# ---- dff_level_gen ----
### Placement by cell class, dff_level_gen

Bar = 10 um.
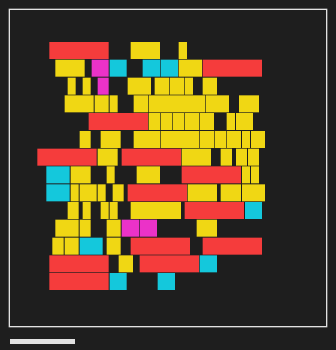
### src/rtl/dff_level_gen.sv
// dff_level_gen: rebuilds a registered do level from rise/fall request pulses.
// do is held high for at least MIN_HIGH cycles and low for at least MIN_LOW cycles after each fall.
// Build option DFF_LEVEL_GEN_PEND_EN: early requests are parked in one-bit pend flags and
// replayed later. Without it, early requests are dropped and reported on o_err.
module dff_level_gen #(
  parameter int MIN_HIGH = 2,
  parameter int MIN_LOW  = 2,
  parameter int CW       = 8
) (
  input  logic clk,
  input  logic rst_n,
  input  logic i_r,
  input  logic i_f,
  output logic o_do,
  output logic o_busy,
  output logic o_err
);
  typedef enum logic [1:0] {S_IDLE = 2'd0, S_HIGH = 2'd1, S_GAP = 2'd2} state_t;
  localparam logic [CW:0] LP_MIN_HIGH = (CW+1)'(MIN_HIGH);
  localparam logic [CW:0] LP_MIN_LOW  = (CW+1)'(MIN_LOW);
  state_t r_state, w_next;
  logic [CW-1:0] r_cnt;
  logic [CW:0] w_cnt_inc;
  logic w_high_met, w_low_met;
  logic w_take_r, w_take_f, w_early_r, w_early_f, w_drop, w_err;
  logic r_r_pend, r_f_pend;
  // one extra bit so the dwell test stays correct once the counter has saturated
  assign w_cnt_inc  = {1'b0, r_cnt} + {{CW{1'b0}}, 1'b1};
  assign w_high_met = w_cnt_inc >= LP_MIN_HIGH;
  assign w_low_met  = w_cnt_inc >= LP_MIN_LOW;
  // next state plus classification of each request as taken, early or dropped
  always_comb begin
    w_next    = r_state;
    w_take_r  = 1'b0;
    w_take_f  = 1'b0;
    w_early_r = 1'b0;
    w_early_f = 1'b0;
    w_drop    = 1'b0;
    case (r_state)
      S_IDLE: begin
        w_take_r  = i_r | r_r_pend;
        w_next    = w_take_r ? S_HIGH : S_IDLE;
        w_early_f = i_f & w_take_r;
        w_drop    = i_f & ~w_take_r;
      end
      S_HIGH: begin
        w_take_f  = (i_f | r_f_pend) & w_high_met;
        w_next    = w_take_f ? S_GAP : S_HIGH;
        w_early_f = i_f & ~w_high_met;
        w_drop    = i_r;
      end
      S_GAP: begin
        w_next    = w_low_met ? S_IDLE : S_GAP;
        w_early_r = i_r;
        w_drop    = i_f;
      end
      default: w_next = S_IDLE;
    endcase
  end
`ifdef DFF_LEVEL_GEN_PEND_EN
  // early requests wait in their flag until the FSM can act on them; repeats are absorbed
  always_ff @(posedge clk or negedge rst_n) begin
    if (!rst_n) begin
      r_r_pend <= 1'b0;
      r_f_pend <= 1'b0;
    end else begin
      r_r_pend <= w_take_r ? 1'b0 : (r_r_pend | w_early_r);
      r_f_pend <= w_take_f ? 1'b0 : (r_f_pend | w_early_f);
    end
  end
  assign w_err = w_drop;
`else
  assign r_r_pend = 1'b0;
  assign r_f_pend = 1'b0;
  assign w_err    = w_drop | w_early_r | w_early_f;
`endif
  // state register, saturating dwell counter and outputs decoded from the next state
  always_ff @(posedge clk or negedge rst_n) begin
    if (!rst_n) begin
      r_state <= S_IDLE;
      r_cnt   <= '0;
      o_do    <= 1'b0;
      o_busy  <= 1'b0;
      o_err   <= 1'b0;
    end else begin
      r_state <= w_next;
      r_cnt   <= (w_next != r_state) ? '0 : (&r_cnt ? r_cnt : w_cnt_inc[CW-1:0]);
      o_do    <= w_next == S_HIGH;
      o_busy  <= w_next != S_IDLE;
      o_err   <= w_err;
    end
  end
endmodule

### config.mk
export PLATFORM = sky130hd
export DESIGN_NAME = dff_level_gen
export DESIGN_NICKNAME = d
export VERILOG_FILES = /design/src/rtl/dff_level_gen.sv
export SDC_FILE = /design/constraint.sdc
export NUM_CORES = 1
export LEC_CHECK = 0
export CORE_MARGIN = 4
export CORE_UTILIZATION = 49
export CTS_CLUSTER_DIAMETER = 120
export DETAILED_ROUTE_END_ITERATION = 6
export GPL_ROUTABILITY_DRIVEN = 0
export PLACE_DENSITY = 0.69
export SYNTH_ARGS = -nofsm -noshare
export SYNTH_HDL_FRONTEND = slang
export SYNTH_SLANG_ARGS = --single-unit
### constraint.sdc
create_clock -name clk -period 2.1 [get_ports clk]
set_input_delay 0.21 -clock clk [delete_from_list [all_inputs] [get_ports clk]]
set_output_delay 0.21 -clock clk [all_outputs]
set_load 0.1 [all_outputs]
==> impl_metrics.env <==
# yosys + openroad results
export IMPL_n_fill_cell=130
export IMPL_boundaryPins=7
export IMPL_xor_area_share_pct=4.39
export IMPL_worst_r2r_startpoint="r_cnt[0]"
export IMPL_synth_top_flop_cell="sky130_fd_sc_hd__dfrtp_1"
export IMPL_clk_transition_reported_paths_ns=0.08
export IMPL_timing_hold_worst_class="in -> async"
export IMPL_async_reset_ff_share_pct=100
export IMPL_r2r_setup_slack_ns=0.08
export IMPL_die_area_mm2=0.00234
export IMPL_synthesis_yosys_warnings=0
export IMPL_post_synth_mux_area_share_pct=1.25
export IMPL_layout_cells_most_common="sky130_fd_sc_hd__dfrtp_1"
export IMPL_adder_and_majority_gate_portion_of_the_synthesized_area_pct=3.13
export IMPL_globalRouteMet3Util_pct=3.68
export IMPL_yosys_top_cells_area="sky130_fd_sc_hd__dfrtp_1, sky130_fd_sc_hd__a31oi_1, sky130_fd_sc_hd__nor3_2, sky130_fd_sc_hd__nor2_1, sky130_fd_sc_hd__xnor2_1"
export IMPL_run_status="finished clean"
export IMPL_cts_root_buf="sky130_fd_sc_hd__clkbuf_4"
export IMPL_worstPathRequired_ns=2.30
export IMPL_post_cts_setup_buffers=0
export IMPL_yosys_area_share_simple_pct=26.3
export IMPL_synth_cell_area_um2=798
export IMPL_wl_met2_um=798
export IMPL_drt_vias_per_instance=6.42
export IMPL_worstSetupPathType="reg -> reg"
export IMPL_syn_mean_instance_area_um2=9.62
export IMPL_slew_violations=0
## Picture notes: 'Placement by cell class' of dff_level_gen
legend:
  remaining logic cells:
    color: yellow
    cells: 64
    share_of_their_area: 52%
  registers:
    color: red
    cells: 13
    share_of_their_area: 36%
  remaining buffers and delay cells:
    color: cyan
    cells: 10
    share_of_their_area: 9.2%
  clock drivers and dummy loads:
    color: magenta
    cells: 4
    share_of_their_area: 3.1%


# ---- ifetch ----
### M4 wires, ifetch

Bar = 50 um.
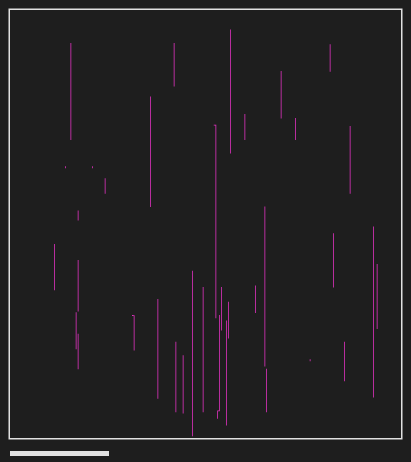
### I/O pins on the die edge, ifetch

Pins as bars across the die edge, other pins in gray.
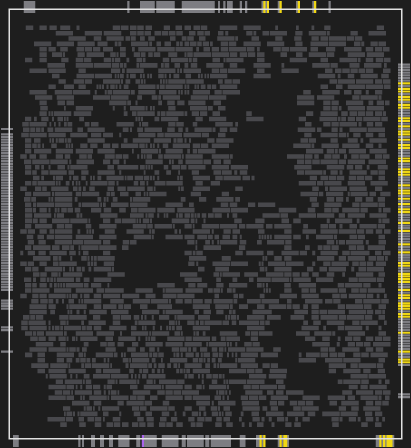
[src/rtl/raisin64_pkg.sv]
// Shared definitions for the raisin64 front end: datapath width, fetch stride,
// fetch FSM encoding and the buffered-instruction record.
package raisin64_pkg;

    localparam int          XLEN         = 64;
    localparam logic [63:0] FETCH_STRIDE = 64'd8;

    typedef enum logic [1:0] {
        ST_RUN  = 2'd0,
        ST_WAIT = 2'd1,
        ST_DROP = 2'd2
    } fetch_state_e;

    typedef struct packed {
        logic [XLEN-1:0] pc;
        logic [XLEN-1:0] inst;
    } fetch_entry_t;

    function automatic logic [XLEN-1:0] align_pc(input logic [XLEN-1:0] pc);
        return {pc[XLEN-1:3], 3'b000};
    endfunction

endpackage

[src/rtl/ifetch_fifo.sv]
// Instruction buffer: circular FIFO with push/pop/flush, head read straight
// from storage so there is no bypass from the write port.
module ifetch_fifo
    import raisin64_pkg::*;
#(
    parameter int DEPTH = 2,
    parameter int WIDTH = 128
) (
    input  logic             clk,
    input  logic             rst_n,
    input  logic             push,
    input  logic [WIDTH-1:0] push_data,
    input  logic             pop,
    input  logic             flush,
    output logic [WIDTH-1:0] head,
    output logic             full,
    output logic             empty
);

    localparam int PW = $clog2(DEPTH);
    localparam int CW = PW + 1;

    logic [WIDTH-1:0] mem_r [DEPTH];
    logic [PW-1:0]    wr_ptr_r;
    logic [PW-1:0]    rd_ptr_r;
    logic [CW-1:0]    count_r;
    logic             push_ok_s;
    logic             pop_ok_s;

    // Qualify push/pop; flush wins over both.
    always_comb begin
        push_ok_s = 1'b0;
        pop_ok_s  = 1'b0;
        if (flush) begin
            push_ok_s = 1'b0;
            pop_ok_s  = 1'b0;
        end else begin
            push_ok_s = push & ~full;
            pop_ok_s  = pop & ~empty;
        end
    end

    // Entry storage.
    always_ff @(posedge clk or negedge rst_n) begin
        if (!rst_n) begin
            for (int i = 0; i < DEPTH; i++) begin
                mem_r[i] <= {WIDTH{1'b0}};
            end
        end else if (push_ok_s) begin
            mem_r[wr_ptr_r] <= push_data;
        end
    end

    // Pointers and occupancy.
    always_ff @(posedge clk or negedge rst_n) begin
        if (!rst_n) begin
            wr_ptr_r <= PW'(0);
            rd_ptr_r <= PW'(0);
            count_r  <= CW'(0);
        end else if (flush) begin
            wr_ptr_r <= PW'(0);
            rd_ptr_r <= PW'(0);
            count_r  <= CW'(0);
        end else begin
            if (push_ok_s) wr_ptr_r <= wr_ptr_r + PW'(1);
            if (pop_ok_s)  rd_ptr_r <= rd_ptr_r + PW'(1);
            case ({push_ok_s, pop_ok_s})
                2'b10:   count_r <= count_r + CW'(1);
                2'b01:   count_r <= count_r - CW'(1);
                default: count_r <= count_r;
            endcase
        end
    end

    assign head  = mem_r[rd_ptr_r];
    assign full  = (count_r == CW'(DEPTH));
    assign empty = (count_r == CW'(0));

endmodule

[src/rtl/ifetch.sv]
// Instruction fetch: one outstanding memory request, redirect/flush handling
// and a small buffer feeding decode.
module ifetch
    import raisin64_pkg::*;
#(
    parameter logic [63:0] RESET_PC   = 64'h0,
    parameter int          FIFO_DEPTH = 2
) (
    input  logic        clk,
    input  logic        rst_n,
    output logic [63:0] imem_addr,
    output logic        imem_addr_valid,
    input  logic [63:0] imem_data,
    input  logic        imem_data_valid,
    input  logic        redirect,
    input  logic [63:0] redirect_pc,
    output logic [63:0] if_inst,
    output logic [63:0] if_pc,
    output logic        if_valid,
    input  logic        id_ready
);

    localparam logic [63:0] RESET_PC_A = align_pc(RESET_PC);

    fetch_state_e state_r;
    fetch_state_e state_nxt_s;
    logic [63:0]  fetch_pc_r;
    logic [63:0]  req_pc_r;
    logic         issue_s;
    logic         push_s;
    logic         pop_s;
    logic         fifo_full_s;
    logic         fifo_empty_s;
    fetch_entry_t push_entry_s;
    fetch_entry_t head_s;

    // FSM state register.
    always_ff @(posedge clk or negedge rst_n) begin
        if (!rst_n) begin
            state_r <= ST_RUN;
        end else begin
            state_r <= state_nxt_s;
        end
    end

    // FSM next state; a response arriving with a redirect still retires the request.
    always_comb begin
        state_nxt_s = state_r;
        case (state_r)
            ST_RUN: begin
                if (issue_s) state_nxt_s = ST_WAIT;
                else         state_nxt_s = ST_RUN;
            end
            ST_WAIT: begin
                if (imem_data_valid) state_nxt_s = ST_RUN;
                else if (redirect)   state_nxt_s = ST_DROP;
                else                 state_nxt_s = ST_WAIT;
            end
            ST_DROP: begin
                if (imem_data_valid) state_nxt_s = ST_RUN;
                else                 state_nxt_s = ST_DROP;
            end
            default: state_nxt_s = ST_RUN;
        endcase
    end

    // FSM outputs; rst_n gates issue so no request strobes during reset.
    always_comb begin
        issue_s = 1'b0;
        push_s  = 1'b0;
        case (state_r)
            ST_RUN:  issue_s = rst_n & ~redirect & ~fifo_full_s;
            ST_WAIT: push_s  = imem_data_valid & ~redirect;
            ST_DROP: push_s  = 1'b0;
            default: issue_s = 1'b0;
        endcase
        pop_s = ~fifo_empty_s & id_ready & ~redirect;
    end

    // Fetch PC and the PC of the request in flight.
    always_ff @(posedge clk or negedge rst_n) begin
        if (!rst_n) begin
            fetch_pc_r <= RESET_PC_A;
            req_pc_r   <= RESET_PC_A;
        end else begin
            if (redirect)    fetch_pc_r <= align_pc(redirect_pc);
            else if (push_s) fetch_pc_r <= req_pc_r + FETCH_STRIDE;
            else             fetch_pc_r <= fetch_pc_r;
            if (issue_s)     req_pc_r   <= fetch_pc_r;
            else             req_pc_r   <= req_pc_r;
        end
    end

    assign push_entry_s = '{pc: req_pc_r, inst: imem_data};

    ifetch_fifo #(
        .DEPTH (FIFO_DEPTH),
        .WIDTH ($bits(fetch_entry_t))
    ) u_fifo (
        .clk       (clk),
        .rst_n     (rst_n),
        .push      (push_s),
        .push_data (push_entry_s),
        .pop       (pop_s),
        .flush     (redirect),
        .head      (head_s),
        .full      (fifo_full_s),
        .empty     (fifo_empty_s)
    );

    assign imem_addr       = fetch_pc_r;
    assign imem_addr_valid = issue_s;
    assign if_valid        = ~fifo_empty_s;
    assign if_pc           = head_s.pc;
    assign if_inst         = head_s.inst;

endmodule
[config.mk]
export PLATFORM = sky130hd
export DESIGN_NAME = ifetch
export DESIGN_NICKNAME = d
export VERILOG_FILES = /design/src/rtl/raisin64_pkg.sv /design/src/rtl/ifetch_fifo.sv /design/src/rtl/ifetch.sv
export SDC_FILE = /design/constraint.sdc
export NUM_CORES = 1
export LEC_CHECK = 0
export CAP_MARGIN = 10
export CORE_ASPECT_RATIO = 1.1
export CORE_MARGIN = 5
export CORE_UTILIZATION = 45
export CTS_CLUSTER_SIZE = 25
export DETAILED_ROUTE_END_ITERATION = 10
export PLACE_DENSITY = 0.71
export SLEW_MARGIN = 5
export SYNTH_ARGS = -nofsm -noshare
export SYNTH_HDL_FRONTEND = slang
export SYNTH_SLANG_ARGS = --single-unit
[constraint.sdc]
create_clock -name clk -period 2.3 [get_ports clk]
set_clock_uncertainty 0.05 [all_clocks]
set_input_delay 0.46 -clock clk [delete_from_list [all_inputs] [get_ports clk]]
set_output_delay 0.46 -clock clk [all_outputs]
set_load 0.01 [all_outputs]
==> impl_metrics.env <==
# yosys + openroad results
export IMPL_failed_checks="negative hold slack, negative setup slack"
export IMPL_xor_area_share_pct=2.74
export IMPL_boundaryPins=327
export IMPL_post_route_worst_setup_slack_ns=-0.274
export IMPL_sh_seq_area_pct=41.4
export IMPL_yosys_area_share_simple_pct=10.2
export IMPL_largest_net_degree_at_the_start_of_global_routing=139
export IMPL_final_design_area_no_fill_mm2=0.0236
export IMPL_max_flop_register="u_fifo.mem_r"
export IMPL_setup_violations_final=99
export IMPL_finish_utilization_pct=61.5
export IMPL_topCombFamilyByArea="multiplexers"
export IMPL_synth_edff_count=0
export IMPL_detailedPlace_worstSlack_ns=-0.00775
export IMPL_worst_path_stages=6
export IMPL_postRouteWirelength_mm=48.9
export IMPL_grt_pass1_vias=13400
export IMPL_placed_cell_area_mm2=0.0218
export IMPL_tritoncts_num_buffers=42
export IMPL_die_width_um=198
export IMPL_cts_sinks=390
export IMPL_worstSetupStartpointType="flip-flop"
export IMPL_worst_hold_slack_ns=-0.0376
export IMPL_synth_yosys_num_cells=1437
export IMPL_worst_r2r_startpoint="req_pc_r[4]"
export IMPL_timing_final_hold_violations=21
export IMPL_run_status="finished with violations"
Notes on 'M4 wires' of ifetch above:
longest straight run: 97.8 um
nets with wire on the layer: 24
share of all routed wire: 2.4%
main direction: vertical

Notes on 'I/O pins on the die edge' of ifetch above:
legend:
  `imem_addr_valid`:
    color: purple
    pins: 1
    direction: output
    edge: bottom
  `imem_data`:
    color: yellow
    pins: 64
    direction: input
    edge: 49 right, 10 bottom, 5 top


# ---- fwnoc_router_egress_arb ----
`config.mk`:
```
export PLATFORM = sky130hd
export DESIGN_NAME = fwnoc_router_egress_arb
export DESIGN_NICKNAME = d
export VERILOG_FILES = /design/src/rtl/fwnoc_router_egress_arb.sv
export SDC_FILE = /design/constraint.sdc
export NUM_CORES = 1
export LEC_CHECK = 0
export ABC_AREA = 1
export CAP_MARGIN = 0
export CORE_MARGIN = 2
export CORE_UTILIZATION = 42
export CTS_BUF_LIST = sky130_fd_sc_hd__clkbuf_16
export CTS_CLUSTER_SIZE = 12
export DETAILED_ROUTE_END_ITERATION = 10
export MAX_ROUTING_LAYER = met4
export PLACE_DENSITY = 0.89
export SYNTH_ARGS = -nofsm -noshare
export SYNTH_HDL_FRONTEND = slang
export SYNTH_SLANG_ARGS = --single-unit
export TNS_END_PERCENT = 50
```
`constraint.sdc`:
```
create_clock -name clk_i -period 8.1 [get_ports clk_i]
set_input_delay 1.215 -clock clk_i [delete_from_list [all_inputs] [get_ports clk_i]]
set_output_delay 1.215 -clock clk_i [all_outputs]
set_load 0.005 [all_outputs]
```
`src/rtl/fwnoc_router_egress_arb.sv`:
```
// Per-output-port egress arbiter for the fwnoc mesh router: packet-atomic round-robin across the
// host/N/S/E/W ingress managers, with the grant held from header beat through last payload beat.
module fwnoc_router_egress_arb #(
  parameter logic [4:0]  PortEn   = 5'b11111,
  parameter int unsigned PriReset = 0
) (
  input  logic        clk_i,
  input  logic        rst_i,
  input  logic        h_valid_i,
  output logic        h_ready_o,
  input  logic [31:0] h_dat_i,
  input  logic        n_valid_i,
  output logic        n_ready_o,
  input  logic [31:0] n_dat_i,
  input  logic        s_valid_i,
  output logic        s_ready_o,
  input  logic [31:0] s_dat_i,
  input  logic        e_valid_i,
  output logic        e_ready_o,
  input  logic [31:0] e_dat_i,
  input  logic        w_valid_i,
  output logic        w_ready_o,
  input  logic [31:0] w_dat_i,
  output logic        o_valid_o,
  input  logic        o_ready_i,
  output logic [31:0] o_dat_o,
  output logic [4:0]  gnt_o,
  output logic        busy_o
);

  typedef enum logic [0:0] {StIdle, StPkt} state_e;

  state_e      state_q;
  logic [4:0]  gnt_q;
  logic [2:0]  ptr_q;
  logic [4:0]  rem_q;
  logic        hdr_q;

  logic [4:0]  valids;
  logic [31:0] dats [5];
  logic [4:0]  eligible;
  logic [4:0]  pick_oh;
  logic [2:0]  gidx;
  logic [2:0]  ptr_next;
  logic [4:0]  size_dec;
  logic        xfer;

  function automatic logic [4:0] size_decode(input logic [3:0] code);
    logic [4:0] res;
    case (code)
      4'd1:    res = 5'd1;
      4'd2:    res = 5'd2;
      4'd3:    res = 5'd4;
      4'd4:    res = 5'd8;
      4'd5:    res = 5'd16;
      default: res = 5'd0;
    endcase
    return res;
  endfunction

  assign valids   = {w_valid_i, e_valid_i, s_valid_i, n_valid_i, h_valid_i};
  assign eligible = valids & PortEn;

  always_comb begin
    dats[0] = h_dat_i;
    dats[1] = n_dat_i;
    dats[2] = s_dat_i;
    dats[3] = e_dat_i;
    dats[4] = w_dat_i;
  end

  // Rotating search: first eligible requester at or above ptr_q, wrapping modulo 5.
  always_comb begin
    logic       found;
    logic [2:0] idx;
    pick_oh = '0;
    found   = 1'b0;
    for (int i = 0; i < 5; i++) begin
      idx = 3'((int'(ptr_q) + i) % 5);
      if (!found && eligible[idx]) begin
        pick_oh[idx] = 1'b1;
        found        = 1'b1;
      end
    end
  end

  always_comb begin
    gidx    = '0;
    o_dat_o = '0;
    for (int i = 0; i < 5; i++) begin
      if (gnt_q[i]) begin
        gidx    = 3'(i);
        o_dat_o = o_dat_o | dats[i];
      end
    end
  end

  assign ptr_next  = (gidx == 3'd4) ? 3'd0 : gidx + 3'd1;
  assign o_valid_o = |(gnt_q & valids);
  assign xfer      = o_valid_o & o_ready_i;
  assign size_dec  = size_decode(o_dat_o[3:0]);

  assign h_ready_o = gnt_q[0] & o_ready_i;
  assign n_ready_o = gnt_q[1] & o_ready_i;
  assign s_ready_o = gnt_q[2] & o_ready_i;
  assign e_ready_o = gnt_q[3] & o_ready_i;
  assign w_ready_o = gnt_q[4] & o_ready_i;
  assign gnt_o     = gnt_q;
  assign busy_o    = (state_q == StPkt);

  always_ff @(posedge clk_i or posedge rst_i) begin
    if (rst_i) begin
      state_q <= StIdle;
      gnt_q   <= '0;
      ptr_q   <= 3'(PriReset);
      rem_q   <= '0;
      hdr_q   <= 1'b1;
    end else begin
      case (state_q)
        StIdle: begin
          if (|eligible) begin
            gnt_q   <= pick_oh;
            hdr_q   <= 1'b1;
            state_q <= StPkt;
          end
        end
        StPkt: begin
          if (xfer) begin
            if (hdr_q) begin
              if (size_dec == 5'd0) begin
                state_q <= StIdle;
                gnt_q   <= '0;
                ptr_q   <= ptr_next;
              end else begin
                rem_q <= size_dec;
                hdr_q <= 1'b0;
              end
            end else begin
              if (rem_q != 5'd0) rem_q <= rem_q - 5'd1;
              if (rem_q == 5'd1) begin
                state_q <= StIdle;
                gnt_q   <= '0;
                ptr_q   <= ptr_next;
                hdr_q   <= 1'b1;
              end
            end
          end
        end
        default: begin
          state_q <= StIdle;
          gnt_q   <= '0;
        end
      endcase
    end
  end

endmodule
```
### Clock network drawn from the DEF, fwnoc_router_egress_arb

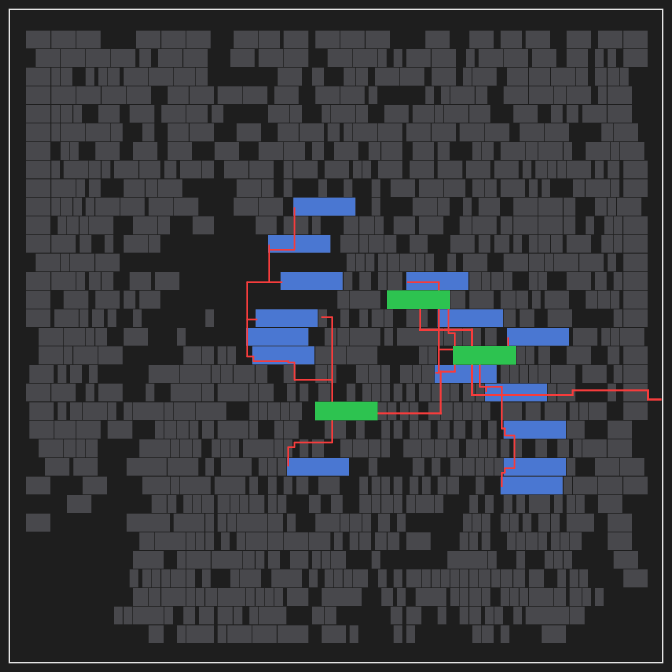
legend:
  clock wires:
    color: red
    length: 237 um
  flip-flops:
    color: blue
    count: 15
  clock-net drivers:
    color: green
    count: 3
routed clock nets: 4
Worst-Skew Late Latency: 0.25 ns
clock distribution power: 96.1 uW
Fin Clk Skew: 0.00453 ns
part of the total power dissipated in the clock network: 12.5%

### Drive-strength map, fwnoc_router_egress_arb

Bar = 20 um.
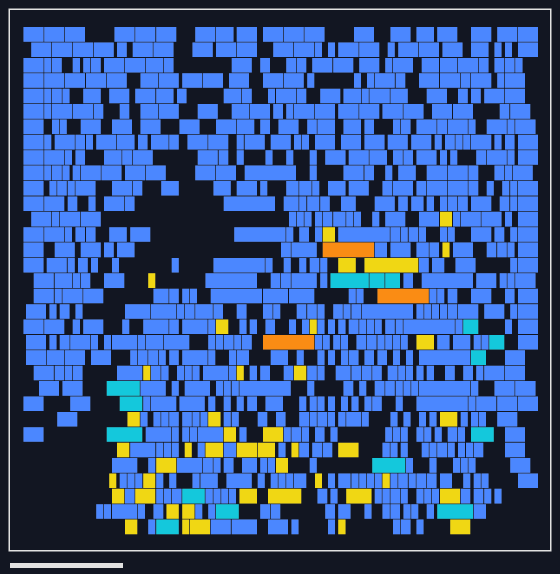
legend:
  x6 and larger:
    color: orange
    cells: 3
    share: 0.37%
    most_used: clkbuf_16
  x3 and x4:
    color: cyan
    cells: 15
    share: 1.8%
  x1 and smaller:
    color: blue
    cells: 750
    share: 92%
    most_used: clkdlybuf4s50_1
  x2:
    color: yellow
    cells: 43
    share: 5.3%
    most_used: inv_2

==> impl_metrics.env <==
# yosys + openroad results
export IMPL_run_status="finished clean"
export IMPL_layout_clock_cell_area_share_pct=1.36
export IMPL_place_inst=912
export IMPL_placementRows=33
export IMPL_layout_cells_most_common="sky130_fd_sc_hd__clkdlybuf4s50_1"
export IMPL_drt_iter0_markers=247
export IMPL_tritoncts_num_buffers=3
export IMPL_critical_path_peak_fanout=16
export IMPL_routed_length_on_met1_mm=6.10
export IMPL_synth_top_flop_cell="sky130_fd_sc_hd__dfrtp_1"
export IMPL_largest_net_degree_at_the_start_of_global_routing=37
export IMPL_power_density_mw_per_mm2=133
export IMPL_gr_total_overflow=0
export IMPL_layout_drive_gt1_share_pct=7.52
export IMPL_inverters_excl_clock=76
export IMPL_slew_violations=0
export IMPL_static_leakage_power_nw=2.72
export IMPL_worst_path_max_delay_cell="sky130_fd_sc_hd__dfrtp_1"
export IMPL_power_frac_seq_pct=13.8
export IMPL_worst_r2r_path_depth=20
### I/O pins on the die edge, fwnoc_router_egress_arb

Pins as bars across the die edge, other pins in gray.
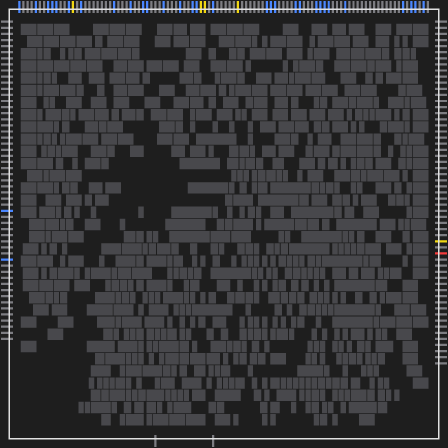
legend:
  `rst_i`:
    color: red
    pins: 1
    direction: input
    edge: right
  `gnt_o`:
    color: yellow
    pins: 5
    direction: output
    edge: 4 top, 1 right
  `h_dat_i`:
    color: blue
    pins: 32
    direction: input
    edge: 30 top, 2 left
all pins by edge: 100 top, 57 right, 53 left, 2 bottom
number of port buffers: 211
die width: 95.4 um


# ---- vram_port_arbiter ----
### Drive-strength map, vram_port_arbiter

Bar = 20 um.
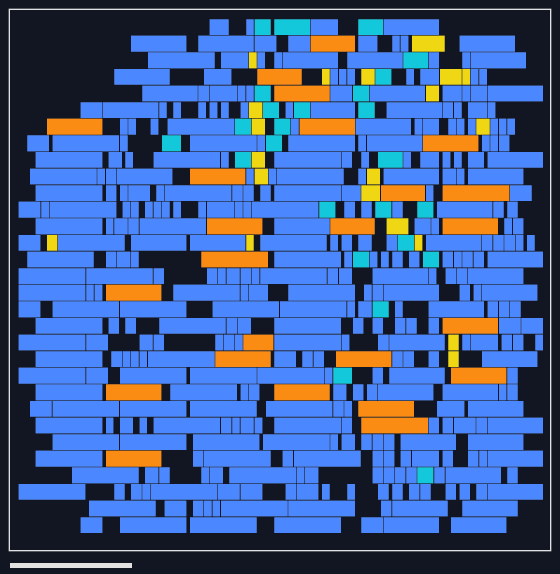
### M4 wires, vram_port_arbiter

Bar = 20 um.
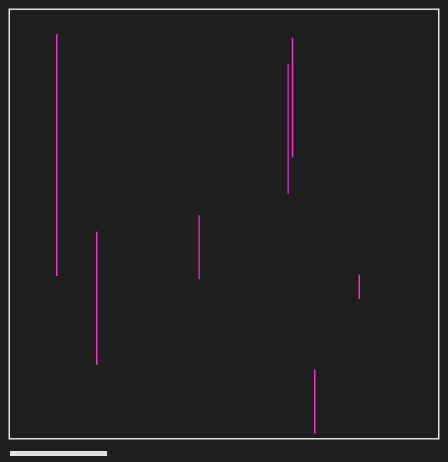
File: config.mk
export PLATFORM = sky130hd
export DESIGN_NAME = vram_port_arbiter
export DESIGN_NICKNAME = d
export VERILOG_FILES = /design/src/rtl/vram_port_arbiter.sv
export SDC_FILE = /design/constraint.sdc
export NUM_CORES = 1
export LEC_CHECK = 0
export ABC_AREA = 1
export ABC_CLOCK_PERIOD_IN_PS = 2500
export CAP_MARGIN = 40
export CORE_UTILIZATION = 63
export DETAILED_ROUTE_END_ITERATION = 6
export DONT_BUFFER_PORTS = 1
export PLACE_DENSITY = 0.79
export SYNTH_ARGS = -nofsm -noshare
export SYNTH_HDL_FRONTEND = slang
export SYNTH_SLANG_ARGS = --single-unit
export TNS_END_PERCENT = 100
File: constraint.sdc
create_clock -name clk -period 2.5 [get_ports clk]
set_clock_uncertainty 0.15 [all_clocks]
set_input_delay 0.5 -clock clk [delete_from_list [all_inputs] [get_ports clk]]
set_output_delay 0.5 -clock clk [all_outputs]
set_load 0.05 [all_outputs]
File: src/rtl/vram_port_arbiter.sv
// Arbitrates one single-port image BRAM between the display scan reader
// (priority) and a FIFO-buffered host pixel writer with starvation relief.
module vram_port_arbiter #(
  parameter int ADDR_W       = 14,
  parameter int DATA_W       = 3,
  parameter int MEM_DEPTH    = 12288,
  parameter int FIFO_DEPTH   = 4,
  parameter int STARVE_LIMIT = 1023
) (
  input  logic                            clk,
  input  logic                            reset,
  input  logic                            disp_req,
  input  logic [ADDR_W-1:0]               disp_addr,
  output logic [DATA_W-1:0]               disp_rdata,
  output logic                            disp_valid,
  output logic                            disp_miss,
  input  logic                            wr_valid,
  output logic                            wr_ready,
  input  logic [ADDR_W-1:0]               wr_addr,
  input  logic [DATA_W-1:0]               wr_data,
  output logic                            err_addr,
  output logic [$clog2(FIFO_DEPTH):0]     fifo_level,
  output logic                            mem_en,
  output logic                            mem_we,
  output logic [ADDR_W-1:0]               mem_addr,
  output logic [DATA_W-1:0]               mem_wdata,
  input  logic [DATA_W-1:0]               mem_rdata
);

  localparam int LW = $clog2(FIFO_DEPTH) + 1;
  localparam int PW = $clog2(FIFO_DEPTH);
  localparam int SW = $clog2(STARVE_LIMIT + 1);

  localparam logic [ADDR_W:0] ADDR_END = MEM_DEPTH[ADDR_W:0];
  localparam logic [LW-1:0]   FULL     = LW'(FIFO_DEPTH);
  localparam logic [SW-1:0]   SMAX     = SW'(STARVE_LIMIT);

  localparam logic [1:0] G_NONE = 2'd0;
  localparam logic [1:0] G_DISP = 2'd1;
  localparam logic [1:0] G_WR   = 2'd2;

  // Kind of display response travelling down the 2-stage return pipe
  localparam logic [1:0] K_NONE = 2'd0;
  localparam logic [1:0] K_READ = 2'd1;
  localparam logic [1:0] K_ZERO = 2'd2;
  localparam logic [1:0] K_MISS = 2'd3;

  logic [ADDR_W-1:0] f_addr [FIFO_DEPTH];
  logic [DATA_W-1:0] f_data [FIFO_DEPTH];
  logic [PW-1:0]     wp, rp;
  logic [SW-1:0]     starve;
  logic [1:0]        grant, kind, p1, p2;
  logic              disp_in, wr_in, accept, push, pop, empty, steal;

  assign wr_ready = !reset && (fifo_level < FULL);
  assign accept   = wr_valid & wr_ready;
  assign wr_in    = {1'b0, wr_addr} < ADDR_END;
  assign disp_in  = {1'b0, disp_addr} < ADDR_END;
  assign push     = accept & wr_in;
  assign empty    = (fifo_level == '0);
  assign steal    = (starve == SMAX) & !empty & disp_req;
  assign pop      = (grant == G_WR);

  always_comb begin
    grant = G_NONE;
    if (disp_req & disp_in & !steal)
      grant = G_DISP;
    else if (!empty & (!disp_req | !disp_in | steal))
      grant = G_WR;
  end

  always_comb begin
    kind = K_NONE;
    if (disp_req) begin
      if (!disp_in)   kind = K_ZERO;
      else if (steal) kind = K_MISS;
      else            kind = K_READ;
    end
  end

  always_ff @(posedge clk) begin
    if (push) begin
      f_addr[wp] <= wr_addr;
      f_data[wp] <= wr_data;
    end
  end

  always_ff @(posedge clk or posedge reset) begin
    if (reset) begin
      wp         <= '0;
      rp         <= '0;
      fifo_level <= '0;
      starve     <= '0;
      err_addr   <= 1'b0;
      mem_en     <= 1'b0;
      mem_we     <= 1'b0;
      mem_addr   <= '0;
      mem_wdata  <= '0;
      p1         <= K_NONE;
      p2         <= K_NONE;
      disp_valid <= 1'b0;
      disp_miss  <= 1'b0;
      disp_rdata <= '0;
    end else begin
      if (push) wp <= wp + PW'(1);
      if (pop)  rp <= rp + PW'(1);
      fifo_level <= fifo_level + LW'(push) - LW'(pop);
      err_addr   <= accept & !wr_in;

      if (empty || pop)
        starve <= '0;
      else if (starve != SMAX)
        starve <= starve + SW'(1);

      unique case (grant)
        G_DISP: begin
          mem_en   <= 1'b1;
          mem_we   <= 1'b0;
          mem_addr <= disp_addr;
        end
        G_WR: begin
          mem_en    <= 1'b1;
          mem_we    <= 1'b1;
          mem_addr  <= f_addr[rp];
          mem_wdata <= f_data[rp];
        end
        default: begin
          mem_en <= 1'b0;
          mem_we <= 1'b0;
        end
      endcase

      p1         <= kind;
      p2         <= p1;
      disp_valid <= (p2 != K_NONE);
      disp_miss  <= (p2 == K_MISS);
      if (p2 == K_READ)
        disp_rdata <= mem_rdata;
      else if (p2 == K_ZERO)
        disp_rdata <= '0;
    end
  end

endmodule

==> impl_metrics.env <==
# yosys + openroad results
export IMPL_run_status="finished clean"
export IMPL_dp_hpwl_mm=5.64
export IMPL_n_fill_cell=414
export IMPL_remaining_drc_errors=0
export IMPL_inverters_excl_clock=31
export IMPL_hold_depth=2
export IMPL_fp_utilization_pct=65.0
export IMPL_reg2reg_to="fifo_level[2]"
export IMPL_category_of_cells_accounting_for_the_largest_share_of_critical_path_delay="simple AND/OR/NAND/NOR gates"
export IMPL_cts_htree_levels=4
export IMPL_coreArea_mm2=0.00725
export IMPL_worstPathRequired_ns=2.73
export IMPL_peakVddDrop_uv=703
export IMPL_clk_transition_reported_paths_ns=0.06
export IMPL_wl_met2_mm=4.94
export IMPL_power_clock_fraction_pct=33.3
export IMPL_drt_vias_per_instance=5.73
export IMPL_worstPathArrival_ns=2.61
export IMPL_chipHeight_um=88.5
export IMPL_largest_register_ffs=56
Notes on 'Drive-strength map' of vram_port_arbiter above:
legend:
  x6 and larger:
    color: orange
    cells: 24
    share: 5.3%
    most_used: clkbuf_16
  x3 and x4:
    color: cyan
    cells: 25
    share: 5.5%
    most_used: buf_4
  x1 and smaller:
    color: blue
    cells: 384
    share: 85%
    most_used: edfxtp_1
  x2:
    color: yellow
    cells: 20
    share: 4.4%

Notes on 'M4 wires' of vram_port_arbiter above:
longest straight run: 49.6 um
nets with wire on the layer: 5
main direction: vertical
share of all routed wire: 1.6%
wire length on this layer: 158 um
routed wire length: 9.74 mm
vias post-DR: 3,163


# ---- vector_alu_wb_buffer ----
### I/O pins on the die edge, vector_alu_wb_buffer

Pins as bars across the die edge, other pins in gray.
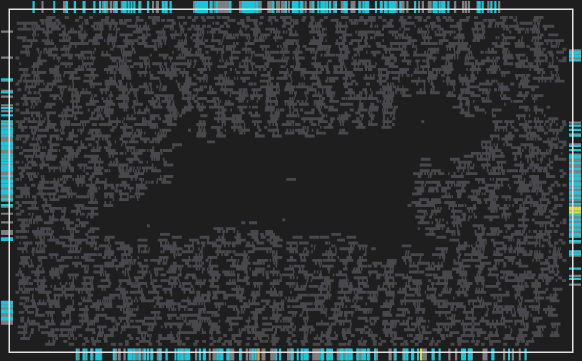
### Drive-strength map, vector_alu_wb_buffer

Bar = 200 um.
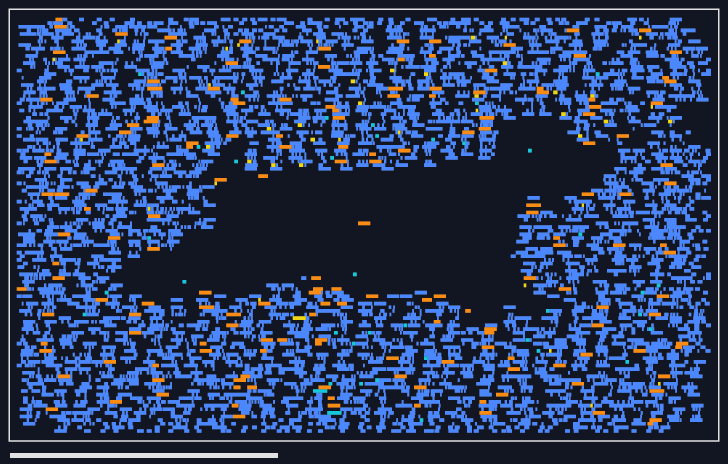
### src/rtl/vector_alu_pkg.sv
// Shared definitions for the vector FP ALU and its writeback result stage.
package vector_alu_pkg;

  typedef enum logic [1:0] {
    OP_ADD     = 2'b00,
    OP_MUL     = 2'b01,
    OP_MULADD  = 2'b10,
    OP_ILLEGAL = 2'b11
  } alu_op_e;

  localparam int VALU_LAT     = 3;
  localparam int VALU_ELE_NUM = 8;

  function automatic logic is_illegal_op(input logic [1:0] ctrl);
    return alu_op_e'(ctrl) == OP_ILLEGAL;
  endfunction

endpackage

### src/rtl/vector_wb_fifo.sv
// Parameterised circular-buffer FIFO with occupancy count; the head is read
// combinationally, and a read from an empty FIFO is ignored.
module vector_wb_fifo #(
  parameter int WIDTH = 32,
  parameter int DEPTH = 4,
  localparam int CNT_W = $clog2(DEPTH + 1),
  localparam int PTR_W = (DEPTH > 1) ? $clog2(DEPTH) : 1
) (
  input  logic             clk,
  input  logic             rst,
  input  logic             wr_en,
  input  logic [WIDTH-1:0] wr_data,
  input  logic             rd_en,
  output logic [WIDTH-1:0] rd_data,
  output logic             valid,
  output logic [CNT_W-1:0] count
);

  logic [WIDTH-1:0] mem [DEPTH];
  logic [PTR_W-1:0] wr_ptr;
  logic [PTR_W-1:0] rd_ptr;
  logic             do_rd;

  function automatic logic [PTR_W-1:0] bump(input logic [PTR_W-1:0] p);
    return (p == PTR_W'(DEPTH - 1)) ? '0 : p + 1'b1;
  endfunction

  assign do_rd   = rd_en && (count != '0);
  assign valid   = (count != '0);
  assign rd_data = mem[rd_ptr];

  always_ff @(posedge clk or posedge rst) begin
    if (rst) begin
      wr_ptr <= '0;
      rd_ptr <= '0;
      count  <= '0;
      for (int i = 0; i < DEPTH; i++) mem[i] <= '0;
    end else begin
      if (wr_en) begin
        mem[wr_ptr] <= wr_data;
        wr_ptr      <= bump(wr_ptr);
      end
      if (do_rd) rd_ptr <= bump(rd_ptr);
      case ({wr_en, do_rd})
        2'b10:   count <= count + 1'b1;
        2'b01:   count <= count - 1'b1;
        default: count <= count;
      endcase
    end
  end

  // Upstream credit flow control makes a write into a full buffer impossible.
  always_ff @(posedge clk) begin
    if (!rst) assert (!(wr_en && (count == CNT_W'(DEPTH))));
  end

endmodule

### src/rtl/vector_alu_wb_buffer.sv
// Result stage for the vector FP ALU: tags each issued op through a fixed-latency
// delay line, captures alu_d into a FIFO and grants issue credits upstream.
module vector_alu_wb_buffer
  import vector_alu_pkg::*;
#(
  parameter int ELE_NUM = VALU_ELE_NUM,
  parameter int LAT     = VALU_LAT,
  parameter int DEPTH   = 4,
  parameter int TAG_W   = 4,
  localparam int DW     = 32 * ELE_NUM,
  localparam int CNT_W  = $clog2(DEPTH + 1)
) (
  input  logic             clk,
  input  logic             rst,
  input  logic             issue_valid,
  output logic             issue_ready,
  input  logic [TAG_W-1:0] issue_tag,
  input  logic [1:0]       issue_ctrl,
  input  logic [DW-1:0]    alu_d,
  output logic             out_valid,
  input  logic             out_ready,
  output logic [DW-1:0]    out_data,
  output logic [TAG_W-1:0] out_tag,
  output logic             out_err,
  output logic [CNT_W-1:0] occupancy
);

  localparam int FW = DW + TAG_W + 1;

  logic [CNT_W-1:0] credits;
  logic             accept;
  logic             pop;
  logic [LAT-1:0]   dl_vld;
  logic [LAT-1:0]   dl_err;
  logic [TAG_W-1:0] dl_tag [LAT];
  logic [FW-1:0]    head;

  // Ready comes from the credit register alone, so a pop frees a credit one cycle later.
  assign issue_ready = (credits != '0);
  assign accept      = issue_valid && issue_ready;
  assign pop         = out_valid && out_ready;

  always_ff @(posedge clk or posedge rst) begin
    if (rst) begin
      credits <= CNT_W'(DEPTH);
    end else begin
      case ({accept, pop})
        2'b10:   credits <= credits - 1'b1;
        2'b01:   credits <= credits + 1'b1;
        default: credits <= credits;
      endcase
    end
  end

  // The ALU cannot stall, so the tag/err line shifts unconditionally every cycle.
  always_ff @(posedge clk or posedge rst) begin
    if (rst) begin
      dl_vld <= '0;
      dl_err <= '0;
      for (int i = 0; i < LAT; i++) dl_tag[i] <= '0;
    end else begin
      dl_vld[0] <= accept;
      dl_err[0] <= is_illegal_op(issue_ctrl);
      dl_tag[0] <= issue_tag;
      for (int i = 1; i < LAT; i++) begin
        dl_vld[i] <= dl_vld[i-1];
        dl_err[i] <= dl_err[i-1];
        dl_tag[i] <= dl_tag[i-1];
      end
    end
  end

  vector_wb_fifo #(
    .WIDTH (FW),
    .DEPTH (DEPTH)
  ) u_fifo (
    .clk     (clk),
    .rst     (rst),
    .wr_en   (dl_vld[LAT-1]),
    .wr_data ({dl_err[LAT-1], dl_tag[LAT-1], alu_d}),
    .rd_en   (out_ready),
    .rd_data (head),
    .valid   (out_valid),
    .count   (occupancy)
  );

  assign {out_err, out_tag, out_data} = head;

endmodule
### config.mk
export PLATFORM = sky130hd
export DESIGN_NAME = vector_alu_wb_buffer
export DESIGN_NICKNAME = d
export VERILOG_FILES = /design/src/rtl/vector_alu_pkg.sv /design/src/rtl/vector_wb_fifo.sv /design/src/rtl/vector_alu_wb_buffer.sv
export SDC_FILE = /design/constraint.sdc
export NUM_CORES = 2
export LEC_CHECK = 0
export ABC_AREA = 1
export CORE_ASPECT_RATIO = 0.6
export CORE_MARGIN = 5
export CORE_UTILIZATION = 30
export DETAILED_ROUTE_END_ITERATION = 7
export PLACE_DENSITY_LB_ADDON = 0.12
export SYNTH_ARGS = -nofsm -noshare
export SYNTH_HDL_FRONTEND = slang
export SYNTH_SLANG_ARGS = --single-unit
### constraint.sdc
create_clock -name clk -period 40.4 [get_ports clk]
set_input_delay 8.08 -clock clk [delete_from_list [all_inputs] [get_ports clk]]
set_output_delay 8.08 -clock clk [all_outputs]
set_load 0.005 [all_outputs]
==> impl_metrics.env <==
# yosys + openroad results
export IMPL_layout_clock_cell_area_share_pct=6.41
export IMPL_netSwitchingFraction_pct=38.6
export IMPL_grt_pass1_vias=36500
export IMPL_worst_hold_slack_ns=0.334
export IMPL_post_synth_mux_area_share_pct=0
export IMPL_place_inst=8034
export IMPL_run_status="finished clean"
export IMPL_globalRouteMet3Util_pct=3.76
export IMPL_cts_hold_fix_buffers=0
export IMPL_synth_compound_area_share_pct=19.1
export IMPL_crit_top_cell="sky130_fd_sc_hd__buf_4"
export IMPL_worst_r2r_startpoint="dl_vld[2]"
export IMPL_fin_cells=8250
export IMPL_setup_violations_final=0
export IMPL_sequential_share_of_the_synthesized_area_pct=55.4
export IMPL_synthesis_nets=5992
export IMPL_drt_vias_per_instance=4.53
Notes on 'I/O pins on the die edge' of vector_alu_wb_buffer above:
legend:
  `out_valid`:
    color: orange
    pins: 1
    direction: output
    edge: bottom
  `out_tag`:
    color: yellow
    pins: 4
    direction: output
    edge: 3 right, 1 bottom
  `out_data`:
    color: cyan
    pins: 256
    direction: output
    edge: 95 top, 83 bottom, 41 left, 37 right
all pins by edge: 183 top, 174 bottom, 92 left, 83 right
number of port buffers: 531
vertical die dimension: 321 um

Notes on 'Drive-strength map' of vector_alu_wb_buffer above:
legend:
  x6 and larger:
    color: orange
    cells: 169
    share: 2.8%
    most_used: clkbuf_16
  x3 and x4:
    color: cyan
    cells: 38
    share: 0.62%
    most_used: buf_4
  x2:
    color: yellow
    cells: 42
    share: 0.69%
    most_used: clkinv_2
  x1 and smaller:
    color: blue
    cells: 5,840
    share: 96%
    most_used: nand2_1
non-clock buffer instance count of the final layout: 573
post-route worst setup slack: 26.92 ns
post-layout instance area: 0.0585 mm^2


# ---- vedic2_mul ----
--- src/rtl/vedic2_mul.sv ---
// Registered 2x2 unsigned Vedic (Urdhva-Tiryagbhyam) multiplier leaf cell.
// Define VEDIC2_CHECK_EN to build a parallel behavioural reference and sticky err flag.

module vedic2_ha (
   input  logic x,
   input  logic y,
   output logic sum,
   output logic carry
);
   assign sum   = x ^ y;
   assign carry = x & y;
endmodule

module vedic2_mul (
   input  logic       clk,
   input  logic       rst,
   input  logic       in_valid,
   input  logic [1:0] a,
   input  logic [1:0] b,
   output logic [3:0] s,
   output logic       out_valid,
   output logic       err
);
   logic       p0;
   logic       p1;
   logic       p2;
   logic       p3;
   logic       c1;
   logic [3:0] prod;

   // Vertical terms on the outer bits, crosswise terms feed the middle column.
   assign p0 = a[0] & b[0];
   assign p1 = a[1] & b[0];
   assign p2 = a[0] & b[1];
   assign p3 = a[1] & b[1];

   assign prod[0] = p0;

   vedic2_ha u_ha1 (
      .x     (p1),
      .y     (p2),
      .sum   (prod[1]),
      .carry (c1)
   );

   vedic2_ha u_ha2 (
      .x     (p3),
      .y     (c1),
      .sum   (prod[2]),
      .carry (prod[3])
   );

   logic [3:0] s_reg;
   logic       valid_reg;

   always_ff @(posedge clk or posedge rst) begin
      if (rst) begin
         s_reg     <= 4'b0000;
         valid_reg <= 1'b0;
      end else begin
         valid_reg <= in_valid;
         if (in_valid) begin
            s_reg <= prod;
         end
      end
   end

   assign s         = s_reg;
   assign out_valid = valid_reg;

`ifdef VEDIC2_CHECK_EN
   logic [3:0] ref_reg;
   logic       err_reg;

   // Reference is loaded under the same qualifier so both registers hold the same pair.
   always_ff @(posedge clk or posedge rst) begin
      if (rst) begin
         ref_reg <= 4'b0000;
         err_reg <= 1'b0;
      end else begin
         if (in_valid) begin
            ref_reg <= {2'b00, a} * {2'b00, b};
         end
         if (valid_reg && (s_reg != ref_reg)) begin
            err_reg <= 1'b1;
         end
      end
   end

   assign err = err_reg;
`else
   assign err = 1'b0;
`endif

endmodule

--- config.mk ---
export PLATFORM = sky130hd
export DESIGN_NAME = vedic2_mul
export DESIGN_NICKNAME = d
export VERILOG_FILES = /design/src/rtl/vedic2_mul.sv
export SDC_FILE = /design/constraint.sdc
export NUM_CORES = 1
export LEC_CHECK = 0
export ABC_CLOCK_PERIOD_IN_PS = 820
export CAP_MARGIN = 10
export CELL_PAD_IN_SITES_DETAIL_PLACEMENT = 0
export CELL_PAD_IN_SITES_GLOBAL_PLACEMENT = 1
export CORE_AREA = 3 3 40 42
export DETAILED_ROUTE_END_ITERATION = 16
export DIE_AREA = 0 0 43 45
export PLACE_DENSITY_LB_ADDON = 0.1
export SETUP_SLACK_MARGIN = 0.15
export SLEW_MARGIN = 25
export SYNTH_ARGS = -nofsm -noshare
export SYNTH_HDL_FRONTEND = slang
export SYNTH_SLANG_ARGS = --single-unit
export TNS_END_PERCENT = 5
--- constraint.sdc ---
create_clock -name clk -period 0.82 [get_ports clk]
set_input_delay 0.164 -clock clk [delete_from_list [all_inputs] [get_ports clk]]
set_output_delay 0.164 -clock clk [all_outputs]
set_load 0.01 [all_outputs]
### I/O pins on the die edge, vedic2_mul

Pins as bars across the die edge, other pins in gray.
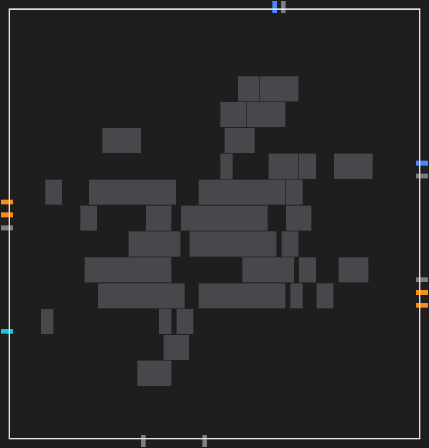
legend:
  `s`:
    color: orange
    pins: 4
    direction: output
    edge: 2 right, 2 left
  `err`:
    color: cyan
    pins: 1
    direction: output
    edge: left
  `b`:
    color: blue
    pins: 2
    direction: input
    edge: 1 right, 1 top
all pins by edge: 5 right, 4 left, 2 top, 2 bottom

==> impl_metrics.env <==
# yosys + openroad results
export IMPL_layout_cells_most_common="sky130_fd_sc_hd__buf_2"
export IMPL_grt_pass1_vias=218
export IMPL_run_status="finished with violations"
export IMPL_chipHeight_um=45
export IMPL_maximum_capacitance_violations=0
export IMPL_post_synth_top_count_cell="sky130_fd_sc_hd__dfrtp_1"
export IMPL_area_combinational_um2=129
export IMPL_post_route_worst_setup_slack_ns=-0.0997
export IMPL_total_switching_power_uw=165
export IMPL_failed_checks="negative setup slack"
export IMPL_placementRows=13
export IMPL_grt_first_pass_wirelength_um=890
export IMPL_gr_total_overflow=0
export IMPL_power_clock_fraction_pct=42.1
export IMPL_clk_transition_reported_paths_ns=0.05
export IMPL_clock_buffer_count=4
export IMPL_logic_gates=11
export IMPL_cts_repair_resized=40
export IMPL_slew_violations=0
export IMPL_top_usage_layer="met2"
export IMPL_worstPathArrival_ns=0.76
export IMPL_xor_area_share_pct=0
export IMPL_worst_skew_pair_late_latency_ns=0.24
export IMPL_setup_violations_final=7
export IMPL_drt_pass1_iterations=1
### Drive-strength map, vedic2_mul

Bar = 10 um.
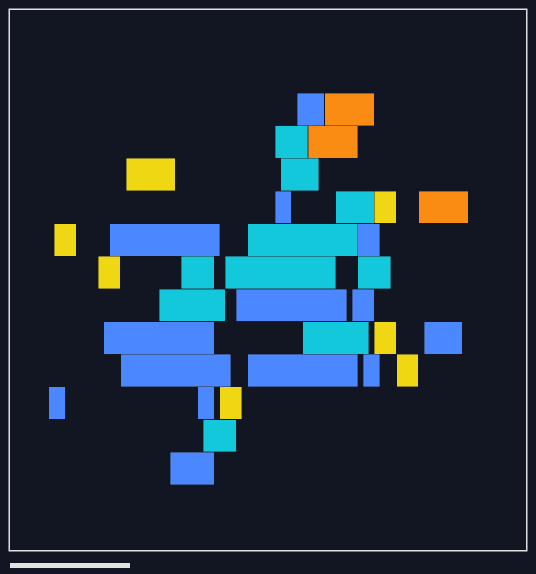
legend:
  x2:
    color: yellow
    cells: 7
    share: 21%
    most_used: buf_2
  x3 and x4:
    color: cyan
    cells: 10
    share: 29%
    most_used: clkbuf_4
  x6 and larger:
    color: orange
    cells: 3
    share: 8.8%
    most_used: buf_6
  x1 and smaller:
    color: blue
    cells: 14
    share: 41%
    most_used: dfrtp_1


# ---- if_fetch_unit ----
$ cat src/rtl/if_fetch_unit.sv
// -----------------------------------------------------------------------------
// if_fetch_unit
//
// Instruction-fetch initiator for a combinationally read instruction memory.
// Owns the fetch PC, issues at most one read per cycle, buffers returned words
// together with their PCs in a small circular queue, and hands them to the
// IF/ID stage over a valid/ready handshake. A redirect from EX flushes the
// queue and restarts fetch at the new (word-aligned) target.
//
// Ports
//   clk             in   1     rising-edge clock
//   rst             in   1     asynchronous, active-high reset
//   imem_req        out  1     read strobe; word on imem_rdata is captured this cycle
//   imem_addr       out  XLEN  byte address to instruction memory (= fetch PC)
//   imem_rdata      in   XLEN  instruction word, combinational from imem_addr
//   redirect_valid  in   1     taken branch/jump this cycle
//   redirect_pc     in   XLEN  redirect target; bits [1:0] are ignored
//   id_valid        out  1     queue head holds an instruction
//   id_ready        in   1     IF/ID accepts the head this cycle
//   id_instr        out  XLEN  head instruction, 0 when id_valid=0
//   id_pc           out  XLEN  PC of head instruction, 0 when id_valid=0
// -----------------------------------------------------------------------------
`timescale 1ns/1ps

module if_fetch_unit #(
    parameter int              XLEN     = 32,
    parameter logic [XLEN-1:0] RESET_PC = '0,
    parameter int              DEPTH    = 2
) (
    input  logic            clk,
    input  logic            rst,
    output logic            imem_req,
    output logic [XLEN-1:0] imem_addr,
    input  logic [XLEN-1:0] imem_rdata,
    input  logic            redirect_valid,
    input  logic [XLEN-1:0] redirect_pc,
    output logic            id_valid,
    input  logic            id_ready,
    output logic [XLEN-1:0] id_instr,
    output logic [XLEN-1:0] id_pc
);

    localparam int PTR_W = (DEPTH > 1) ? $clog2(DEPTH) : 1;
    localparam int CNT_W = PTR_W + 1;
    localparam logic [CNT_W-1:0] FULL_CNT = CNT_W'(DEPTH);

    // Queue occupancy class; the occupancy counter is the state register.
    typedef enum logic [1:0] {
        Q_EMPTY,
        Q_PARTIAL,
        Q_FULL
    } q_state_t;

    logic [XLEN-1:0]  fetch_pc;
    logic [XLEN-1:0]  instr_q [DEPTH];
    logic [XLEN-1:0]  pc_q    [DEPTH];
    logic [PTR_W-1:0] rd_ptr;
    logic [PTR_W-1:0] wr_ptr;
    logic [CNT_W-1:0] count;
    q_state_t         q_state;
    logic             push;
    logic             pop;
    logic [XLEN-1:0]  redirect_target;

    // Masking instead of slicing keeps every bit of redirect_pc in use.
    assign redirect_target = redirect_pc & ~XLEN'(3);

    // -------------------------------------------------------------------------
    // Next-state / output logic
    // -------------------------------------------------------------------------
    always_comb begin
        // NOTE: every combinational output gets a default first so no path
        // leaves it unassigned, which would otherwise infer a latch.
        q_state  = Q_PARTIAL;
        id_valid = 1'b0;
        pop      = 1'b0;
        push     = 1'b0;
        imem_req = 1'b0;
        id_instr = '0;
        id_pc    = '0;

        if (count == '0) begin
            q_state = Q_EMPTY;
        end else if (count == FULL_CNT) begin
            q_state = Q_FULL;
        end

        id_valid = (q_state != Q_EMPTY);
        pop      = id_valid & id_ready;

        // A full queue can still accept a word when the head leaves this cycle.
        imem_req = ~rst & ~redirect_valid & ((q_state != Q_FULL) | pop);
        push     = imem_req;

        if (id_valid) begin
            id_instr = instr_q[rd_ptr];
            id_pc    = pc_q[rd_ptr];
        end
    end

    assign imem_addr = fetch_pc;

    // -------------------------------------------------------------------------
    // Queue storage
    // -------------------------------------------------------------------------
    // NOTE: the data array has no reset; validity is tracked solely by count,
    // so stale contents are never visible and the RAM stays reset-free.
    always_ff @(posedge clk) begin
        if (push) begin
            instr_q[wr_ptr] <= imem_rdata;
            pc_q[wr_ptr]    <= fetch_pc;
        end
    end

    // -------------------------------------------------------------------------
    // Control state: fetch PC, pointers, occupancy
    // -------------------------------------------------------------------------
    // NOTE: sequential state uses non-blocking assignments so every register
    // samples the pre-edge values regardless of statement order.
    always_ff @(posedge clk or posedge rst) begin
        if (rst) begin
            fetch_pc <= RESET_PC;
            rd_ptr   <= '0;
            wr_ptr   <= '0;
            count    <= '0;
        end else if (redirect_valid) begin
            // Flush everything; a head handshaken this cycle is simply gone
            // along with the rest, which is exactly "consumed".
            fetch_pc <= redirect_target;
            rd_ptr   <= '0;
            wr_ptr   <= '0;
            count    <= '0;
        end else begin
            if (push) begin
                wr_ptr   <= wr_ptr + 1'b1;
                fetch_pc <= fetch_pc + XLEN'(4);
            end
            if (pop) begin
                rd_ptr <= rd_ptr + 1'b1;
            end
            case ({push, pop})
                2'b10:   count <= count + 1'b1;
                2'b01:   count <= count - 1'b1;
                default: count <= count;
            endcase
        end
    end

endmodule
$ cat config.mk
export PLATFORM = sky130hd
export DESIGN_NAME = if_fetch_unit
export DESIGN_NICKNAME = d
export VERILOG_FILES = /design/src/rtl/if_fetch_unit.sv
export SDC_FILE = /design/constraint.sdc
export NUM_CORES = 1
export LEC_CHECK = 0
export CAP_MARGIN = 25
export CORE_ASPECT_RATIO = 0.6
export CORE_MARGIN = 4
export CORE_UTILIZATION = 25
export CTS_CLUSTER_DIAMETER = 40
export DETAILED_ROUTE_END_ITERATION = 12
export GPL_ROUTABILITY_DRIVEN = 0
export PLACE_DENSITY = 0.48
export SLEW_MARGIN = 30
export SYNTH_ARGS = -nofsm -noshare
export SYNTH_HDL_FRONTEND = slang
export SYNTH_SLANG_ARGS = --single-unit
$ cat constraint.sdc
create_clock -name clk -period 8.63 [get_ports clk]
set_clock_uncertainty 0.2 [all_clocks]
set_input_delay 1.726 -clock clk [delete_from_list [all_inputs] [get_ports clk]]
set_output_delay 1.726 -clock clk [all_outputs]
set_load 0.05 [all_outputs]
==> impl_metrics.env <==
# yosys + openroad results
export IMPL_worstPathArrival_ns=3.76
export IMPL_run_status="finished clean"
export IMPL_clockNetworkPower_uw=718
export IMPL_synthesis_yosys_warnings=0
export IMPL_post_cts_setup_buffers=0
export IMPL_cts_sinks=158
export IMPL_clock_buffer_count=19
export IMPL_dp_hpwl_mm=11.9
export IMPL_track_usage_pct=12.3
export IMPL_critical_path_peak_fanout=8
export IMPL_worstSetupPathType="in -> out"
export IMPL_worst_r2r_startpoint="count[1]"
export IMPL_ys_area_mm2=0.00661
export IMPL_syn_mean_instance_area_um2=13.7
export IMPL_synth_top_cells_by_count="sky130_fd_sc_hd__edfxtp_1, sky130_fd_sc_hd__nor2_1, sky130_fd_sc_hd__mux2i_1"
export IMPL_placementRows=45
export IMPL_logic_gates=298
export IMPL_power_top_group="registers"
export IMPL_layout_cells_most_common_list="sky130_fd_sc_hd__clkdlybuf4s50_1, sky130_fd_sc_hd__edfxtp_1, sky130_fd_sc_hd__nor2_1, sky130_fd_sc_hd__mux2i_1, sky130_fd_sc_hd__nand2_1"
export IMPL_post_synth_top_count_cell="sky130_fd_sc_hd__edfxtp_1"
export IMPL_combinationalPower_uw=370
export IMPL_layout_drive_gt1_share_pct=7.29
export IMPL_power_total_mw=2.00
export IMPL_reg2reg_to="instr_q[1][11]"
export IMPL_synth_compound_area_share_pct=2.50
### Drive-strength map, if_fetch_unit

Bar = 50 um.
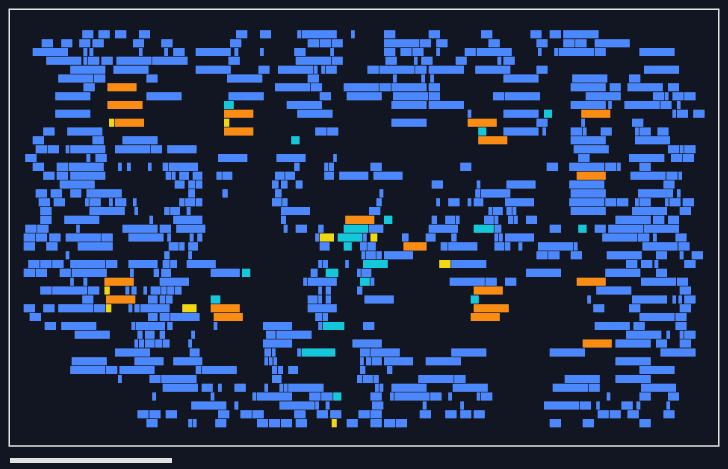
legend:
  x1 and smaller:
    color: blue
    cells: 610
    share: 93%
    most_used: clkdlybuf4s50_1
  x3 and x4:
    color: cyan
    cells: 19
    share: 2.9%
    most_used: buf_4
  x6 and larger:
    color: orange
    cells: 20
    share: 3.0%
    most_used: clkbuf_16
  x2:
    color: yellow
    cells: 9
    share: 1.4%
    most_used: clkinv_2

### Clock network drawn from the DEF, if_fetch_unit

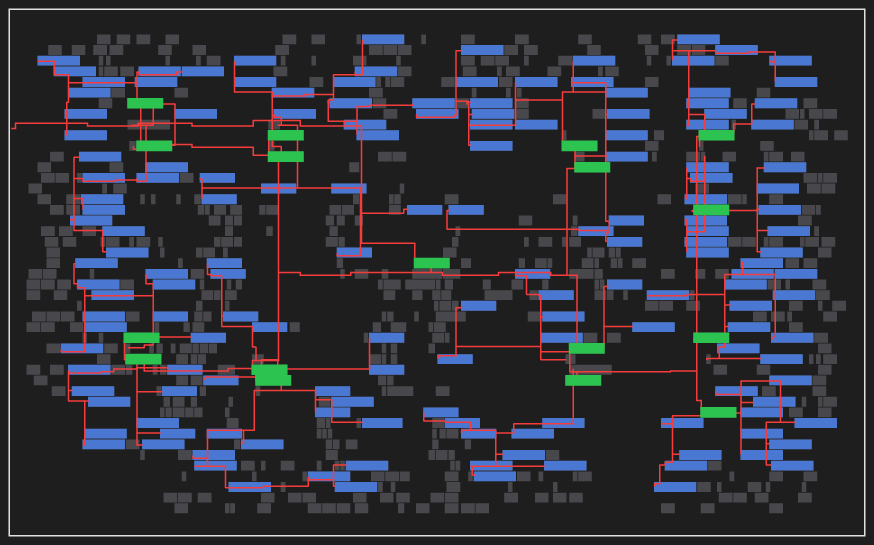
legend:
  clock-net drivers:
    color: green
    count: 17
  flip-flops:
    color: blue
    count: 158
  clock wires:
    color: red
    length: 2,200 um
routed clock nets: 18
flops lie: all over the die

### M4 wires, if_fetch_unit

Bar = 50 um.
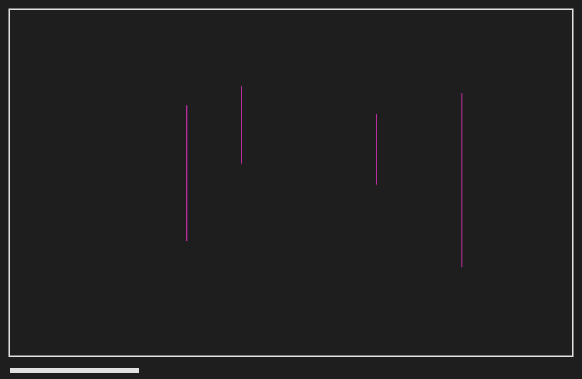
longest straight run: 67.3 um
nets with wire on the layer: 2
share of all routed wire: 1.0%
wire length on this layer: 177 um
vias post-DR: 4,303
routed wire length: 17.6 mm


# ---- reg_write_arbiter ----
### Drive-strength map, reg_write_arbiter

Bar = 20 um.
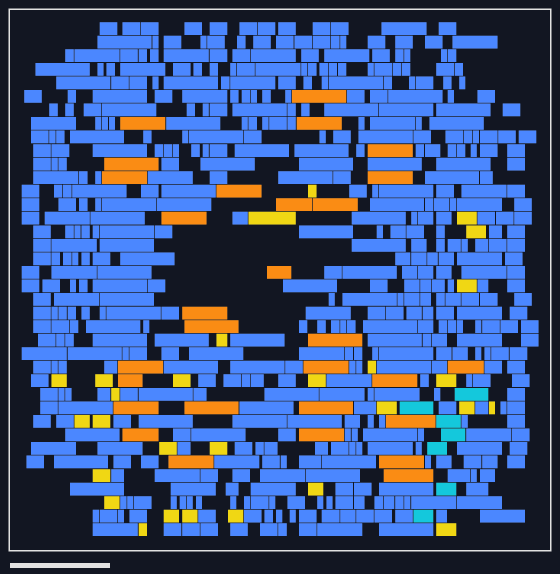
### Clock wiring as the flow saved it, reg_write_arbiter

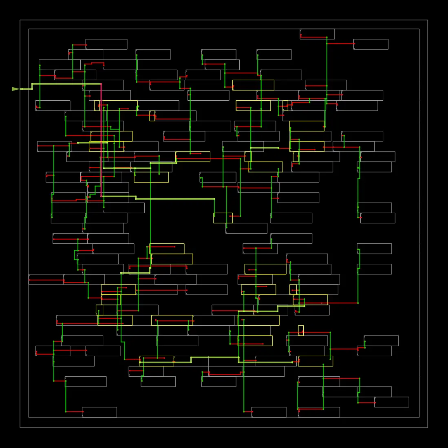
### Placement by cell class, reg_write_arbiter

Bar = 20 um.
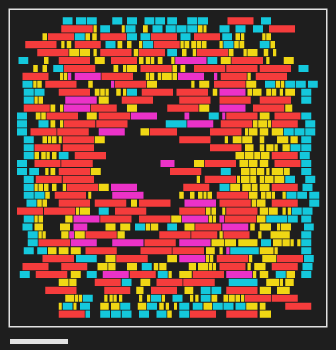
--- config.mk ---
export PLATFORM = sky130hd
export DESIGN_NAME = reg_write_arbiter
export DESIGN_NICKNAME = d
export VERILOG_FILES = /design/src/rtl/reg_write_arbiter.sv
export SDC_FILE = /design/constraint.sdc
export NUM_CORES = 1
export LEC_CHECK = 0
export CORE_MARGIN = 2
export CORE_UTILIZATION = 49
export DETAILED_ROUTE_END_ITERATION = 12
export GPL_TIMING_DRIVEN = 0
export PLACE_DENSITY = 0.79
export REMOVE_ABC_BUFFERS = 1
export SETUP_SLACK_MARGIN = 0.1
export SYNTH_ARGS = -nofsm -noshare
export SYNTH_HDL_FRONTEND = slang
export SYNTH_SLANG_ARGS = --single-unit
export TNS_END_PERCENT = 10
--- constraint.sdc ---
create_clock -name clk -period 4.5 [get_ports clk]
set_input_delay 0.675 -clock clk [delete_from_list [all_inputs] [get_ports clk]]
set_output_delay 0.675 -clock clk [all_outputs]
set_load 0.02 [all_outputs]
--- src/rtl/reg_write_arbiter.sv ---
`default_nettype none
// ============================================================================
// reg_write_arbiter : shares the register-file write port between pipeline
//                     write-back and mul/div results via a deferred-write FIFO
// Revision: 1.0
// ============================================================================
module reg_write_arbiter #(
  parameter int DEPTH        = 2,
  parameter int STARVE_LIMIT = 4
) (
  input  logic                     clk,
  input  logic                     rst,
  input  logic                     wbValid,
  input  logic [4:0]               wbRpoint,
  input  logic [31:0]              wbData,
  input  logic                     mdValid,
  input  logic [4:0]               mdRpoint,
  input  logic [31:0]              mdData,
  output logic                     mdReady,
  input  logic [4:0]               R1point,
  input  logic [4:0]               R2point,
  output logic                     R1pending,
  output logic                     R2pending,
  output logic [4:0]               writeRpoint,
  output logic [31:0]              writeData,
  output logic                     writeEnable,
  output logic                     stallReq,
  output logic [$clog2(DEPTH):0]   pendingCount
);

  localparam int                c_PW         = $clog2(DEPTH);
  localparam int                c_SW         = $clog2(STARVE_LIMIT + 1);
  localparam logic [c_PW-1:0]   c_PTR_ONE    = c_PW'(1);
  localparam logic [c_SW-1:0]   c_STARVE_MAX = c_SW'(STARVE_LIMIT);
  localparam logic [c_SW-1:0]   c_STARVE_ONE = c_SW'(1);

  logic [4:0]       r_mem_rp   [DEPTH];
  logic [31:0]      r_mem_data [DEPTH];
  logic [c_PW-1:0]  r_head;
  logic [c_PW-1:0]  r_tail;
  logic [c_PW:0]    r_count;
  logic [c_SW-1:0]  r_starve;
  logic             r_stall;
  logic             r_we;
  logic [4:0]       r_wrp;
  logic [31:0]      r_wdata;

  logic             w_empty;
  logic             w_full;
  logic             w_md_take;
  logic             w_pop;
  logic             w_push;
  logic             w_grant;
  logic [4:0]       w_grant_rp;
  logic [31:0]      w_grant_data;

  assign w_empty   = (r_count == '0);
  assign w_full    = r_count[c_PW];     // count never exceeds DEPTH, a power of two
  assign mdReady   = !rst && (!w_full || (w_empty && !wbValid));
  assign w_md_take = mdValid && mdReady;
  assign w_pop     = !wbValid && !w_empty;
  // An accepted result bypasses the FIFO only when the port is otherwise idle
  assign w_push    = w_md_take && !(w_empty && !wbValid);

  always_comb begin
    w_grant      = 1'b0;
    w_grant_rp   = '0;
    w_grant_data = '0;
    if (wbValid) begin
      w_grant      = 1'b1;
      w_grant_rp   = wbRpoint;
      w_grant_data = wbData;
    end else if (!w_empty) begin
      w_grant      = 1'b1;
      w_grant_rp   = r_mem_rp[r_head];
      w_grant_data = r_mem_data[r_head];
    end else if (w_md_take) begin
      w_grant      = 1'b1;
      w_grant_rp   = mdRpoint;
      w_grant_data = mdData;
    end
  end

  always_comb begin
    logic [c_PW-1:0] w_offset;
    logic            w_valid;
    R1pending = 1'b0;
    R2pending = 1'b0;
    for (int i = 0; i < DEPTH; i++) begin
      w_offset = c_PW'(i) - r_head;
      w_valid  = ({1'b0, w_offset} < r_count);
      if (w_valid && (R1point != '0) && (r_mem_rp[i] == R1point)) R1pending = 1'b1;
      if (w_valid && (R2point != '0) && (r_mem_rp[i] == R2point)) R2pending = 1'b1;
    end
  end

  always_ff @(posedge clk) begin
    if (w_push) begin
      r_mem_rp[r_tail]   <= mdRpoint;
      r_mem_data[r_tail] <= mdData;
    end
  end

  always_ff @(posedge clk or posedge rst) begin
    if (rst) begin
      r_head   <= '0;
      r_tail   <= '0;
      r_count  <= '0;
      r_starve <= '0;
      r_stall  <= 1'b0;
      r_we     <= 1'b0;
      r_wrp    <= '0;
      r_wdata  <= '0;
    end else begin
      if (w_push) r_tail <= r_tail + c_PTR_ONE;
      if (w_pop)  r_head <= r_head + c_PTR_ONE;
      r_count <= r_count + {{c_PW{1'b0}}, w_push} - {{c_PW{1'b0}}, w_pop};

      if (w_empty || !wbValid)
        r_starve <= '0;
      else if (r_starve != c_STARVE_MAX)
        r_starve <= r_starve + c_STARVE_ONE;
      r_stall <= (r_starve == c_STARVE_MAX) && !w_pop;

      // Writes to $0 still consume their slot but never reach the register file
      if (w_grant) begin
        r_we    <= (w_grant_rp != '0);
        r_wrp   <= w_grant_rp;
        r_wdata <= w_grant_data;
      end else begin
        r_we    <= 1'b0;
      end
    end
  end

  assign writeEnable  = r_we;
  assign writeRpoint  = r_wrp;
  assign writeData    = r_wdata;
  assign stallReq     = r_stall;
  assign pendingCount = r_count;

endmodule
`default_nettype wire

==> impl_metrics.env <==
# yosys + openroad results
export IMPL_route_detailed_wl_per_inst_um=18.2
export IMPL_combAreaFraction_pct=24.5
export IMPL_largest_register_ffs=64
export IMPL_category_of_cells_accounting_for_the_largest_share_of_critical_path_delay="buffers and inverters"
export IMPL_routed_length_on_met1_mm=5.14
export IMPL_grt_use_met1_pct=28.5
export IMPL_largest_net_degree_at_the_start_of_global_routing=35
export IMPL_highest_clock_rate_mhz=281
export IMPL_place_inst=684
export IMPL_worst_path_max_delay_cell="sky130_fd_sc_hd__clkdlybuf4s50_1"
export IMPL_synth_compound_area_share_pct=11.4
export IMPL_max_clock_path_buffers=2
export IMPL_worst_r2r_startpoint="pendingCount[1]"
export IMPL_synthesis_yosys_warnings=0
export IMPL_synth_cell_area_mm2=0.00535
export IMPL_nNetsFinal=655
export IMPL_drt_vias_per_instance=5.47
export IMPL_netSwitchingFraction_pct=30.8
export IMPL_run_status="finished clean"
export IMPL_worst_path_stages=6
export IMPL_top_area_cell_class="registers"
export IMPL_layout_cells_most_common="sky130_fd_sc_hd__clkdlybuf4s50_1"
export IMPL_n_fill_cell=776
export IMPL_maxSlewHeadroom_pct=19.4
export IMPL_worstSetupStartpoint="r_head"
Notes on 'Drive-strength map' of reg_write_arbiter above:
legend:
  x6 and larger:
    color: orange
    cells: 29
    share: 5.0%
    most_used: clkbuf_16
  x3 and x4:
    color: cyan
    cells: 7
    share: 1.2%
    most_used: nor2_4
  x1 and smaller:
    color: blue
    cells: 512
    share: 89%
    most_used: clkdlybuf4s50_1
  x2:
    color: yellow
    cells: 28
    share: 4.9%

Notes on 'Clock wiring as the flow saved it' of reg_write_arbiter above:
count of sequential standard cells: 120
Sink Count: 120
clock distribution power: 1.47 mW
Worst-Skew Late Latency: 0.51 ns
total of clock buffers placed in the layout: 23

Notes on 'Placement by cell class' of reg_write_arbiter above:
legend:
  remaining buffers and delay cells:
    color: cyan
    cells: 136
    share_of_their_area: 19%
  registers:
    color: red
    cells: 120
    share_of_their_area: 46%
  clock drivers and dummy loads:
    color: magenta
    cells: 32
    share_of_their_area: 8.8%
  remaining logic cells:
    color: yellow
    cells: 288
    share_of_their_area: 25%


# ---- axi2s_chreg_flat ----
### Drive-strength map, axi2s_chreg_flat

Bar = 100 um.
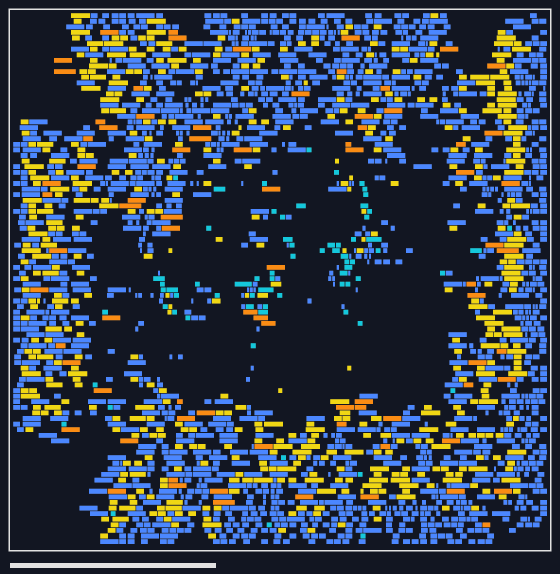
## src/rtl/axi2s_pkg.sv

```systemverilog
// Shared constants and types for the multi-channel AXI2S register file.
// Register map offsets, reset values and the timing register bundle.
package axi2s_pkg;

    localparam int unsigned AW  = 18;
    localparam int unsigned DW  = 32;
    localparam int unsigned TW  = 24;
    localparam int unsigned SW  = 18;
    localparam int unsigned STW = 16;

    // Channel windows start at 0x100 with a 0x40 stride
    localparam logic [11:0]  CH_WIN_BASE   = 12'h100;
    localparam int unsigned  CH_STRIDE_LG2 = 6;

    localparam logic [7:0] G_CTRL      = 8'h00;
    localparam logic [7:0] G_STATUS    = 8'h04;
    localparam logic [7:0] G_IRQMASK   = 8'h08;
    localparam logic [7:0] G_FRAME_LEN = 8'h20;
    localparam logic [7:0] G_FRAME_ADJ = 8'h24;
    localparam logic [7:0] G_TSTART    = 8'h30;
    localparam logic [7:0] G_TEND      = 8'h34;
    localparam logic [7:0] G_RSTART    = 8'h38;
    localparam logic [7:0] G_REND      = 8'h3C;

    localparam logic [5:0] CH_CTRL  = 6'h00;
    localparam logic [5:0] CH_IBASE = 6'h04;
    localparam logic [5:0] CH_ISIZE = 6'h08;
    localparam logic [5:0] CH_OBASE = 6'h0C;
    localparam logic [5:0] CH_OSIZE = 6'h10;
    localparam logic [5:0] CH_IACNT = 6'h14;
    localparam logic [5:0] CH_IBCNT = 6'h18;
    localparam logic [5:0] CH_OACNT = 6'h1C;
    localparam logic [5:0] CH_OBCNT = 6'h20;

    localparam int unsigned CTRL_ARM_BIT = 8;
    localparam int unsigned ST_IERR_LSB  = 0;
    localparam int unsigned ST_OERR_LSB  = 8;

    localparam logic [DW-1:0] RST_BUF_BASE  = 32'hfffc0000;
    localparam logic [SW-1:0] RST_BUF_SIZE  = 18'h400;
    localparam logic [TW-1:0] RST_FRAME_LEN = 24'd1920;
    localparam logic [TW-1:0] RST_FRAME_END = 24'd1919;

    typedef struct packed {
        logic [TW-1:0] frame_len;
        logic [TW-1:0] frame_adj;
        logic [TW-1:0] tstart;
        logic [TW-1:0] tend;
        logic [TW-1:0] rstart;
        logic [TW-1:0] rend;
    } timing_t;

    localparam timing_t TIMING_RST = '{
        frame_len: RST_FRAME_LEN,
        frame_adj: '0,
        tstart:    '0,
        tend:      RST_FRAME_END,
        rstart:    '0,
        rend:      RST_FRAME_END
    };

endpackage

```

## src/rtl/axi2s_chreg_if.sv

```systemverilog
// CPU register bus seen by axi2s_chreg: access strobe, write data and
// registered read return.
interface axi2s_chreg_if;
    import axi2s_pkg::*;

    logic          en;
    logic          wen;
    logic [AW-1:0] addr;
    logic [DW-1:0] din;
    logic [DW-1:0] dout;
    logic          rvalid;

    modport master (output en, wen, addr, din, input dout, rvalid);
    modport slave  (input en, wen, addr, din, output dout, rvalid);
endinterface

```

## src/rtl/axi2s_ch_regs.sv

```systemverilog
// One DMA channel pair: writable enable/base/size registers plus a
// combinational read mux over its 0x40-byte window.
module axi2s_ch_regs
    import axi2s_pkg::*;
(
    input  logic          clk,
    input  logic          rst,
    input  logic          wr,
    input  logic [5:0]    off,
    input  logic [DW-1:0] din,
    input  logic [SW-1:0] iacnt,
    input  logic [SW-1:0] oacnt,
    input  logic [DW-1:0] ibcnt,
    input  logic [DW-1:0] obcnt,
    output logic          ien,
    output logic          oen,
    output logic [DW-1:0] ibase,
    output logic [DW-1:0] obase,
    output logic [SW-1:0] isize,
    output logic [SW-1:0] osize,
    output logic [DW-1:0] rdata_c
);

    always_ff @(posedge clk or posedge rst) begin
        if (rst) begin
            ien   <= 1'b0;
            oen   <= 1'b0;
            ibase <= RST_BUF_BASE;
            obase <= RST_BUF_BASE;
            isize <= RST_BUF_SIZE;
            osize <= RST_BUF_SIZE;
        end else if (wr) begin
            case (off)
                CH_CTRL:  {oen, ien} <= din[1:0];
                CH_IBASE: ibase <= din;
                CH_ISIZE: isize <= din[23:6];
                CH_OBASE: obase <= din;
                CH_OSIZE: osize <= din[23:6];
                default:  ;
            endcase
        end
    end

    // Sizes and address counters are in 64-byte units, shown at [23:6]
    always_comb begin
        rdata_c = '0;
        case (off)
            CH_CTRL:  rdata_c = DW'({oen, ien});
            CH_IBASE: rdata_c = ibase;
            CH_ISIZE: rdata_c = DW'({isize, 6'b0});
            CH_OBASE: rdata_c = obase;
            CH_OSIZE: rdata_c = DW'({osize, 6'b0});
            CH_IACNT: rdata_c = DW'({iacnt, 6'b0});
            CH_IBCNT: rdata_c = ibcnt;
            CH_OACNT: rdata_c = DW'({oacnt, 6'b0});
            CH_OBCNT: rdata_c = obcnt;
            default:  rdata_c = '0;
        endcase
    end

endmodule

```

## src/rtl/axi2s_chreg.sv

```systemverilog
// Multi-channel AXI2S control/status register file: global timing, W1C
// status with maskable irq, NCH channel blocks. Define AXI2S_SHADOW_EN to
// double-buffer timing writes and commit them on an armed frame_sync.
module axi2s_chreg
    import axi2s_pkg::*;
#(
    parameter int unsigned   NCH  = 2,
    parameter logic [AW-1:0] BASE = 18'h00000
) (
    input  logic              clk,
    input  logic              rst,
    axi2s_chreg_if.slave      bus,
    output logic [NCH-1:0]    ien,
    output logic [NCH-1:0]    oen,
    output logic              tddmode,
    output logic [NCH*DW-1:0] ibase,
    output logic [NCH*DW-1:0] obase,
    output logic [NCH*SW-1:0] isize,
    output logic [NCH*SW-1:0] osize,
    input  logic [NCH*SW-1:0] iacnt,
    input  logic [NCH*SW-1:0] oacnt,
    input  logic [NCH*DW-1:0] ibcnt,
    input  logic [NCH*DW-1:0] obcnt,
    input  logic [NCH-1:0]    ierr,
    input  logic [NCH-1:0]    oerr,
    output logic [TW-1:0]     frame_len,
    output logic [TW-1:0]     frame_adj,
    output logic [TW-1:0]     tstart,
    output logic [TW-1:0]     tend,
    output logic [TW-1:0]     rstart,
    output logic [TW-1:0]     rend,
    output logic              adj_req,
    input  logic              adj_pending,
    input  logic              frame_sync,
    output logic              irq
);

    logic           hit_c, wr_c, rd_c, glob_c, gwr_c, arm_wr_c;
    logic [11:0]    pofs_c, ch_rel_c;
    logic [5:0]     ch_idx_c;
    logic [7:0]     goff_c;
    logic [NCH-1:0] ch_sel_c;
    logic [DW-1:0]  ch_rdata [NCH];
    logic [DW-1:0]  rdata_c, dout_q;
    logic           rvalid_q;
    logic [STW-1:0] status, irqmask, set_c, clr_c;
    timing_t        act, tim_src_c, tim_n_c;
    logic           armed;

    assign hit_c    = bus.en && (bus.addr[17:12] == BASE[17:12]);
    assign wr_c     = hit_c && bus.wen;
    assign rd_c     = hit_c && !bus.wen;
    assign pofs_c   = bus.addr[11:0];
    assign glob_c   = pofs_c < CH_WIN_BASE;
    assign goff_c   = pofs_c[7:0];
    assign ch_rel_c = pofs_c - CH_WIN_BASE;
    assign ch_idx_c = 6'(ch_rel_c >> CH_STRIDE_LG2);
    assign gwr_c    = wr_c && glob_c;
    assign arm_wr_c = gwr_c && (goff_c == G_CTRL) && bus.din[CTRL_ARM_BIT];

    for (genvar c = 0; c < NCH; c++) begin : g_ch
        assign ch_sel_c[c] = !glob_c && (ch_idx_c == 6'(c));

        axi2s_ch_regs u_regs (
            .clk     (clk),
            .rst     (rst),
            .wr      (wr_c && ch_sel_c[c]),
            .off     (ch_rel_c[5:0]),
            .din     (bus.din),
            .iacnt   (iacnt[SW*c +: SW]),
            .oacnt   (oacnt[SW*c +: SW]),
            .ibcnt   (ibcnt[DW*c +: DW]),
            .obcnt   (obcnt[DW*c +: DW]),
            .ien     (ien[c]),
            .oen     (oen[c]),
            .ibase   (ibase[DW*c +: DW]),
            .obase   (obase[DW*c +: DW]),
            .isize   (isize[SW*c +: SW]),
            .osize   (osize[SW*c +: SW]),
            .rdata_c (ch_rdata[c])
        );
    end

    // Event set is OR-ed after the W1C clear so a coincident event survives
    assign set_c = (STW'(oerr) << ST_OERR_LSB) | (STW'(ierr) << ST_IERR_LSB);
    assign clr_c = (gwr_c && (goff_c == G_STATUS)) ? bus.din[STW-1:0] : '0;

    always_comb begin
        tim_n_c = tim_src_c;
        if (gwr_c) begin
            case (goff_c)
                G_FRAME_LEN: tim_n_c.frame_len = bus.din[TW-1:0];
                G_FRAME_ADJ: tim_n_c.frame_adj = bus.din[TW-1:0];
                G_TSTART:    tim_n_c.tstart    = bus.din[TW-1:0];
                G_TEND:      tim_n_c.tend      = bus.din[TW-1:0];
                G_RSTART:    tim_n_c.rstart    = bus.din[TW-1:0];
                G_REND:      tim_n_c.rend      = bus.din[TW-1:0];
                default:     ;
            endcase
        end
    end

`ifdef AXI2S_SHADOW_EN
    timing_t shd;
    logic    armed_n_c, commit_c;

    assign tim_src_c = shd;
    assign commit_c  = frame_sync && armed;

    // Arm write wins over a same-cycle commit so it waits for the next frame
    always_comb begin
        armed_n_c = armed;
        if (commit_c) armed_n_c = 1'b0;
        if (arm_wr_c) armed_n_c = 1'b1;
    end

    always_ff @(posedge clk or posedge rst) begin
        if (rst) begin
            shd   <= TIMING_RST;
            act   <= TIMING_RST;
            armed <= 1'b0;
        end else begin
            shd   <= tim_n_c;
            armed <= armed_n_c;
            if (commit_c) act <= shd;
            if (gwr_c && (goff_c == G_FRAME_ADJ)) act.frame_adj <= bus.din[TW-1:0];
        end
    end
`else
    logic unused_c;

    assign tim_src_c = act;
    assign armed     = 1'b0;
    assign unused_c  = frame_sync ^ arm_wr_c;

    always_ff @(posedge clk or posedge rst) begin
        if (rst) act <= TIMING_RST;
        else     act <= tim_n_c;
    end
`endif

    always_comb begin
        rdata_c = '0;
        if (glob_c) begin
            case (goff_c)
                G_CTRL:      rdata_c = DW'({armed, adj_pending, tddmode});
                G_STATUS:    rdata_c = DW'(status);
                G_IRQMASK:   rdata_c = DW'(irqmask);
                G_FRAME_LEN: rdata_c = DW'(tim_src_c.frame_len);
                G_FRAME_ADJ: rdata_c = DW'(tim_src_c.frame_adj);
                G_TSTART:    rdata_c = DW'(tim_src_c.tstart);
                G_TEND:      rdata_c = DW'(tim_src_c.tend);
                G_RSTART:    rdata_c = DW'(tim_src_c.rstart);
                G_REND:      rdata_c = DW'(tim_src_c.rend);
                default:     rdata_c = '0;
            endcase
        end else begin
            for (int c = 0; c < NCH; c++) begin
                if (ch_sel_c[c]) rdata_c = ch_rdata[c];
            end
        end
    end

    always_ff @(posedge clk or posedge rst) begin
        if (rst) begin
            tddmode  <= 1'b0;
            status   <= '0;
            irqmask  <= '0;
            irq      <= 1'b0;
            adj_req  <= 1'b0;
            dout_q   <= '0;
            rvalid_q <= 1'b0;
        end else begin
            status   <= (status & ~clr_c) | set_c;
            irq      <= |(status & irqmask);
            adj_req  <= gwr_c && (goff_c == G_FRAME_ADJ);
            rvalid_q <= rd_c;
            dout_q   <= rd_c ? rdata_c : '0;
            if (gwr_c && (goff_c == G_CTRL))    tddmode <= bus.din[0];
            if (gwr_c && (goff_c == G_IRQMASK)) irqmask <= bus.din[STW-1:0];
        end
    end

    assign bus.dout   = dout_q;
    assign bus.rvalid = rvalid_q;
    assign frame_len  = act.frame_len;
    assign frame_adj  = act.frame_adj;
    assign tstart     = act.tstart;
    assign tend       = act.tend;
    assign rstart     = act.rstart;
    assign rend       = act.rend;

endmodule

```

## src/flat_wrapper.sv

```systemverilog
// flat-port wrapper written by rule: the top's interface ports become plain ports
module axi2s_chreg_flat import axi2s_pkg::*;
#(
    parameter int unsigned   NCH  = 2,
    parameter logic [AW-1:0] BASE = 18'h00000
)
  (clk, rst, ien, oen, tddmode, ibase, obase, isize, osize, iacnt, oacnt, ibcnt, obcnt, ierr, oerr, frame_len, frame_adj, tstart, tend, rstart, rend, adj_req, adj_pending, frame_sync, irq, bus_en, bus_wen, bus_addr, bus_din, bus_dout, bus_rvalid);
  axi2s_chreg_if bus_i ();
  input  logic clk;
  input  logic rst;
  output logic [NCH-1:0] ien;
  output logic [NCH-1:0] oen;
  output logic tddmode;
  output logic [NCH*DW-1:0] ibase;
  output logic [NCH*DW-1:0] obase;
  output logic [NCH*SW-1:0] isize;
  output logic [NCH*SW-1:0] osize;
  input  logic [NCH*SW-1:0] iacnt;
  input  logic [NCH*SW-1:0] oacnt;
  input  logic [NCH*DW-1:0] ibcnt;
  input  logic [NCH*DW-1:0] obcnt;
  input  logic [NCH-1:0] ierr;
  input  logic [NCH-1:0] oerr;
  output logic [TW-1:0] frame_len;
  output logic [TW-1:0] frame_adj;
  output logic [TW-1:0] tstart;
  output logic [TW-1:0] tend;
  output logic [TW-1:0] rstart;
  output logic [TW-1:0] rend;
  output logic adj_req;
  input  logic adj_pending;
  input  logic frame_sync;
  output logic irq;
  input wire logic [$bits(bus_i.en)-1:0] bus_en;
  input wire logic [$bits(bus_i.wen)-1:0] bus_wen;
  input wire logic [$bits(bus_i.addr)-1:0] bus_addr;
  input wire logic [$bits(bus_i.din)-1:0] bus_din;
  output wire logic [$bits(bus_i.dout)-1:0] bus_dout;
  output wire logic [$bits(bus_i.rvalid)-1:0] bus_rvalid;
  assign bus_i.en = bus_en;
  assign bus_i.wen = bus_wen;
  assign bus_i.addr = bus_addr;
  assign bus_i.din = bus_din;
  assign bus_dout = bus_i.dout;
  assign bus_rvalid = bus_i.rvalid;
  axi2s_chreg #(.NCH(NCH), .BASE(BASE)) u_core (.clk(clk), .rst(rst), .bus(bus_i), .ien(ien), .oen(oen), .tddmode(tddmode), .ibase(ibase), .obase(obase), .isize(isize), .osize(osize), .iacnt(iacnt), .oacnt(oacnt), .ibcnt(ibcnt), .obcnt(obcnt), .ierr(ierr), .oerr(oerr), .frame_len(frame_len), .frame_adj(frame_adj), .tstart(tstart), .tend(tend), .rstart(rstart), .rend(rend), .adj_req(adj_req), .adj_pending(adj_pending), .frame_sync(frame_sync), .irq(irq));
endmodule
```

## config.mk

```make
export PLATFORM = sky130hd
export DESIGN_NAME = axi2s_chreg_flat
export DESIGN_NICKNAME = d
export VERILOG_FILES = /design/src/rtl/axi2s_pkg.sv /design/src/rtl/axi2s_chreg_if.sv /design/src/rtl/axi2s_ch_regs.sv /design/src/rtl/axi2s_chreg.sv /design/src/flat_wrapper.sv
export SDC_FILE = /design/constraint.sdc
export NUM_CORES = 1
export LEC_CHECK = 0
export CORE_MARGIN = 1
export CORE_UTILIZATION = 30
export DETAILED_ROUTE_END_ITERATION = 12
export PLACE_DENSITY = 0.67
export SYNTH_ARGS = -nofsm -noshare
export SYNTH_HDL_FRONTEND = slang
export SYNTH_SLANG_ARGS = --single-unit
```

## constraint.sdc

```tcl
create_clock -name clk -period 20.4 [get_ports clk]
set_input_delay 3.06 -clock clk [delete_from_list [all_inputs] [get_ports clk]]
set_output_delay 3.06 -clock clk [all_outputs]
set_load 0.05 [all_outputs]
```

==> impl_metrics.env <==
# yosys + openroad results
export IMPL_worstSetupStartpointType="input pin"
export IMPL_ys_area_mm2=0.0204
export IMPL_cts_hold_fix_buffers=0
export IMPL_detailedPlace_worstSlack_ns=13.42
export IMPL_cts_htree_levels=2
export IMPL_synth_edff_count=0
export IMPL_run_status="finished clean"
export IMPL_maximum_capacitance_violations=0
export IMPL_synth_cell_area_mm2=0.0204
export IMPL_worst_r2r_path_depth=4
export IMPL_worst_path_stages=7
export IMPL_drtAntennaViolNets=0
export IMPL_boundaryPins=644
export IMPL_final_design_area_no_fill_mm2=0.0294
export IMPL_die_area_mm2=0.0689
export IMPL_hold_sp="u_core.tstart[0]"
export IMPL_combAreaFraction_pct=31.4
export IMPL_top_usage_layer="met2"
About 'Drive-strength map' of axi2s_chreg_flat:
legend:
  x6 and larger:
    color: orange
    cells: 79
    share: 3.6%
    most_used: clkbuf_16
  x1 and smaller:
    color: blue
    cells: 1,545
    share: 70%
    most_used: clkdlybuf4s50_1
  x2:
    color: yellow
    cells: 507
    share: 23%
    most_used: mux2_2
  x3 and x4:
    color: cyan
    cells: 69
    share: 3.1%
    most_used: buf_4


# ---- fetch_npc_flat ----
### I/O pins on the die edge, fetch_npc_flat

Pins as bars across the die edge, other pins in gray.
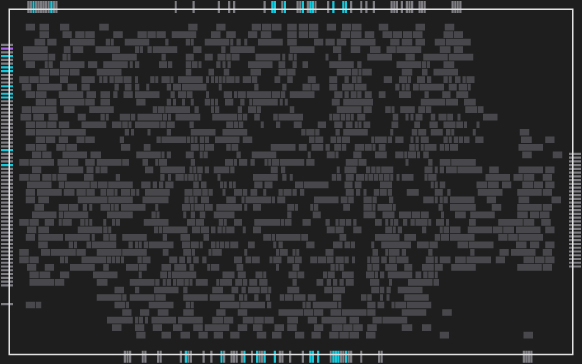
### Clock wiring as the flow saved it, fetch_npc_flat

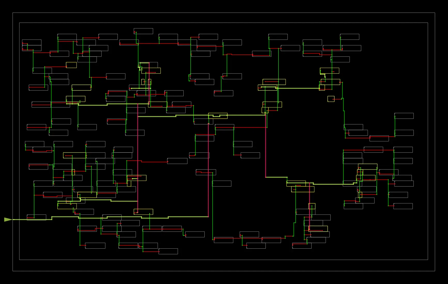
## src/rtl/fetch_npc_if.sv

```systemverilog
// Fetch/next-PC bundle shared between the fetch stage and the rest of the core.
// The slave side is the fetch_npc block itself; the master side is whoever
// supplies the hazard, branch-compare and instruction-memory inputs.
interface fetch_npc_if;
    logic        stall;
    logic [31:0] instr_f;
    logic        cmpout;
    logic [31:0] rs_data_d;
    logic [31:0] pc_f;
    logic [31:0] instr_d;
    logic [31:0] pc_d;
    logic [31:0] pc8_d;
    logic        redirect_d;

    modport master (
        output stall,
        output instr_f,
        output cmpout,
        output rs_data_d,
        input  pc_f,
        input  instr_d,
        input  pc_d,
        input  pc8_d,
        input  redirect_d
    );

    modport slave (
        input  stall,
        input  instr_f,
        input  cmpout,
        input  rs_data_d,
        output pc_f,
        output instr_d,
        output pc_d,
        output pc8_d,
        output redirect_d
    );
endinterface

```

## src/rtl/fetch_npc.sv

```systemverilog
// Fetch-stage PC register, next-PC selection and IF/ID pipeline register.
// Control transfers resolve while the instruction sits in D and have one
// architectural delay slot: by the time D redirects, pc_f already points at
// the delay-slot instruction, so only the following fetch goes to the target.
module fetch_npc #(
    parameter logic [31:0] RESET_PC = 32'h0000_3000
) (
    input  logic        clk,
    input  logic        reset,
    fetch_npc_if.slave  bus
);

    // Kind of control transfer carried by the instruction in D.
    typedef enum logic [1:0] {
        XFER_NONE,
        XFER_BRANCH,
        XFER_JUMP,
        XFER_REGJUMP
    } xfer_e;

    localparam logic [5:0] OP_SPECIAL = 6'b000000;
    localparam logic [5:0] OP_REGIMM  = 6'b000001;
    localparam logic [5:0] OP_J       = 6'b000010;
    localparam logic [5:0] OP_JAL     = 6'b000011;
    localparam logic [5:0] OP_BEQ     = 6'b000100;
    localparam logic [5:0] OP_BNE     = 6'b000101;
    localparam logic [5:0] OP_BLEZ    = 6'b000110;
    localparam logic [5:0] OP_BGTZ    = 6'b000111;

    localparam logic [4:0] RT_BLTZ    = 5'b00000;
    localparam logic [4:0] RT_BGEZ    = 5'b00001;
    localparam logic [4:0] RT_BGEZAL  = 5'b10001;

    localparam logic [5:0] FN_JR      = 6'b001000;
    localparam logic [5:0] FN_JALR    = 6'b001001;

    logic [31:0] pc_f_q;
    logic [31:0] instr_d_q;
    logic [31:0] pc_d_q;
    logic [31:0] pc8_d_q;

    xfer_e       xfer;
    logic [5:0]  op;
    logic [4:0]  rt;
    logic [5:0]  funct;
    logic [15:0] imm;

    logic [31:0] pc_d_plus4;
    logic [31:0] branch_off;
    logic [31:0] branch_target;
    logic [31:0] jump_target;
    logic [31:0] seq_pc;
    logic        branch_taken;
    logic [31:0] next_pc;
    logic        redirect;

    assign op    = instr_d_q[31:26];
    assign rt    = instr_d_q[20:16];
    assign funct = instr_d_q[5:0];
    assign imm   = instr_d_q[15:0];

    // Classify the instruction in D; anything not listed (movz etc.) is not a transfer.
    always_comb begin
        xfer = XFER_NONE;
        case (op)
            OP_BEQ, OP_BNE, OP_BLEZ, OP_BGTZ: begin
                xfer = XFER_BRANCH;
            end
            OP_REGIMM: begin
                if (rt == RT_BLTZ || rt == RT_BGEZ || rt == RT_BGEZAL) begin
                    xfer = XFER_BRANCH;
                end
            end
            OP_J, OP_JAL: begin
                xfer = XFER_JUMP;
            end
            OP_SPECIAL: begin
                if (funct == FN_JR || funct == FN_JALR) begin
                    xfer = XFER_REGJUMP;
                end
            end
            default: begin
                xfer = XFER_NONE;
            end
        endcase
    end

    // Candidate targets; all adds wrap silently at 32 bits.
    always_comb begin
        pc_d_plus4    = pc_d_q + 32'd4;
        branch_off    = {{14{imm[15]}}, imm, 2'b00};
        branch_target = pc_d_plus4 + branch_off;
        jump_target   = {pc_d_plus4[31:28], instr_d_q[25:0], 2'b00};
        seq_pc        = pc_f_q + 32'd4;
    end

    // Next-PC priority: register jump, jump, taken branch, then sequential.
    always_comb begin
        next_pc      = seq_pc;
        branch_taken = (xfer == XFER_BRANCH) && bus.cmpout;
        redirect     = 1'b0;
        if (xfer == XFER_REGJUMP) begin
            next_pc  = bus.rs_data_d;
            redirect = 1'b1;
        end else if (xfer == XFER_JUMP) begin
            next_pc  = jump_target;
            redirect = 1'b1;
        end else if (branch_taken) begin
            next_pc  = branch_target;
            redirect = 1'b1;
        end
    end

    // PC and IF/ID registers; a stall freezes everything so a branch in D is re-evaluated.
    always_ff @(posedge clk or posedge reset) begin
        if (reset) begin
            pc_f_q    <= RESET_PC;
            instr_d_q <= 32'd0;
            pc_d_q    <= RESET_PC;
            pc8_d_q   <= RESET_PC + 32'd8;
        end else if (!bus.stall) begin
            pc_f_q    <= next_pc;
            instr_d_q <= bus.instr_f;
            pc_d_q    <= pc_f_q;
            pc8_d_q   <= pc_f_q + 32'd8;
        end
    end

    assign bus.pc_f       = pc_f_q;
    assign bus.instr_d    = instr_d_q;
    assign bus.pc_d       = pc_d_q;
    assign bus.pc8_d      = pc8_d_q;
    assign bus.redirect_d = redirect;

endmodule

```

## src/flat_wrapper.sv

```systemverilog
// flat-port wrapper written by rule: the top's interface ports become plain ports
module fetch_npc_flat 
#(
    parameter logic [31:0] RESET_PC = 32'h0000_3000
)
  (clk, reset, bus_stall, bus_instr_f, bus_cmpout, bus_rs_data_d, bus_pc_f, bus_instr_d, bus_pc_d, bus_pc8_d, bus_redirect_d);
  fetch_npc_if bus_i ();
  input  logic clk;
  input  logic reset;
  input wire logic [$bits(bus_i.stall)-1:0] bus_stall;
  input wire logic [$bits(bus_i.instr_f)-1:0] bus_instr_f;
  input wire logic [$bits(bus_i.cmpout)-1:0] bus_cmpout;
  input wire logic [$bits(bus_i.rs_data_d)-1:0] bus_rs_data_d;
  output wire logic [$bits(bus_i.pc_f)-1:0] bus_pc_f;
  output wire logic [$bits(bus_i.instr_d)-1:0] bus_instr_d;
  output wire logic [$bits(bus_i.pc_d)-1:0] bus_pc_d;
  output wire logic [$bits(bus_i.pc8_d)-1:0] bus_pc8_d;
  output wire logic [$bits(bus_i.redirect_d)-1:0] bus_redirect_d;
  assign bus_i.stall = bus_stall;
  assign bus_i.instr_f = bus_instr_f;
  assign bus_i.cmpout = bus_cmpout;
  assign bus_i.rs_data_d = bus_rs_data_d;
  assign bus_pc_f = bus_i.pc_f;
  assign bus_instr_d = bus_i.instr_d;
  assign bus_pc_d = bus_i.pc_d;
  assign bus_pc8_d = bus_i.pc8_d;
  assign bus_redirect_d = bus_i.redirect_d;
  fetch_npc #(.RESET_PC(RESET_PC)) u_core (.clk(clk), .reset(reset), .bus(bus_i));
endmodule
```

## config.mk

```make
export PLATFORM = sky130hd
export DESIGN_NAME = fetch_npc_flat
export DESIGN_NICKNAME = d
export VERILOG_FILES = /design/src/rtl/fetch_npc_if.sv /design/src/rtl/fetch_npc.sv /design/src/flat_wrapper.sv
export SDC_FILE = /design/constraint.sdc
export NUM_CORES = 1
export LEC_CHECK = 0
export CORE_ASPECT_RATIO = 0.6
export CORE_MARGIN = 3
export CORE_UTILIZATION = 36
export CTS_CLUSTER_SIZE = 14
export DETAILED_ROUTE_END_ITERATION = 7
export GPL_ROUTABILITY_DRIVEN = 1
export HOLD_SLACK_MARGIN = 0.12
export SLEW_MARGIN = 0
export SYNTH_ARGS = -nofsm -noshare
export SYNTH_HDL_FRONTEND = slang
export SYNTH_SLANG_ARGS = --single-unit
```

## constraint.sdc

```tcl
create_clock -name clk -period 14 [get_ports clk]
set_clock_uncertainty 0.2 [all_clocks]
set_input_delay 4.2 -clock clk [delete_from_list [all_inputs] [get_ports clk]]
set_output_delay 4.2 -clock clk [all_outputs]
set_load 0.02 [all_outputs]
```

==> impl_metrics.env <==
# yosys + openroad results
export IMPL_tapcell_inserted=308
export IMPL_sequential_share_of_the_synthesized_area_pct=37.2
export IMPL_yosys_area_share_simple_pct=16.6
export IMPL_grt_first_pass_wirelength_mm=47.2
export IMPL_peakVddDrop_uv=100
export IMPL_xor_area_share_pct=10.9
export IMPL_worst_r2r_startpoint="u_core.bus.pc_d[13]"
export IMPL_run_status="finished clean"
export IMPL_hold_path_endpoint="u_core.bus.pc8_d[3]"
export IMPL_power_total_mw=2.04
export IMPL_cts_htree_levels=4
export IMPL_n_fill_cell=2163
export IMPL_drt_vias_per_instance=5.58
export IMPL_post_cts_setup_buffers=0
export IMPL_synth_yosys_num_cells=932
export IMPL_drt_iter0_markers=677
export IMPL_ys_area_mm2=0.00843
About 'I/O pins on the die edge' of fetch_npc_flat:
legend:
  `bus_rs_data_d`:
    color: cyan
    pins: 32
    direction: input
    edge: 13 bottom, 11 top, 8 left
  `bus_redirect_d`:
    color: purple
    pins: 1
    direction: output
    edge: left
die width: 204 um
vertical die dimension: 125 um
number of port buffers: 196

About 'Clock wiring as the flow saved it' of fetch_npc_flat:
Worst-Skew Late Latency: 0.43 ns
total of clock buffers placed in the layout: 21
CTS Buf Count: 17
clock distribution power: 458 uW
Sink Count: 125


# ---- ulpb_tx_sequencer ----
### I/O pins on the die edge, ulpb_tx_sequencer

Pins as bars across the die edge, other pins in gray.
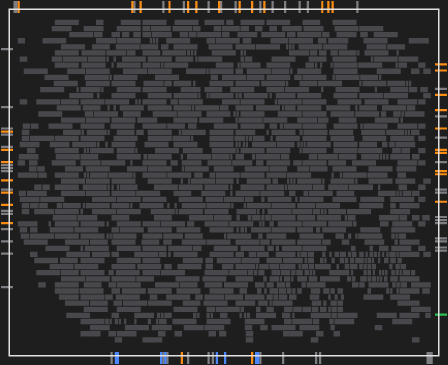
### Clock wiring as the flow saved it, ulpb_tx_sequencer

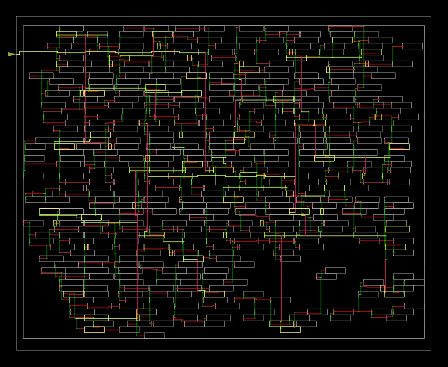
<file path="config.mk">
export PLATFORM = sky130hd
export DESIGN_NAME = ulpb_tx_sequencer
export DESIGN_NICKNAME = d
export VERILOG_FILES = /design/src/rtl/ulpb_tx_sequencer.sv
export SDC_FILE = /design/constraint.sdc
export NUM_CORES = 1
export LEC_CHECK = 0
export CAP_MARGIN = 30
export CORE_ASPECT_RATIO = 0.8
export CORE_MARGIN = 3
export CORE_UTILIZATION = 58
export CTS_CLUSTER_SIZE = 30
export DETAILED_ROUTE_END_ITERATION = 7
export GPL_TIMING_DRIVEN = 0
export PLACE_DENSITY = 0.8
export SYNTH_ARGS = -nofsm -noshare
export SYNTH_HDL_FRONTEND = slang
export SYNTH_SLANG_ARGS = --single-unit
export TNS_END_PERCENT = 100
</file>
<file path="constraint.sdc">
create_clock -name clk -period 7.9 [get_ports clk]
set_input_delay 1.975 -clock clk [delete_from_list [all_inputs] [get_ports clk]]
set_output_delay 1.975 -clock clk [all_outputs]
set_load 0.05 [all_outputs]
</file>
<file path="src/rtl/ulpb_tx_sequencer.sv">
// ULPB transmit sequencer: buffers whole host messages and replays them word by
// word over the node's 4-phase TX handshake, reporting one status per message.
module ulpb_tx_sequencer #(
    parameter int ADDR_WIDTH = 8,
    parameter int DATA_WIDTH = 32,
    parameter int DEPTH      = 8
) (
    input  logic                  clk,
    input  logic                  resetn,
    input  logic                  host_valid,
    output logic                  host_ready,
    input  logic [ADDR_WIDTH-1:0] host_addr,
    input  logic [DATA_WIDTH-1:0] host_data,
    input  logic                  host_last,
    input  logic                  host_priority,
    output logic                  status_valid,
    output logic                  status_succ,
    output logic                  status_ovf,
    output logic [ADDR_WIDTH-1:0] TX_ADDR,
    output logic [DATA_WIDTH-1:0] TX_DATA,
    output logic                  TX_REQ,
    output logic                  TX_PEND,
    output logic                  PRIORITY,
    input  logic                  TX_ACK,
    input  logic                  TX_SUCC,
    input  logic                  TX_FAIL,
    output logic                  TX_RESP_ACK
);
    localparam int AW = $clog2(DEPTH);

    typedef struct packed {
        logic [ADDR_WIDTH-1:0] addr;
        logic [DATA_WIDTH-1:0] data;
        logic                  last;
        logic                  prio;
    } entry_t;

    typedef enum logic [2:0] {
        S_IDLE, S_REQ, S_REL, S_RESP, S_RACK, S_FLUSH
    } state_t;

    entry_t          mem_q [DEPTH];
    entry_t          head, wr_entry;
    logic [AW:0]     wr_ptr_q, wr_ptr_d, rd_ptr_q, rd_ptr_d;
    logic [AW:0]     msg_cnt_q, msg_cnt_d, fifo_cnt;
    logic            full, push, pop, ovf_clr;

    logic [1:0]      ack_sync_q, succ_sync_q, fail_sync_q;
    logic            ack_s, succ_s, fail_s;

    state_t                state_q, state_d;
    logic [ADDR_WIDTH-1:0] addr_q, addr_d;
    logic [DATA_WIDTH-1:0] data_q, data_d;
    logic                  req_q, req_d, pend_q, pend_d, prio_q, prio_d;
    logic                  rack_q, rack_d, result_q, result_d;
    logic                  flush_q, flush_d, last_q, last_d;
    logic                  sv_q, sv_d, ss_q, ss_d, so_q, so_d;

    // Node-side handshake lines are asynchronous to clk.
    always_ff @(posedge clk or negedge resetn) begin
        if (!resetn) begin
            ack_sync_q  <= '0;
            succ_sync_q <= '0;
            fail_sync_q <= '0;
        end else begin
            ack_sync_q  <= {ack_sync_q[0], TX_ACK};
            succ_sync_q <= {succ_sync_q[0], TX_SUCC};
            fail_sync_q <= {fail_sync_q[0], TX_FAIL};
        end
    end

    assign ack_s  = ack_sync_q[1];
    assign succ_s = succ_sync_q[1];
    assign fail_s = fail_sync_q[1];

    assign fifo_cnt   = wr_ptr_q - rd_ptr_q;
    assign full       = (fifo_cnt == (AW+1)'(DEPTH));
    assign host_ready = ~full;
    assign push       = host_valid & ~full & ~ovf_clr;
    assign head       = mem_q[rd_ptr_q[AW-1:0]];
    assign wr_entry   = '{addr: host_addr, data: host_data, last: host_last, prio: host_priority};

    always_ff @(posedge clk) begin
        if (push) mem_q[wr_ptr_q[AW-1:0]] <= wr_entry;
    end

    always_comb begin
        wr_ptr_d  = ovf_clr ? '0 : wr_ptr_q + (AW+1)'(push);
        rd_ptr_d  = ovf_clr ? '0 : rd_ptr_q + (AW+1)'(pop);
        msg_cnt_d = msg_cnt_q;
        case ({push & host_last, pop & head.last})
            2'b10:   msg_cnt_d = msg_cnt_q + (AW+1)'(1);
            2'b01:   msg_cnt_d = msg_cnt_q - (AW+1)'(1);
            default: msg_cnt_d = msg_cnt_q;
        endcase
    end

    always_comb begin
        state_d  = state_q;
        addr_d   = addr_q;
        data_d   = data_q;
        req_d    = req_q;
        pend_d   = pend_q;
        prio_d   = prio_q;
        rack_d   = rack_q;
        result_d = result_q;
        flush_d  = flush_q;
        last_d   = last_q;
        sv_d     = 1'b0;
        ss_d     = 1'b0;
        so_d     = 1'b0;
        pop      = 1'b0;
        ovf_clr  = 1'b0;
        case (state_q)
            S_IDLE: begin
                prio_d = 1'b0;
                // A full FIFO with no complete message can never drain: drop it.
                if (full && msg_cnt_q == '0) begin
                    ovf_clr = 1'b1;
                    sv_d    = 1'b1;
                    so_d    = 1'b1;
                end else if (msg_cnt_q != '0) begin
                    addr_d  = head.addr;
                    prio_d  = head.prio;
                    data_d  = head.data;
                    pend_d  = ~head.last;
                    req_d   = 1'b1;
                    state_d = S_REQ;
                end
            end
            S_REQ: begin
                if (fail_s) begin
                    req_d    = 1'b0;
                    rack_d   = 1'b1;
                    result_d = 1'b0;
                    flush_d  = 1'b1;
                    state_d  = S_RACK;
                end else if (ack_s) begin
                    pop     = 1'b1;
                    last_d  = head.last;
                    req_d   = 1'b0;
                    state_d = S_REL;
                end
            end
            S_REL: begin
                if (fail_s) begin
                    rack_d   = 1'b1;
                    result_d = 1'b0;
                    // Nothing left to discard once the final word has gone out.
                    flush_d  = ~last_q;
                    state_d  = S_RACK;
                end else if (!ack_s) begin
                    if (last_q) begin
                        state_d = S_RESP;
                    end else begin
                        data_d  = head.data;
                        pend_d  = ~head.last;
                        req_d   = 1'b1;
                        state_d = S_REQ;
                    end
                end
            end
            S_RESP: begin
                if (succ_s || fail_s) begin
                    rack_d   = 1'b1;
                    result_d = succ_s;
                    flush_d  = 1'b0;
                    state_d  = S_RACK;
                end
            end
            S_RACK: begin
                if (!succ_s && !fail_s) begin
                    rack_d = 1'b0;
                    if (flush_q) begin
                        state_d = S_FLUSH;
                    end else begin
                        sv_d    = 1'b1;
                        ss_d    = result_q;
                        prio_d  = 1'b0;
                        state_d = S_IDLE;
                    end
                end
            end
            S_FLUSH: begin
                pop = (fifo_cnt != '0);
                if (fifo_cnt == '0 || head.last) begin
                    sv_d    = 1'b1;
                    prio_d  = 1'b0;
                    flush_d = 1'b0;
                    state_d = S_IDLE;
                end
            end
            default: state_d = S_IDLE;
        endcase
    end

    always_ff @(posedge clk or negedge resetn) begin
        if (!resetn) begin
            state_q   <= S_IDLE;
            wr_ptr_q  <= '0;
            rd_ptr_q  <= '0;
            msg_cnt_q <= '0;
            addr_q    <= '0;
            data_q    <= '0;
            req_q     <= 1'b0;
            pend_q    <= 1'b0;
            prio_q    <= 1'b0;
            rack_q    <= 1'b0;
            result_q  <= 1'b0;
            flush_q   <= 1'b0;
            last_q    <= 1'b0;
            sv_q      <= 1'b0;
            ss_q      <= 1'b0;
            so_q      <= 1'b0;
        end else begin
            state_q   <= state_d;
            wr_ptr_q  <= wr_ptr_d;
            rd_ptr_q  <= rd_ptr_d;
            msg_cnt_q <= msg_cnt_d;
            addr_q    <= addr_d;
            data_q    <= data_d;
            req_q     <= req_d;
            pend_q    <= pend_d;
            prio_q    <= prio_d;
            rack_q    <= rack_d;
            result_q  <= result_d;
            flush_q   <= flush_d;
            last_q    <= last_d;
            sv_q      <= sv_d;
            ss_q      <= ss_d;
            so_q      <= so_d;
        end
    end

    assign TX_ADDR      = addr_q;
    assign TX_DATA      = data_q;
    assign TX_REQ       = req_q;
    assign TX_PEND      = pend_q;
    assign PRIORITY     = prio_q;
    assign TX_RESP_ACK  = rack_q;
    assign status_valid = sv_q;
    assign status_succ  = ss_q;
    assign status_ovf   = so_q;
endmodule

</file>
==> impl_metrics.env <==
# yosys + openroad results
export IMPL_cts_root_buf="sky130_fd_sc_hd__clkbuf_16"
export IMPL_coreArea_mm2=0.0266
export IMPL_power_frac_seq_pct=39.1
export IMPL_place_inst=1319
export IMPL_routed_length_on_met1_mm=13.4
export IMPL_route_detailed_wl_per_inst_um=23.5
export IMPL_peakVddDrop_uv=206
export IMPL_final_design_area_no_fill_mm2=0.0189
export IMPL_combinationalPower_mw=2.82
export IMPL_power_sequential_mw=2.97
export IMPL_run_status="finished clean"
export IMPL_max_clock_path_buffers=3
export IMPL_tritoncts_num_buffers=39
export IMPL_synth_edff_count=336
export IMPL_tapcell_inserted=357
export IMPL_drt_pass1_iterations=5
export IMPL_synthesis_nets=896
export IMPL_largest_register_ffs=336
export IMPL_placementRows=53
export IMPL_boundaryPins=96
## Picture notes: 'I/O pins on the die edge' of ulpb_tx_sequencer
legend:
  `TX_ADDR`:
    color: blue
    pins: 8
    direction: output
    edge: bottom
  `TX_DATA`:
    color: orange
    pins: 32
    direction: output
    edge: 13 top, 10 right, 7 left, 2 bottom
  `resetn`:
    color: green
    pins: 1
    direction: input
    edge: right

## Picture notes: 'Clock wiring as the flow saved it' of ulpb_tx_sequencer
Worst-Skew Late Latency: 0.53 ns
total of clock buffers placed in the layout: 56
Sink Count: 407
Fin Clk Skew: 0.0173 ns
clock distribution power: 1.80 mW


# ---- uart_rx_monitor ----
File: config.mk
export PLATFORM = sky130hd
export DESIGN_NAME = uart_rx_monitor
export DESIGN_NICKNAME = d
export VERILOG_FILES = /design/src/rtl/uart_rx_monitor.sv
export SDC_FILE = /design/constraint.sdc
export NUM_CORES = 1
export LEC_CHECK = 0
export ABC_AREA = 1
export ABC_CLOCK_PERIOD_IN_PS = 2700
export CORE_ASPECT_RATIO = 2
export CORE_MARGIN = 2
export CORE_UTILIZATION = 40
export CTS_CLUSTER_DIAMETER = 120
export DETAILED_ROUTE_END_ITERATION = 10
export GPL_ROUTABILITY_DRIVEN = 1
export PLACE_DENSITY = 0.53
export SETUP_SLACK_MARGIN = 0.5
export SYNTH_ARGS = -nofsm -noshare
export SYNTH_HDL_FRONTEND = slang
export SYNTH_SLANG_ARGS = --single-unit
File: constraint.sdc
create_clock -name HCLK -period 2.7 [get_ports HCLK]
set_clock_uncertainty 0.15 [all_clocks]
set_input_delay 0.675 -clock HCLK [delete_from_list [all_inputs] [get_ports HCLK]]
set_output_delay 0.675 -clock HCLK [all_outputs]
set_load 0.01 [all_outputs]
File: src/rtl/uart_rx_monitor.sv
// uart_rx_monitor: HCLK-synchronous UART receive monitor.
// Decodes frames from a serial line with configurable data width, parity and
// stop bits, flags framing/parity errors and buffers decoded characters in a
// show-ahead FIFO that is drained over a valid/ready interface.
module uart_rx_monitor #(
  parameter int CLKS_PER_BIT = 16,
  parameter int DATA_BITS    = 8,
  parameter int PARITY       = 0,
  parameter int STOP_BITS    = 1,
  parameter int FIFO_DEPTH   = 16
) (
  input  logic                          HCLK,
  input  logic                          HRESETn,
  input  logic                          rx,
  input  logic                          en,
  output logic                          dout_valid,
  input  logic                          dout_ready,
  output logic [DATA_BITS-1:0]          dout_data,
  output logic                          dout_ferr,
  output logic                          dout_perr,
  output logic [$clog2(FIFO_DEPTH):0]   level,
  output logic                          overflow,
  input  logic                          clr_ovf
);

  localparam int CW = (CLKS_PER_BIT > 1) ? $clog2(CLKS_PER_BIT) : 1;
  localparam int AW = $clog2(FIFO_DEPTH);
  localparam int LW = AW + 1;
  localparam int EW = DATA_BITS + 2;

  localparam logic [CW-1:0] CNT_LAST  = CW'(CLKS_PER_BIT - 1);
  localparam logic [CW-1:0] HALF_LAST = CW'(CLKS_PER_BIT / 2 - 1);
  localparam logic [3:0]    DATA_LAST = 4'(DATA_BITS - 1);
  localparam logic [3:0]    STOP_LAST = 4'(STOP_BITS - 1);
  localparam logic [LW-1:0] FULL_LVL  = LW'(FIFO_DEPTH);

  typedef enum logic [2:0] {
    IDLE,
    START,
    DATA,
    PAR,
    STOP,
    WAIT_HIGH
  } state_t;

  logic                 rx_meta, rx_s, rx_prev, rx_fall;
  state_t               state, state_next;
  logic [CW-1:0]        cnt, cnt_next;
  logic [3:0]           bit_cnt, bit_next;
  logic [DATA_BITS-1:0] shift, shift_next;
  logic                 perr_q, perr_next;
  logic                 ferr_q, ferr_next;
  logic                 stop_ferr;
  logic                 push;
  logic [EW-1:0]        fifo_wdata;
  logic [EW-1:0]        mem [FIFO_DEPTH];
  logic [EW-1:0]        head;
  logic [AW-1:0]        wr_ptr, rd_ptr;
  logic                 full, do_push, do_pop, drop;

  // Two-flop synchronizer for the asynchronous line plus a delayed copy for edge detect
  always_ff @(posedge HCLK or negedge HRESETn) begin
    if (!HRESETn) begin
      rx_meta <= 1'b1;
      rx_s    <= 1'b1;
      rx_prev <= 1'b1;
    end else begin
      rx_meta <= rx;
      rx_s    <= rx_meta;
      rx_prev <= rx_s;
    end
  end

  assign rx_fall    = rx_prev & ~rx_s;
  assign stop_ferr  = ferr_q | ~rx_s;
  assign fifo_wdata = {perr_q, stop_ferr, shift};

  // Frame decoder state and datapath registers
  always_ff @(posedge HCLK or negedge HRESETn) begin
    if (!HRESETn) begin
      state   <= IDLE;
      cnt     <= '0;
      bit_cnt <= '0;
      shift   <= '0;
      perr_q  <= 1'b0;
      ferr_q  <= 1'b0;
    end else begin
      state   <= state_next;
      cnt     <= cnt_next;
      bit_cnt <= bit_next;
      shift   <= shift_next;
      perr_q  <= perr_next;
      ferr_q  <= ferr_next;
    end
  end

  // Next-state logic: bit timing, sampling, error detection and the push strobe
  always_comb begin
    state_next = state;
    cnt_next   = cnt + 1'b1;
    bit_next   = bit_cnt;
    shift_next = shift;
    perr_next  = perr_q;
    ferr_next  = ferr_q;
    push       = 1'b0;
    if (!en) begin
      state_next = IDLE;
      cnt_next   = '0;
    end else begin
      case (state)
        IDLE: begin
          cnt_next = '0;
          if (rx_fall) begin
            state_next = START;
            bit_next   = '0;
            perr_next  = 1'b0;
            ferr_next  = 1'b0;
          end
        end
        START: begin
          if (cnt == HALF_LAST) begin
            cnt_next   = '0;
            state_next = rx_s ? IDLE : DATA;
          end
        end
        DATA: begin
          if (cnt == CNT_LAST) begin
            cnt_next   = '0;
            shift_next = {rx_s, shift[DATA_BITS-1:1]};
            bit_next   = bit_cnt + 1'b1;
            if (bit_cnt == DATA_LAST) begin
              bit_next   = '0;
              state_next = (PARITY != 0) ? PAR : STOP;
            end
          end
        end
        PAR: begin
          if (cnt == CNT_LAST) begin
            cnt_next   = '0;
            perr_next  = ((^shift) ^ rx_s) != (PARITY == 2);
            bit_next   = '0;
            state_next = STOP;
          end
        end
        STOP: begin
          if (cnt == CNT_LAST) begin
            cnt_next  = '0;
            ferr_next = stop_ferr;
            bit_next  = bit_cnt + 1'b1;
            if (bit_cnt == STOP_LAST) begin
              push       = 1'b1;
              bit_next   = '0;
              state_next = stop_ferr ? WAIT_HIGH : IDLE;
            end
          end
        end
        WAIT_HIGH: begin
          cnt_next = '0;
          if (rx_s) state_next = IDLE;
        end
        default: begin
          state_next = IDLE;
          cnt_next   = '0;
        end
      endcase
    end
  end

  assign full       = (level == FULL_LVL);
  assign dout_valid = (level != '0);
  assign do_pop     = dout_valid & dout_ready;
  assign do_push    = push & (~full | do_pop);
  assign drop       = push & full & ~do_pop;

  // FIFO storage; entries only need to be valid while counted in level
  always_ff @(posedge HCLK) begin
    if (do_push) mem[wr_ptr] <= fifo_wdata;
  end

  // FIFO pointers and occupancy
  always_ff @(posedge HCLK or negedge HRESETn) begin
    if (!HRESETn) begin
      wr_ptr <= '0;
      rd_ptr <= '0;
      level  <= '0;
    end else begin
      if (do_push) wr_ptr <= wr_ptr + 1'b1;
      if (do_pop)  rd_ptr <= rd_ptr + 1'b1;
      case ({do_push, do_pop})
        2'b10:   level <= level + 1'b1;
        2'b01:   level <= level - 1'b1;
        default: level <= level;
      endcase
    end
  end

  // Sticky overflow flag; an explicit clear beats a simultaneous drop
  always_ff @(posedge HCLK or negedge HRESETn) begin
    if (!HRESETn)     overflow <= 1'b0;
    else if (clr_ovf) overflow <= 1'b0;
    else if (drop)    overflow <= 1'b1;
  end

  assign head      = mem[rd_ptr];
  assign dout_data = dout_valid ? head[DATA_BITS-1:0] : '0;
  assign dout_ferr = dout_valid & head[DATA_BITS];
  assign dout_perr = dout_valid & head[DATA_BITS+1];

endmodule

### Clock wiring as the flow saved it, uart_rx_monitor

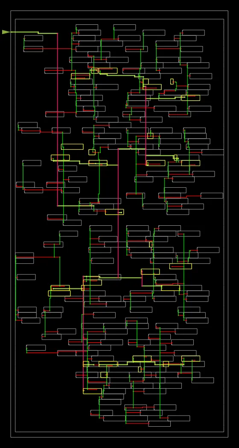
Sink Count: 198
count of sequential standard cells: 198
CTS Buf Count: 17
Worst-Skew Late Latency: 0.44 ns

==> impl_metrics.env <==
# yosys + openroad results
export IMPL_run_status="finished with violations"
export IMPL_failed_checks="negative setup slack"
export IMPL_max_flop_register="mem"
export IMPL_synth_top_cells_by_count="sky130_fd_sc_hd__nand2_1, sky130_fd_sc_hd__edfxtp_1, sky130_fd_sc_hd__nand3_1"
export IMPL_placer_s_final_routability_congestion_estimate=0.887
export IMPL_die_width_um=109
export IMPL_synth_yosys_num_cells=842
export IMPL_cts_htree_levels=4
export IMPL_combinationalPower_mw=4.63
export IMPL_setup_violations_final=10
export IMPL_area_share_of_buffers_outside_the_clock_network_pct=12.8
export IMPL_post_synth_inst_count=842
export IMPL_slowest_delay_ns=0.43
export IMPL_post_route_worst_setup_slack_ns=-0.128
export IMPL_rsz_0062_raised_after_global_routing="yes"
export IMPL_critical_path_cell_chain="clkinv_4 -> buf_6 -> buf_6 -> buf_6 -> buf_6 -> nand2_4 -> nand3_4 -> nand3_2 -> a21oi_2 -> o21a_1 -> buf_2"
export IMPL_inverters_excl_clock=49
export IMPL_worstSetupPathType="reg -> out"
export IMPL_dp_hpwl_mm=15.2


==> notes/layouts.md <==
Pictures saved along the way, in no particular order.

Clock wiring as the flow saved it.
(a)
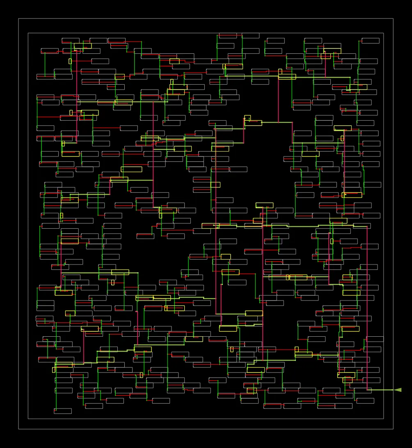
(b)
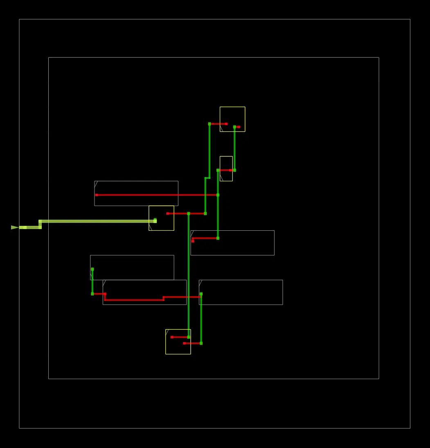
(c)
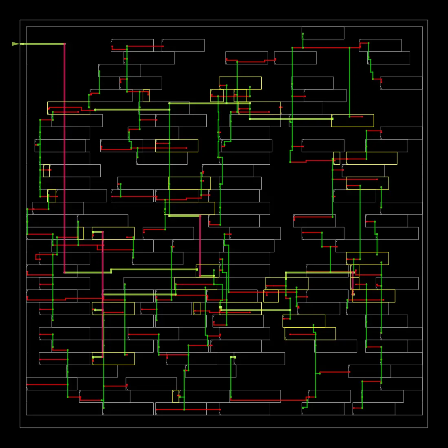
(d)
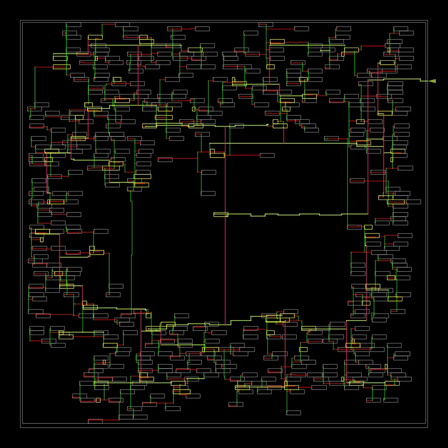
(e)
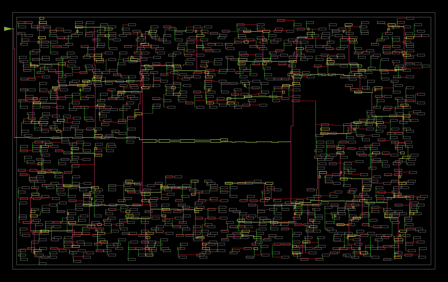
(f)
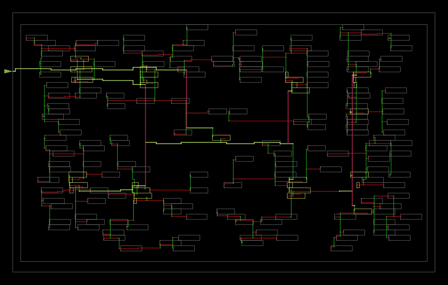
(f) comes from if_fetch_unit.
(c) comes from vram_port_arbiter.
(e) comes from vector_alu_wb_buffer.
(d) comes from axi2s_chreg_flat.
(a) comes from ifetch.
(b) comes from vedic2_mul.
- most clock buffers: (e)


==> gallery <==
Drive-strength map.
Plate I
Bar = 50 um.
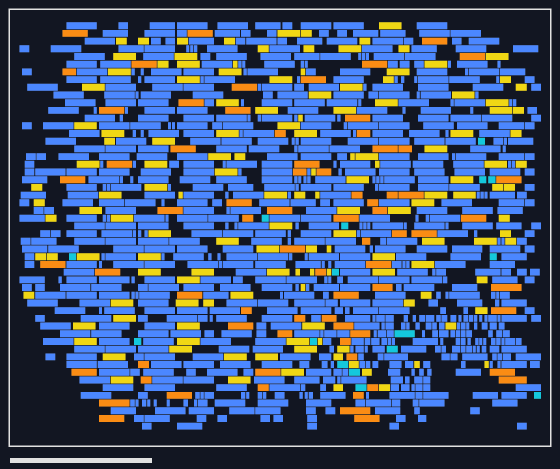
Plate II
Bar = 20 um.
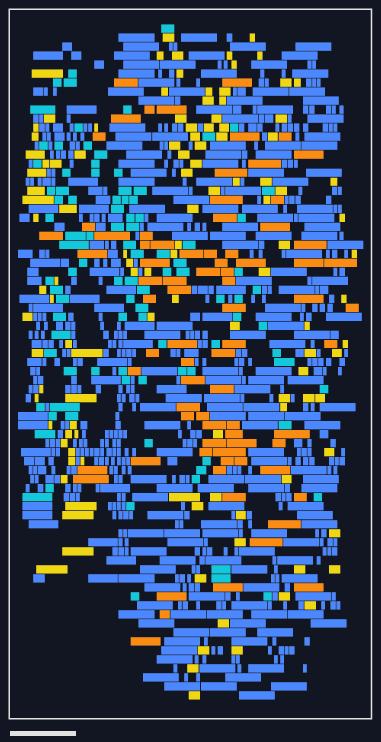
Plate III
Bar = 50 um.
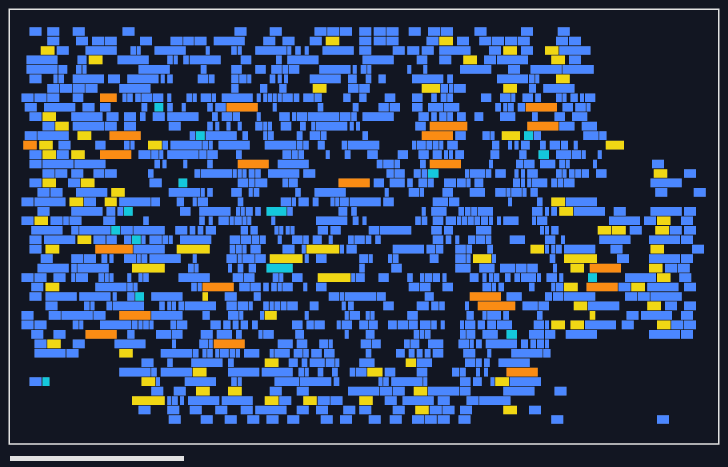
Plate IV
Bar = 50 um.
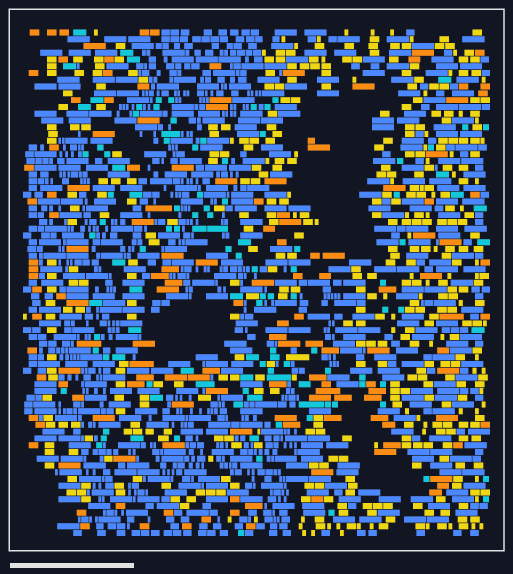
Plate V
Bar = 10 um.
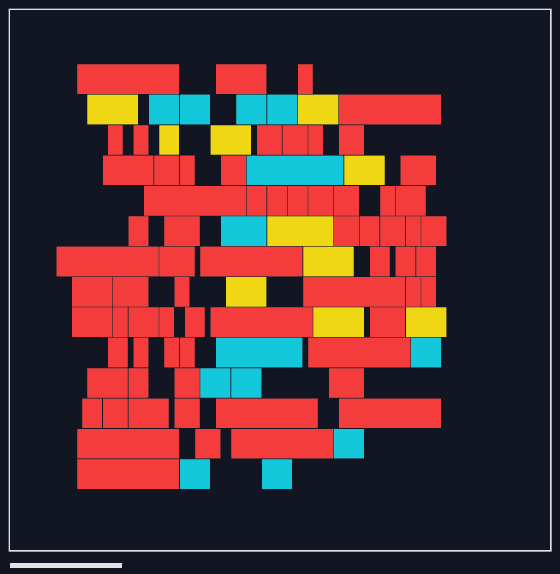
The one with the fewest cells is Plate V.
uart_rx_monitor -> Plate II
ifetch -> Plate IV
fetch_npc_flat -> Plate III
dff_level_gen -> Plate V
ulpb_tx_sequencer -> Plate I

Power figures rest on the tool's default switching activity, not on a simulated workload.
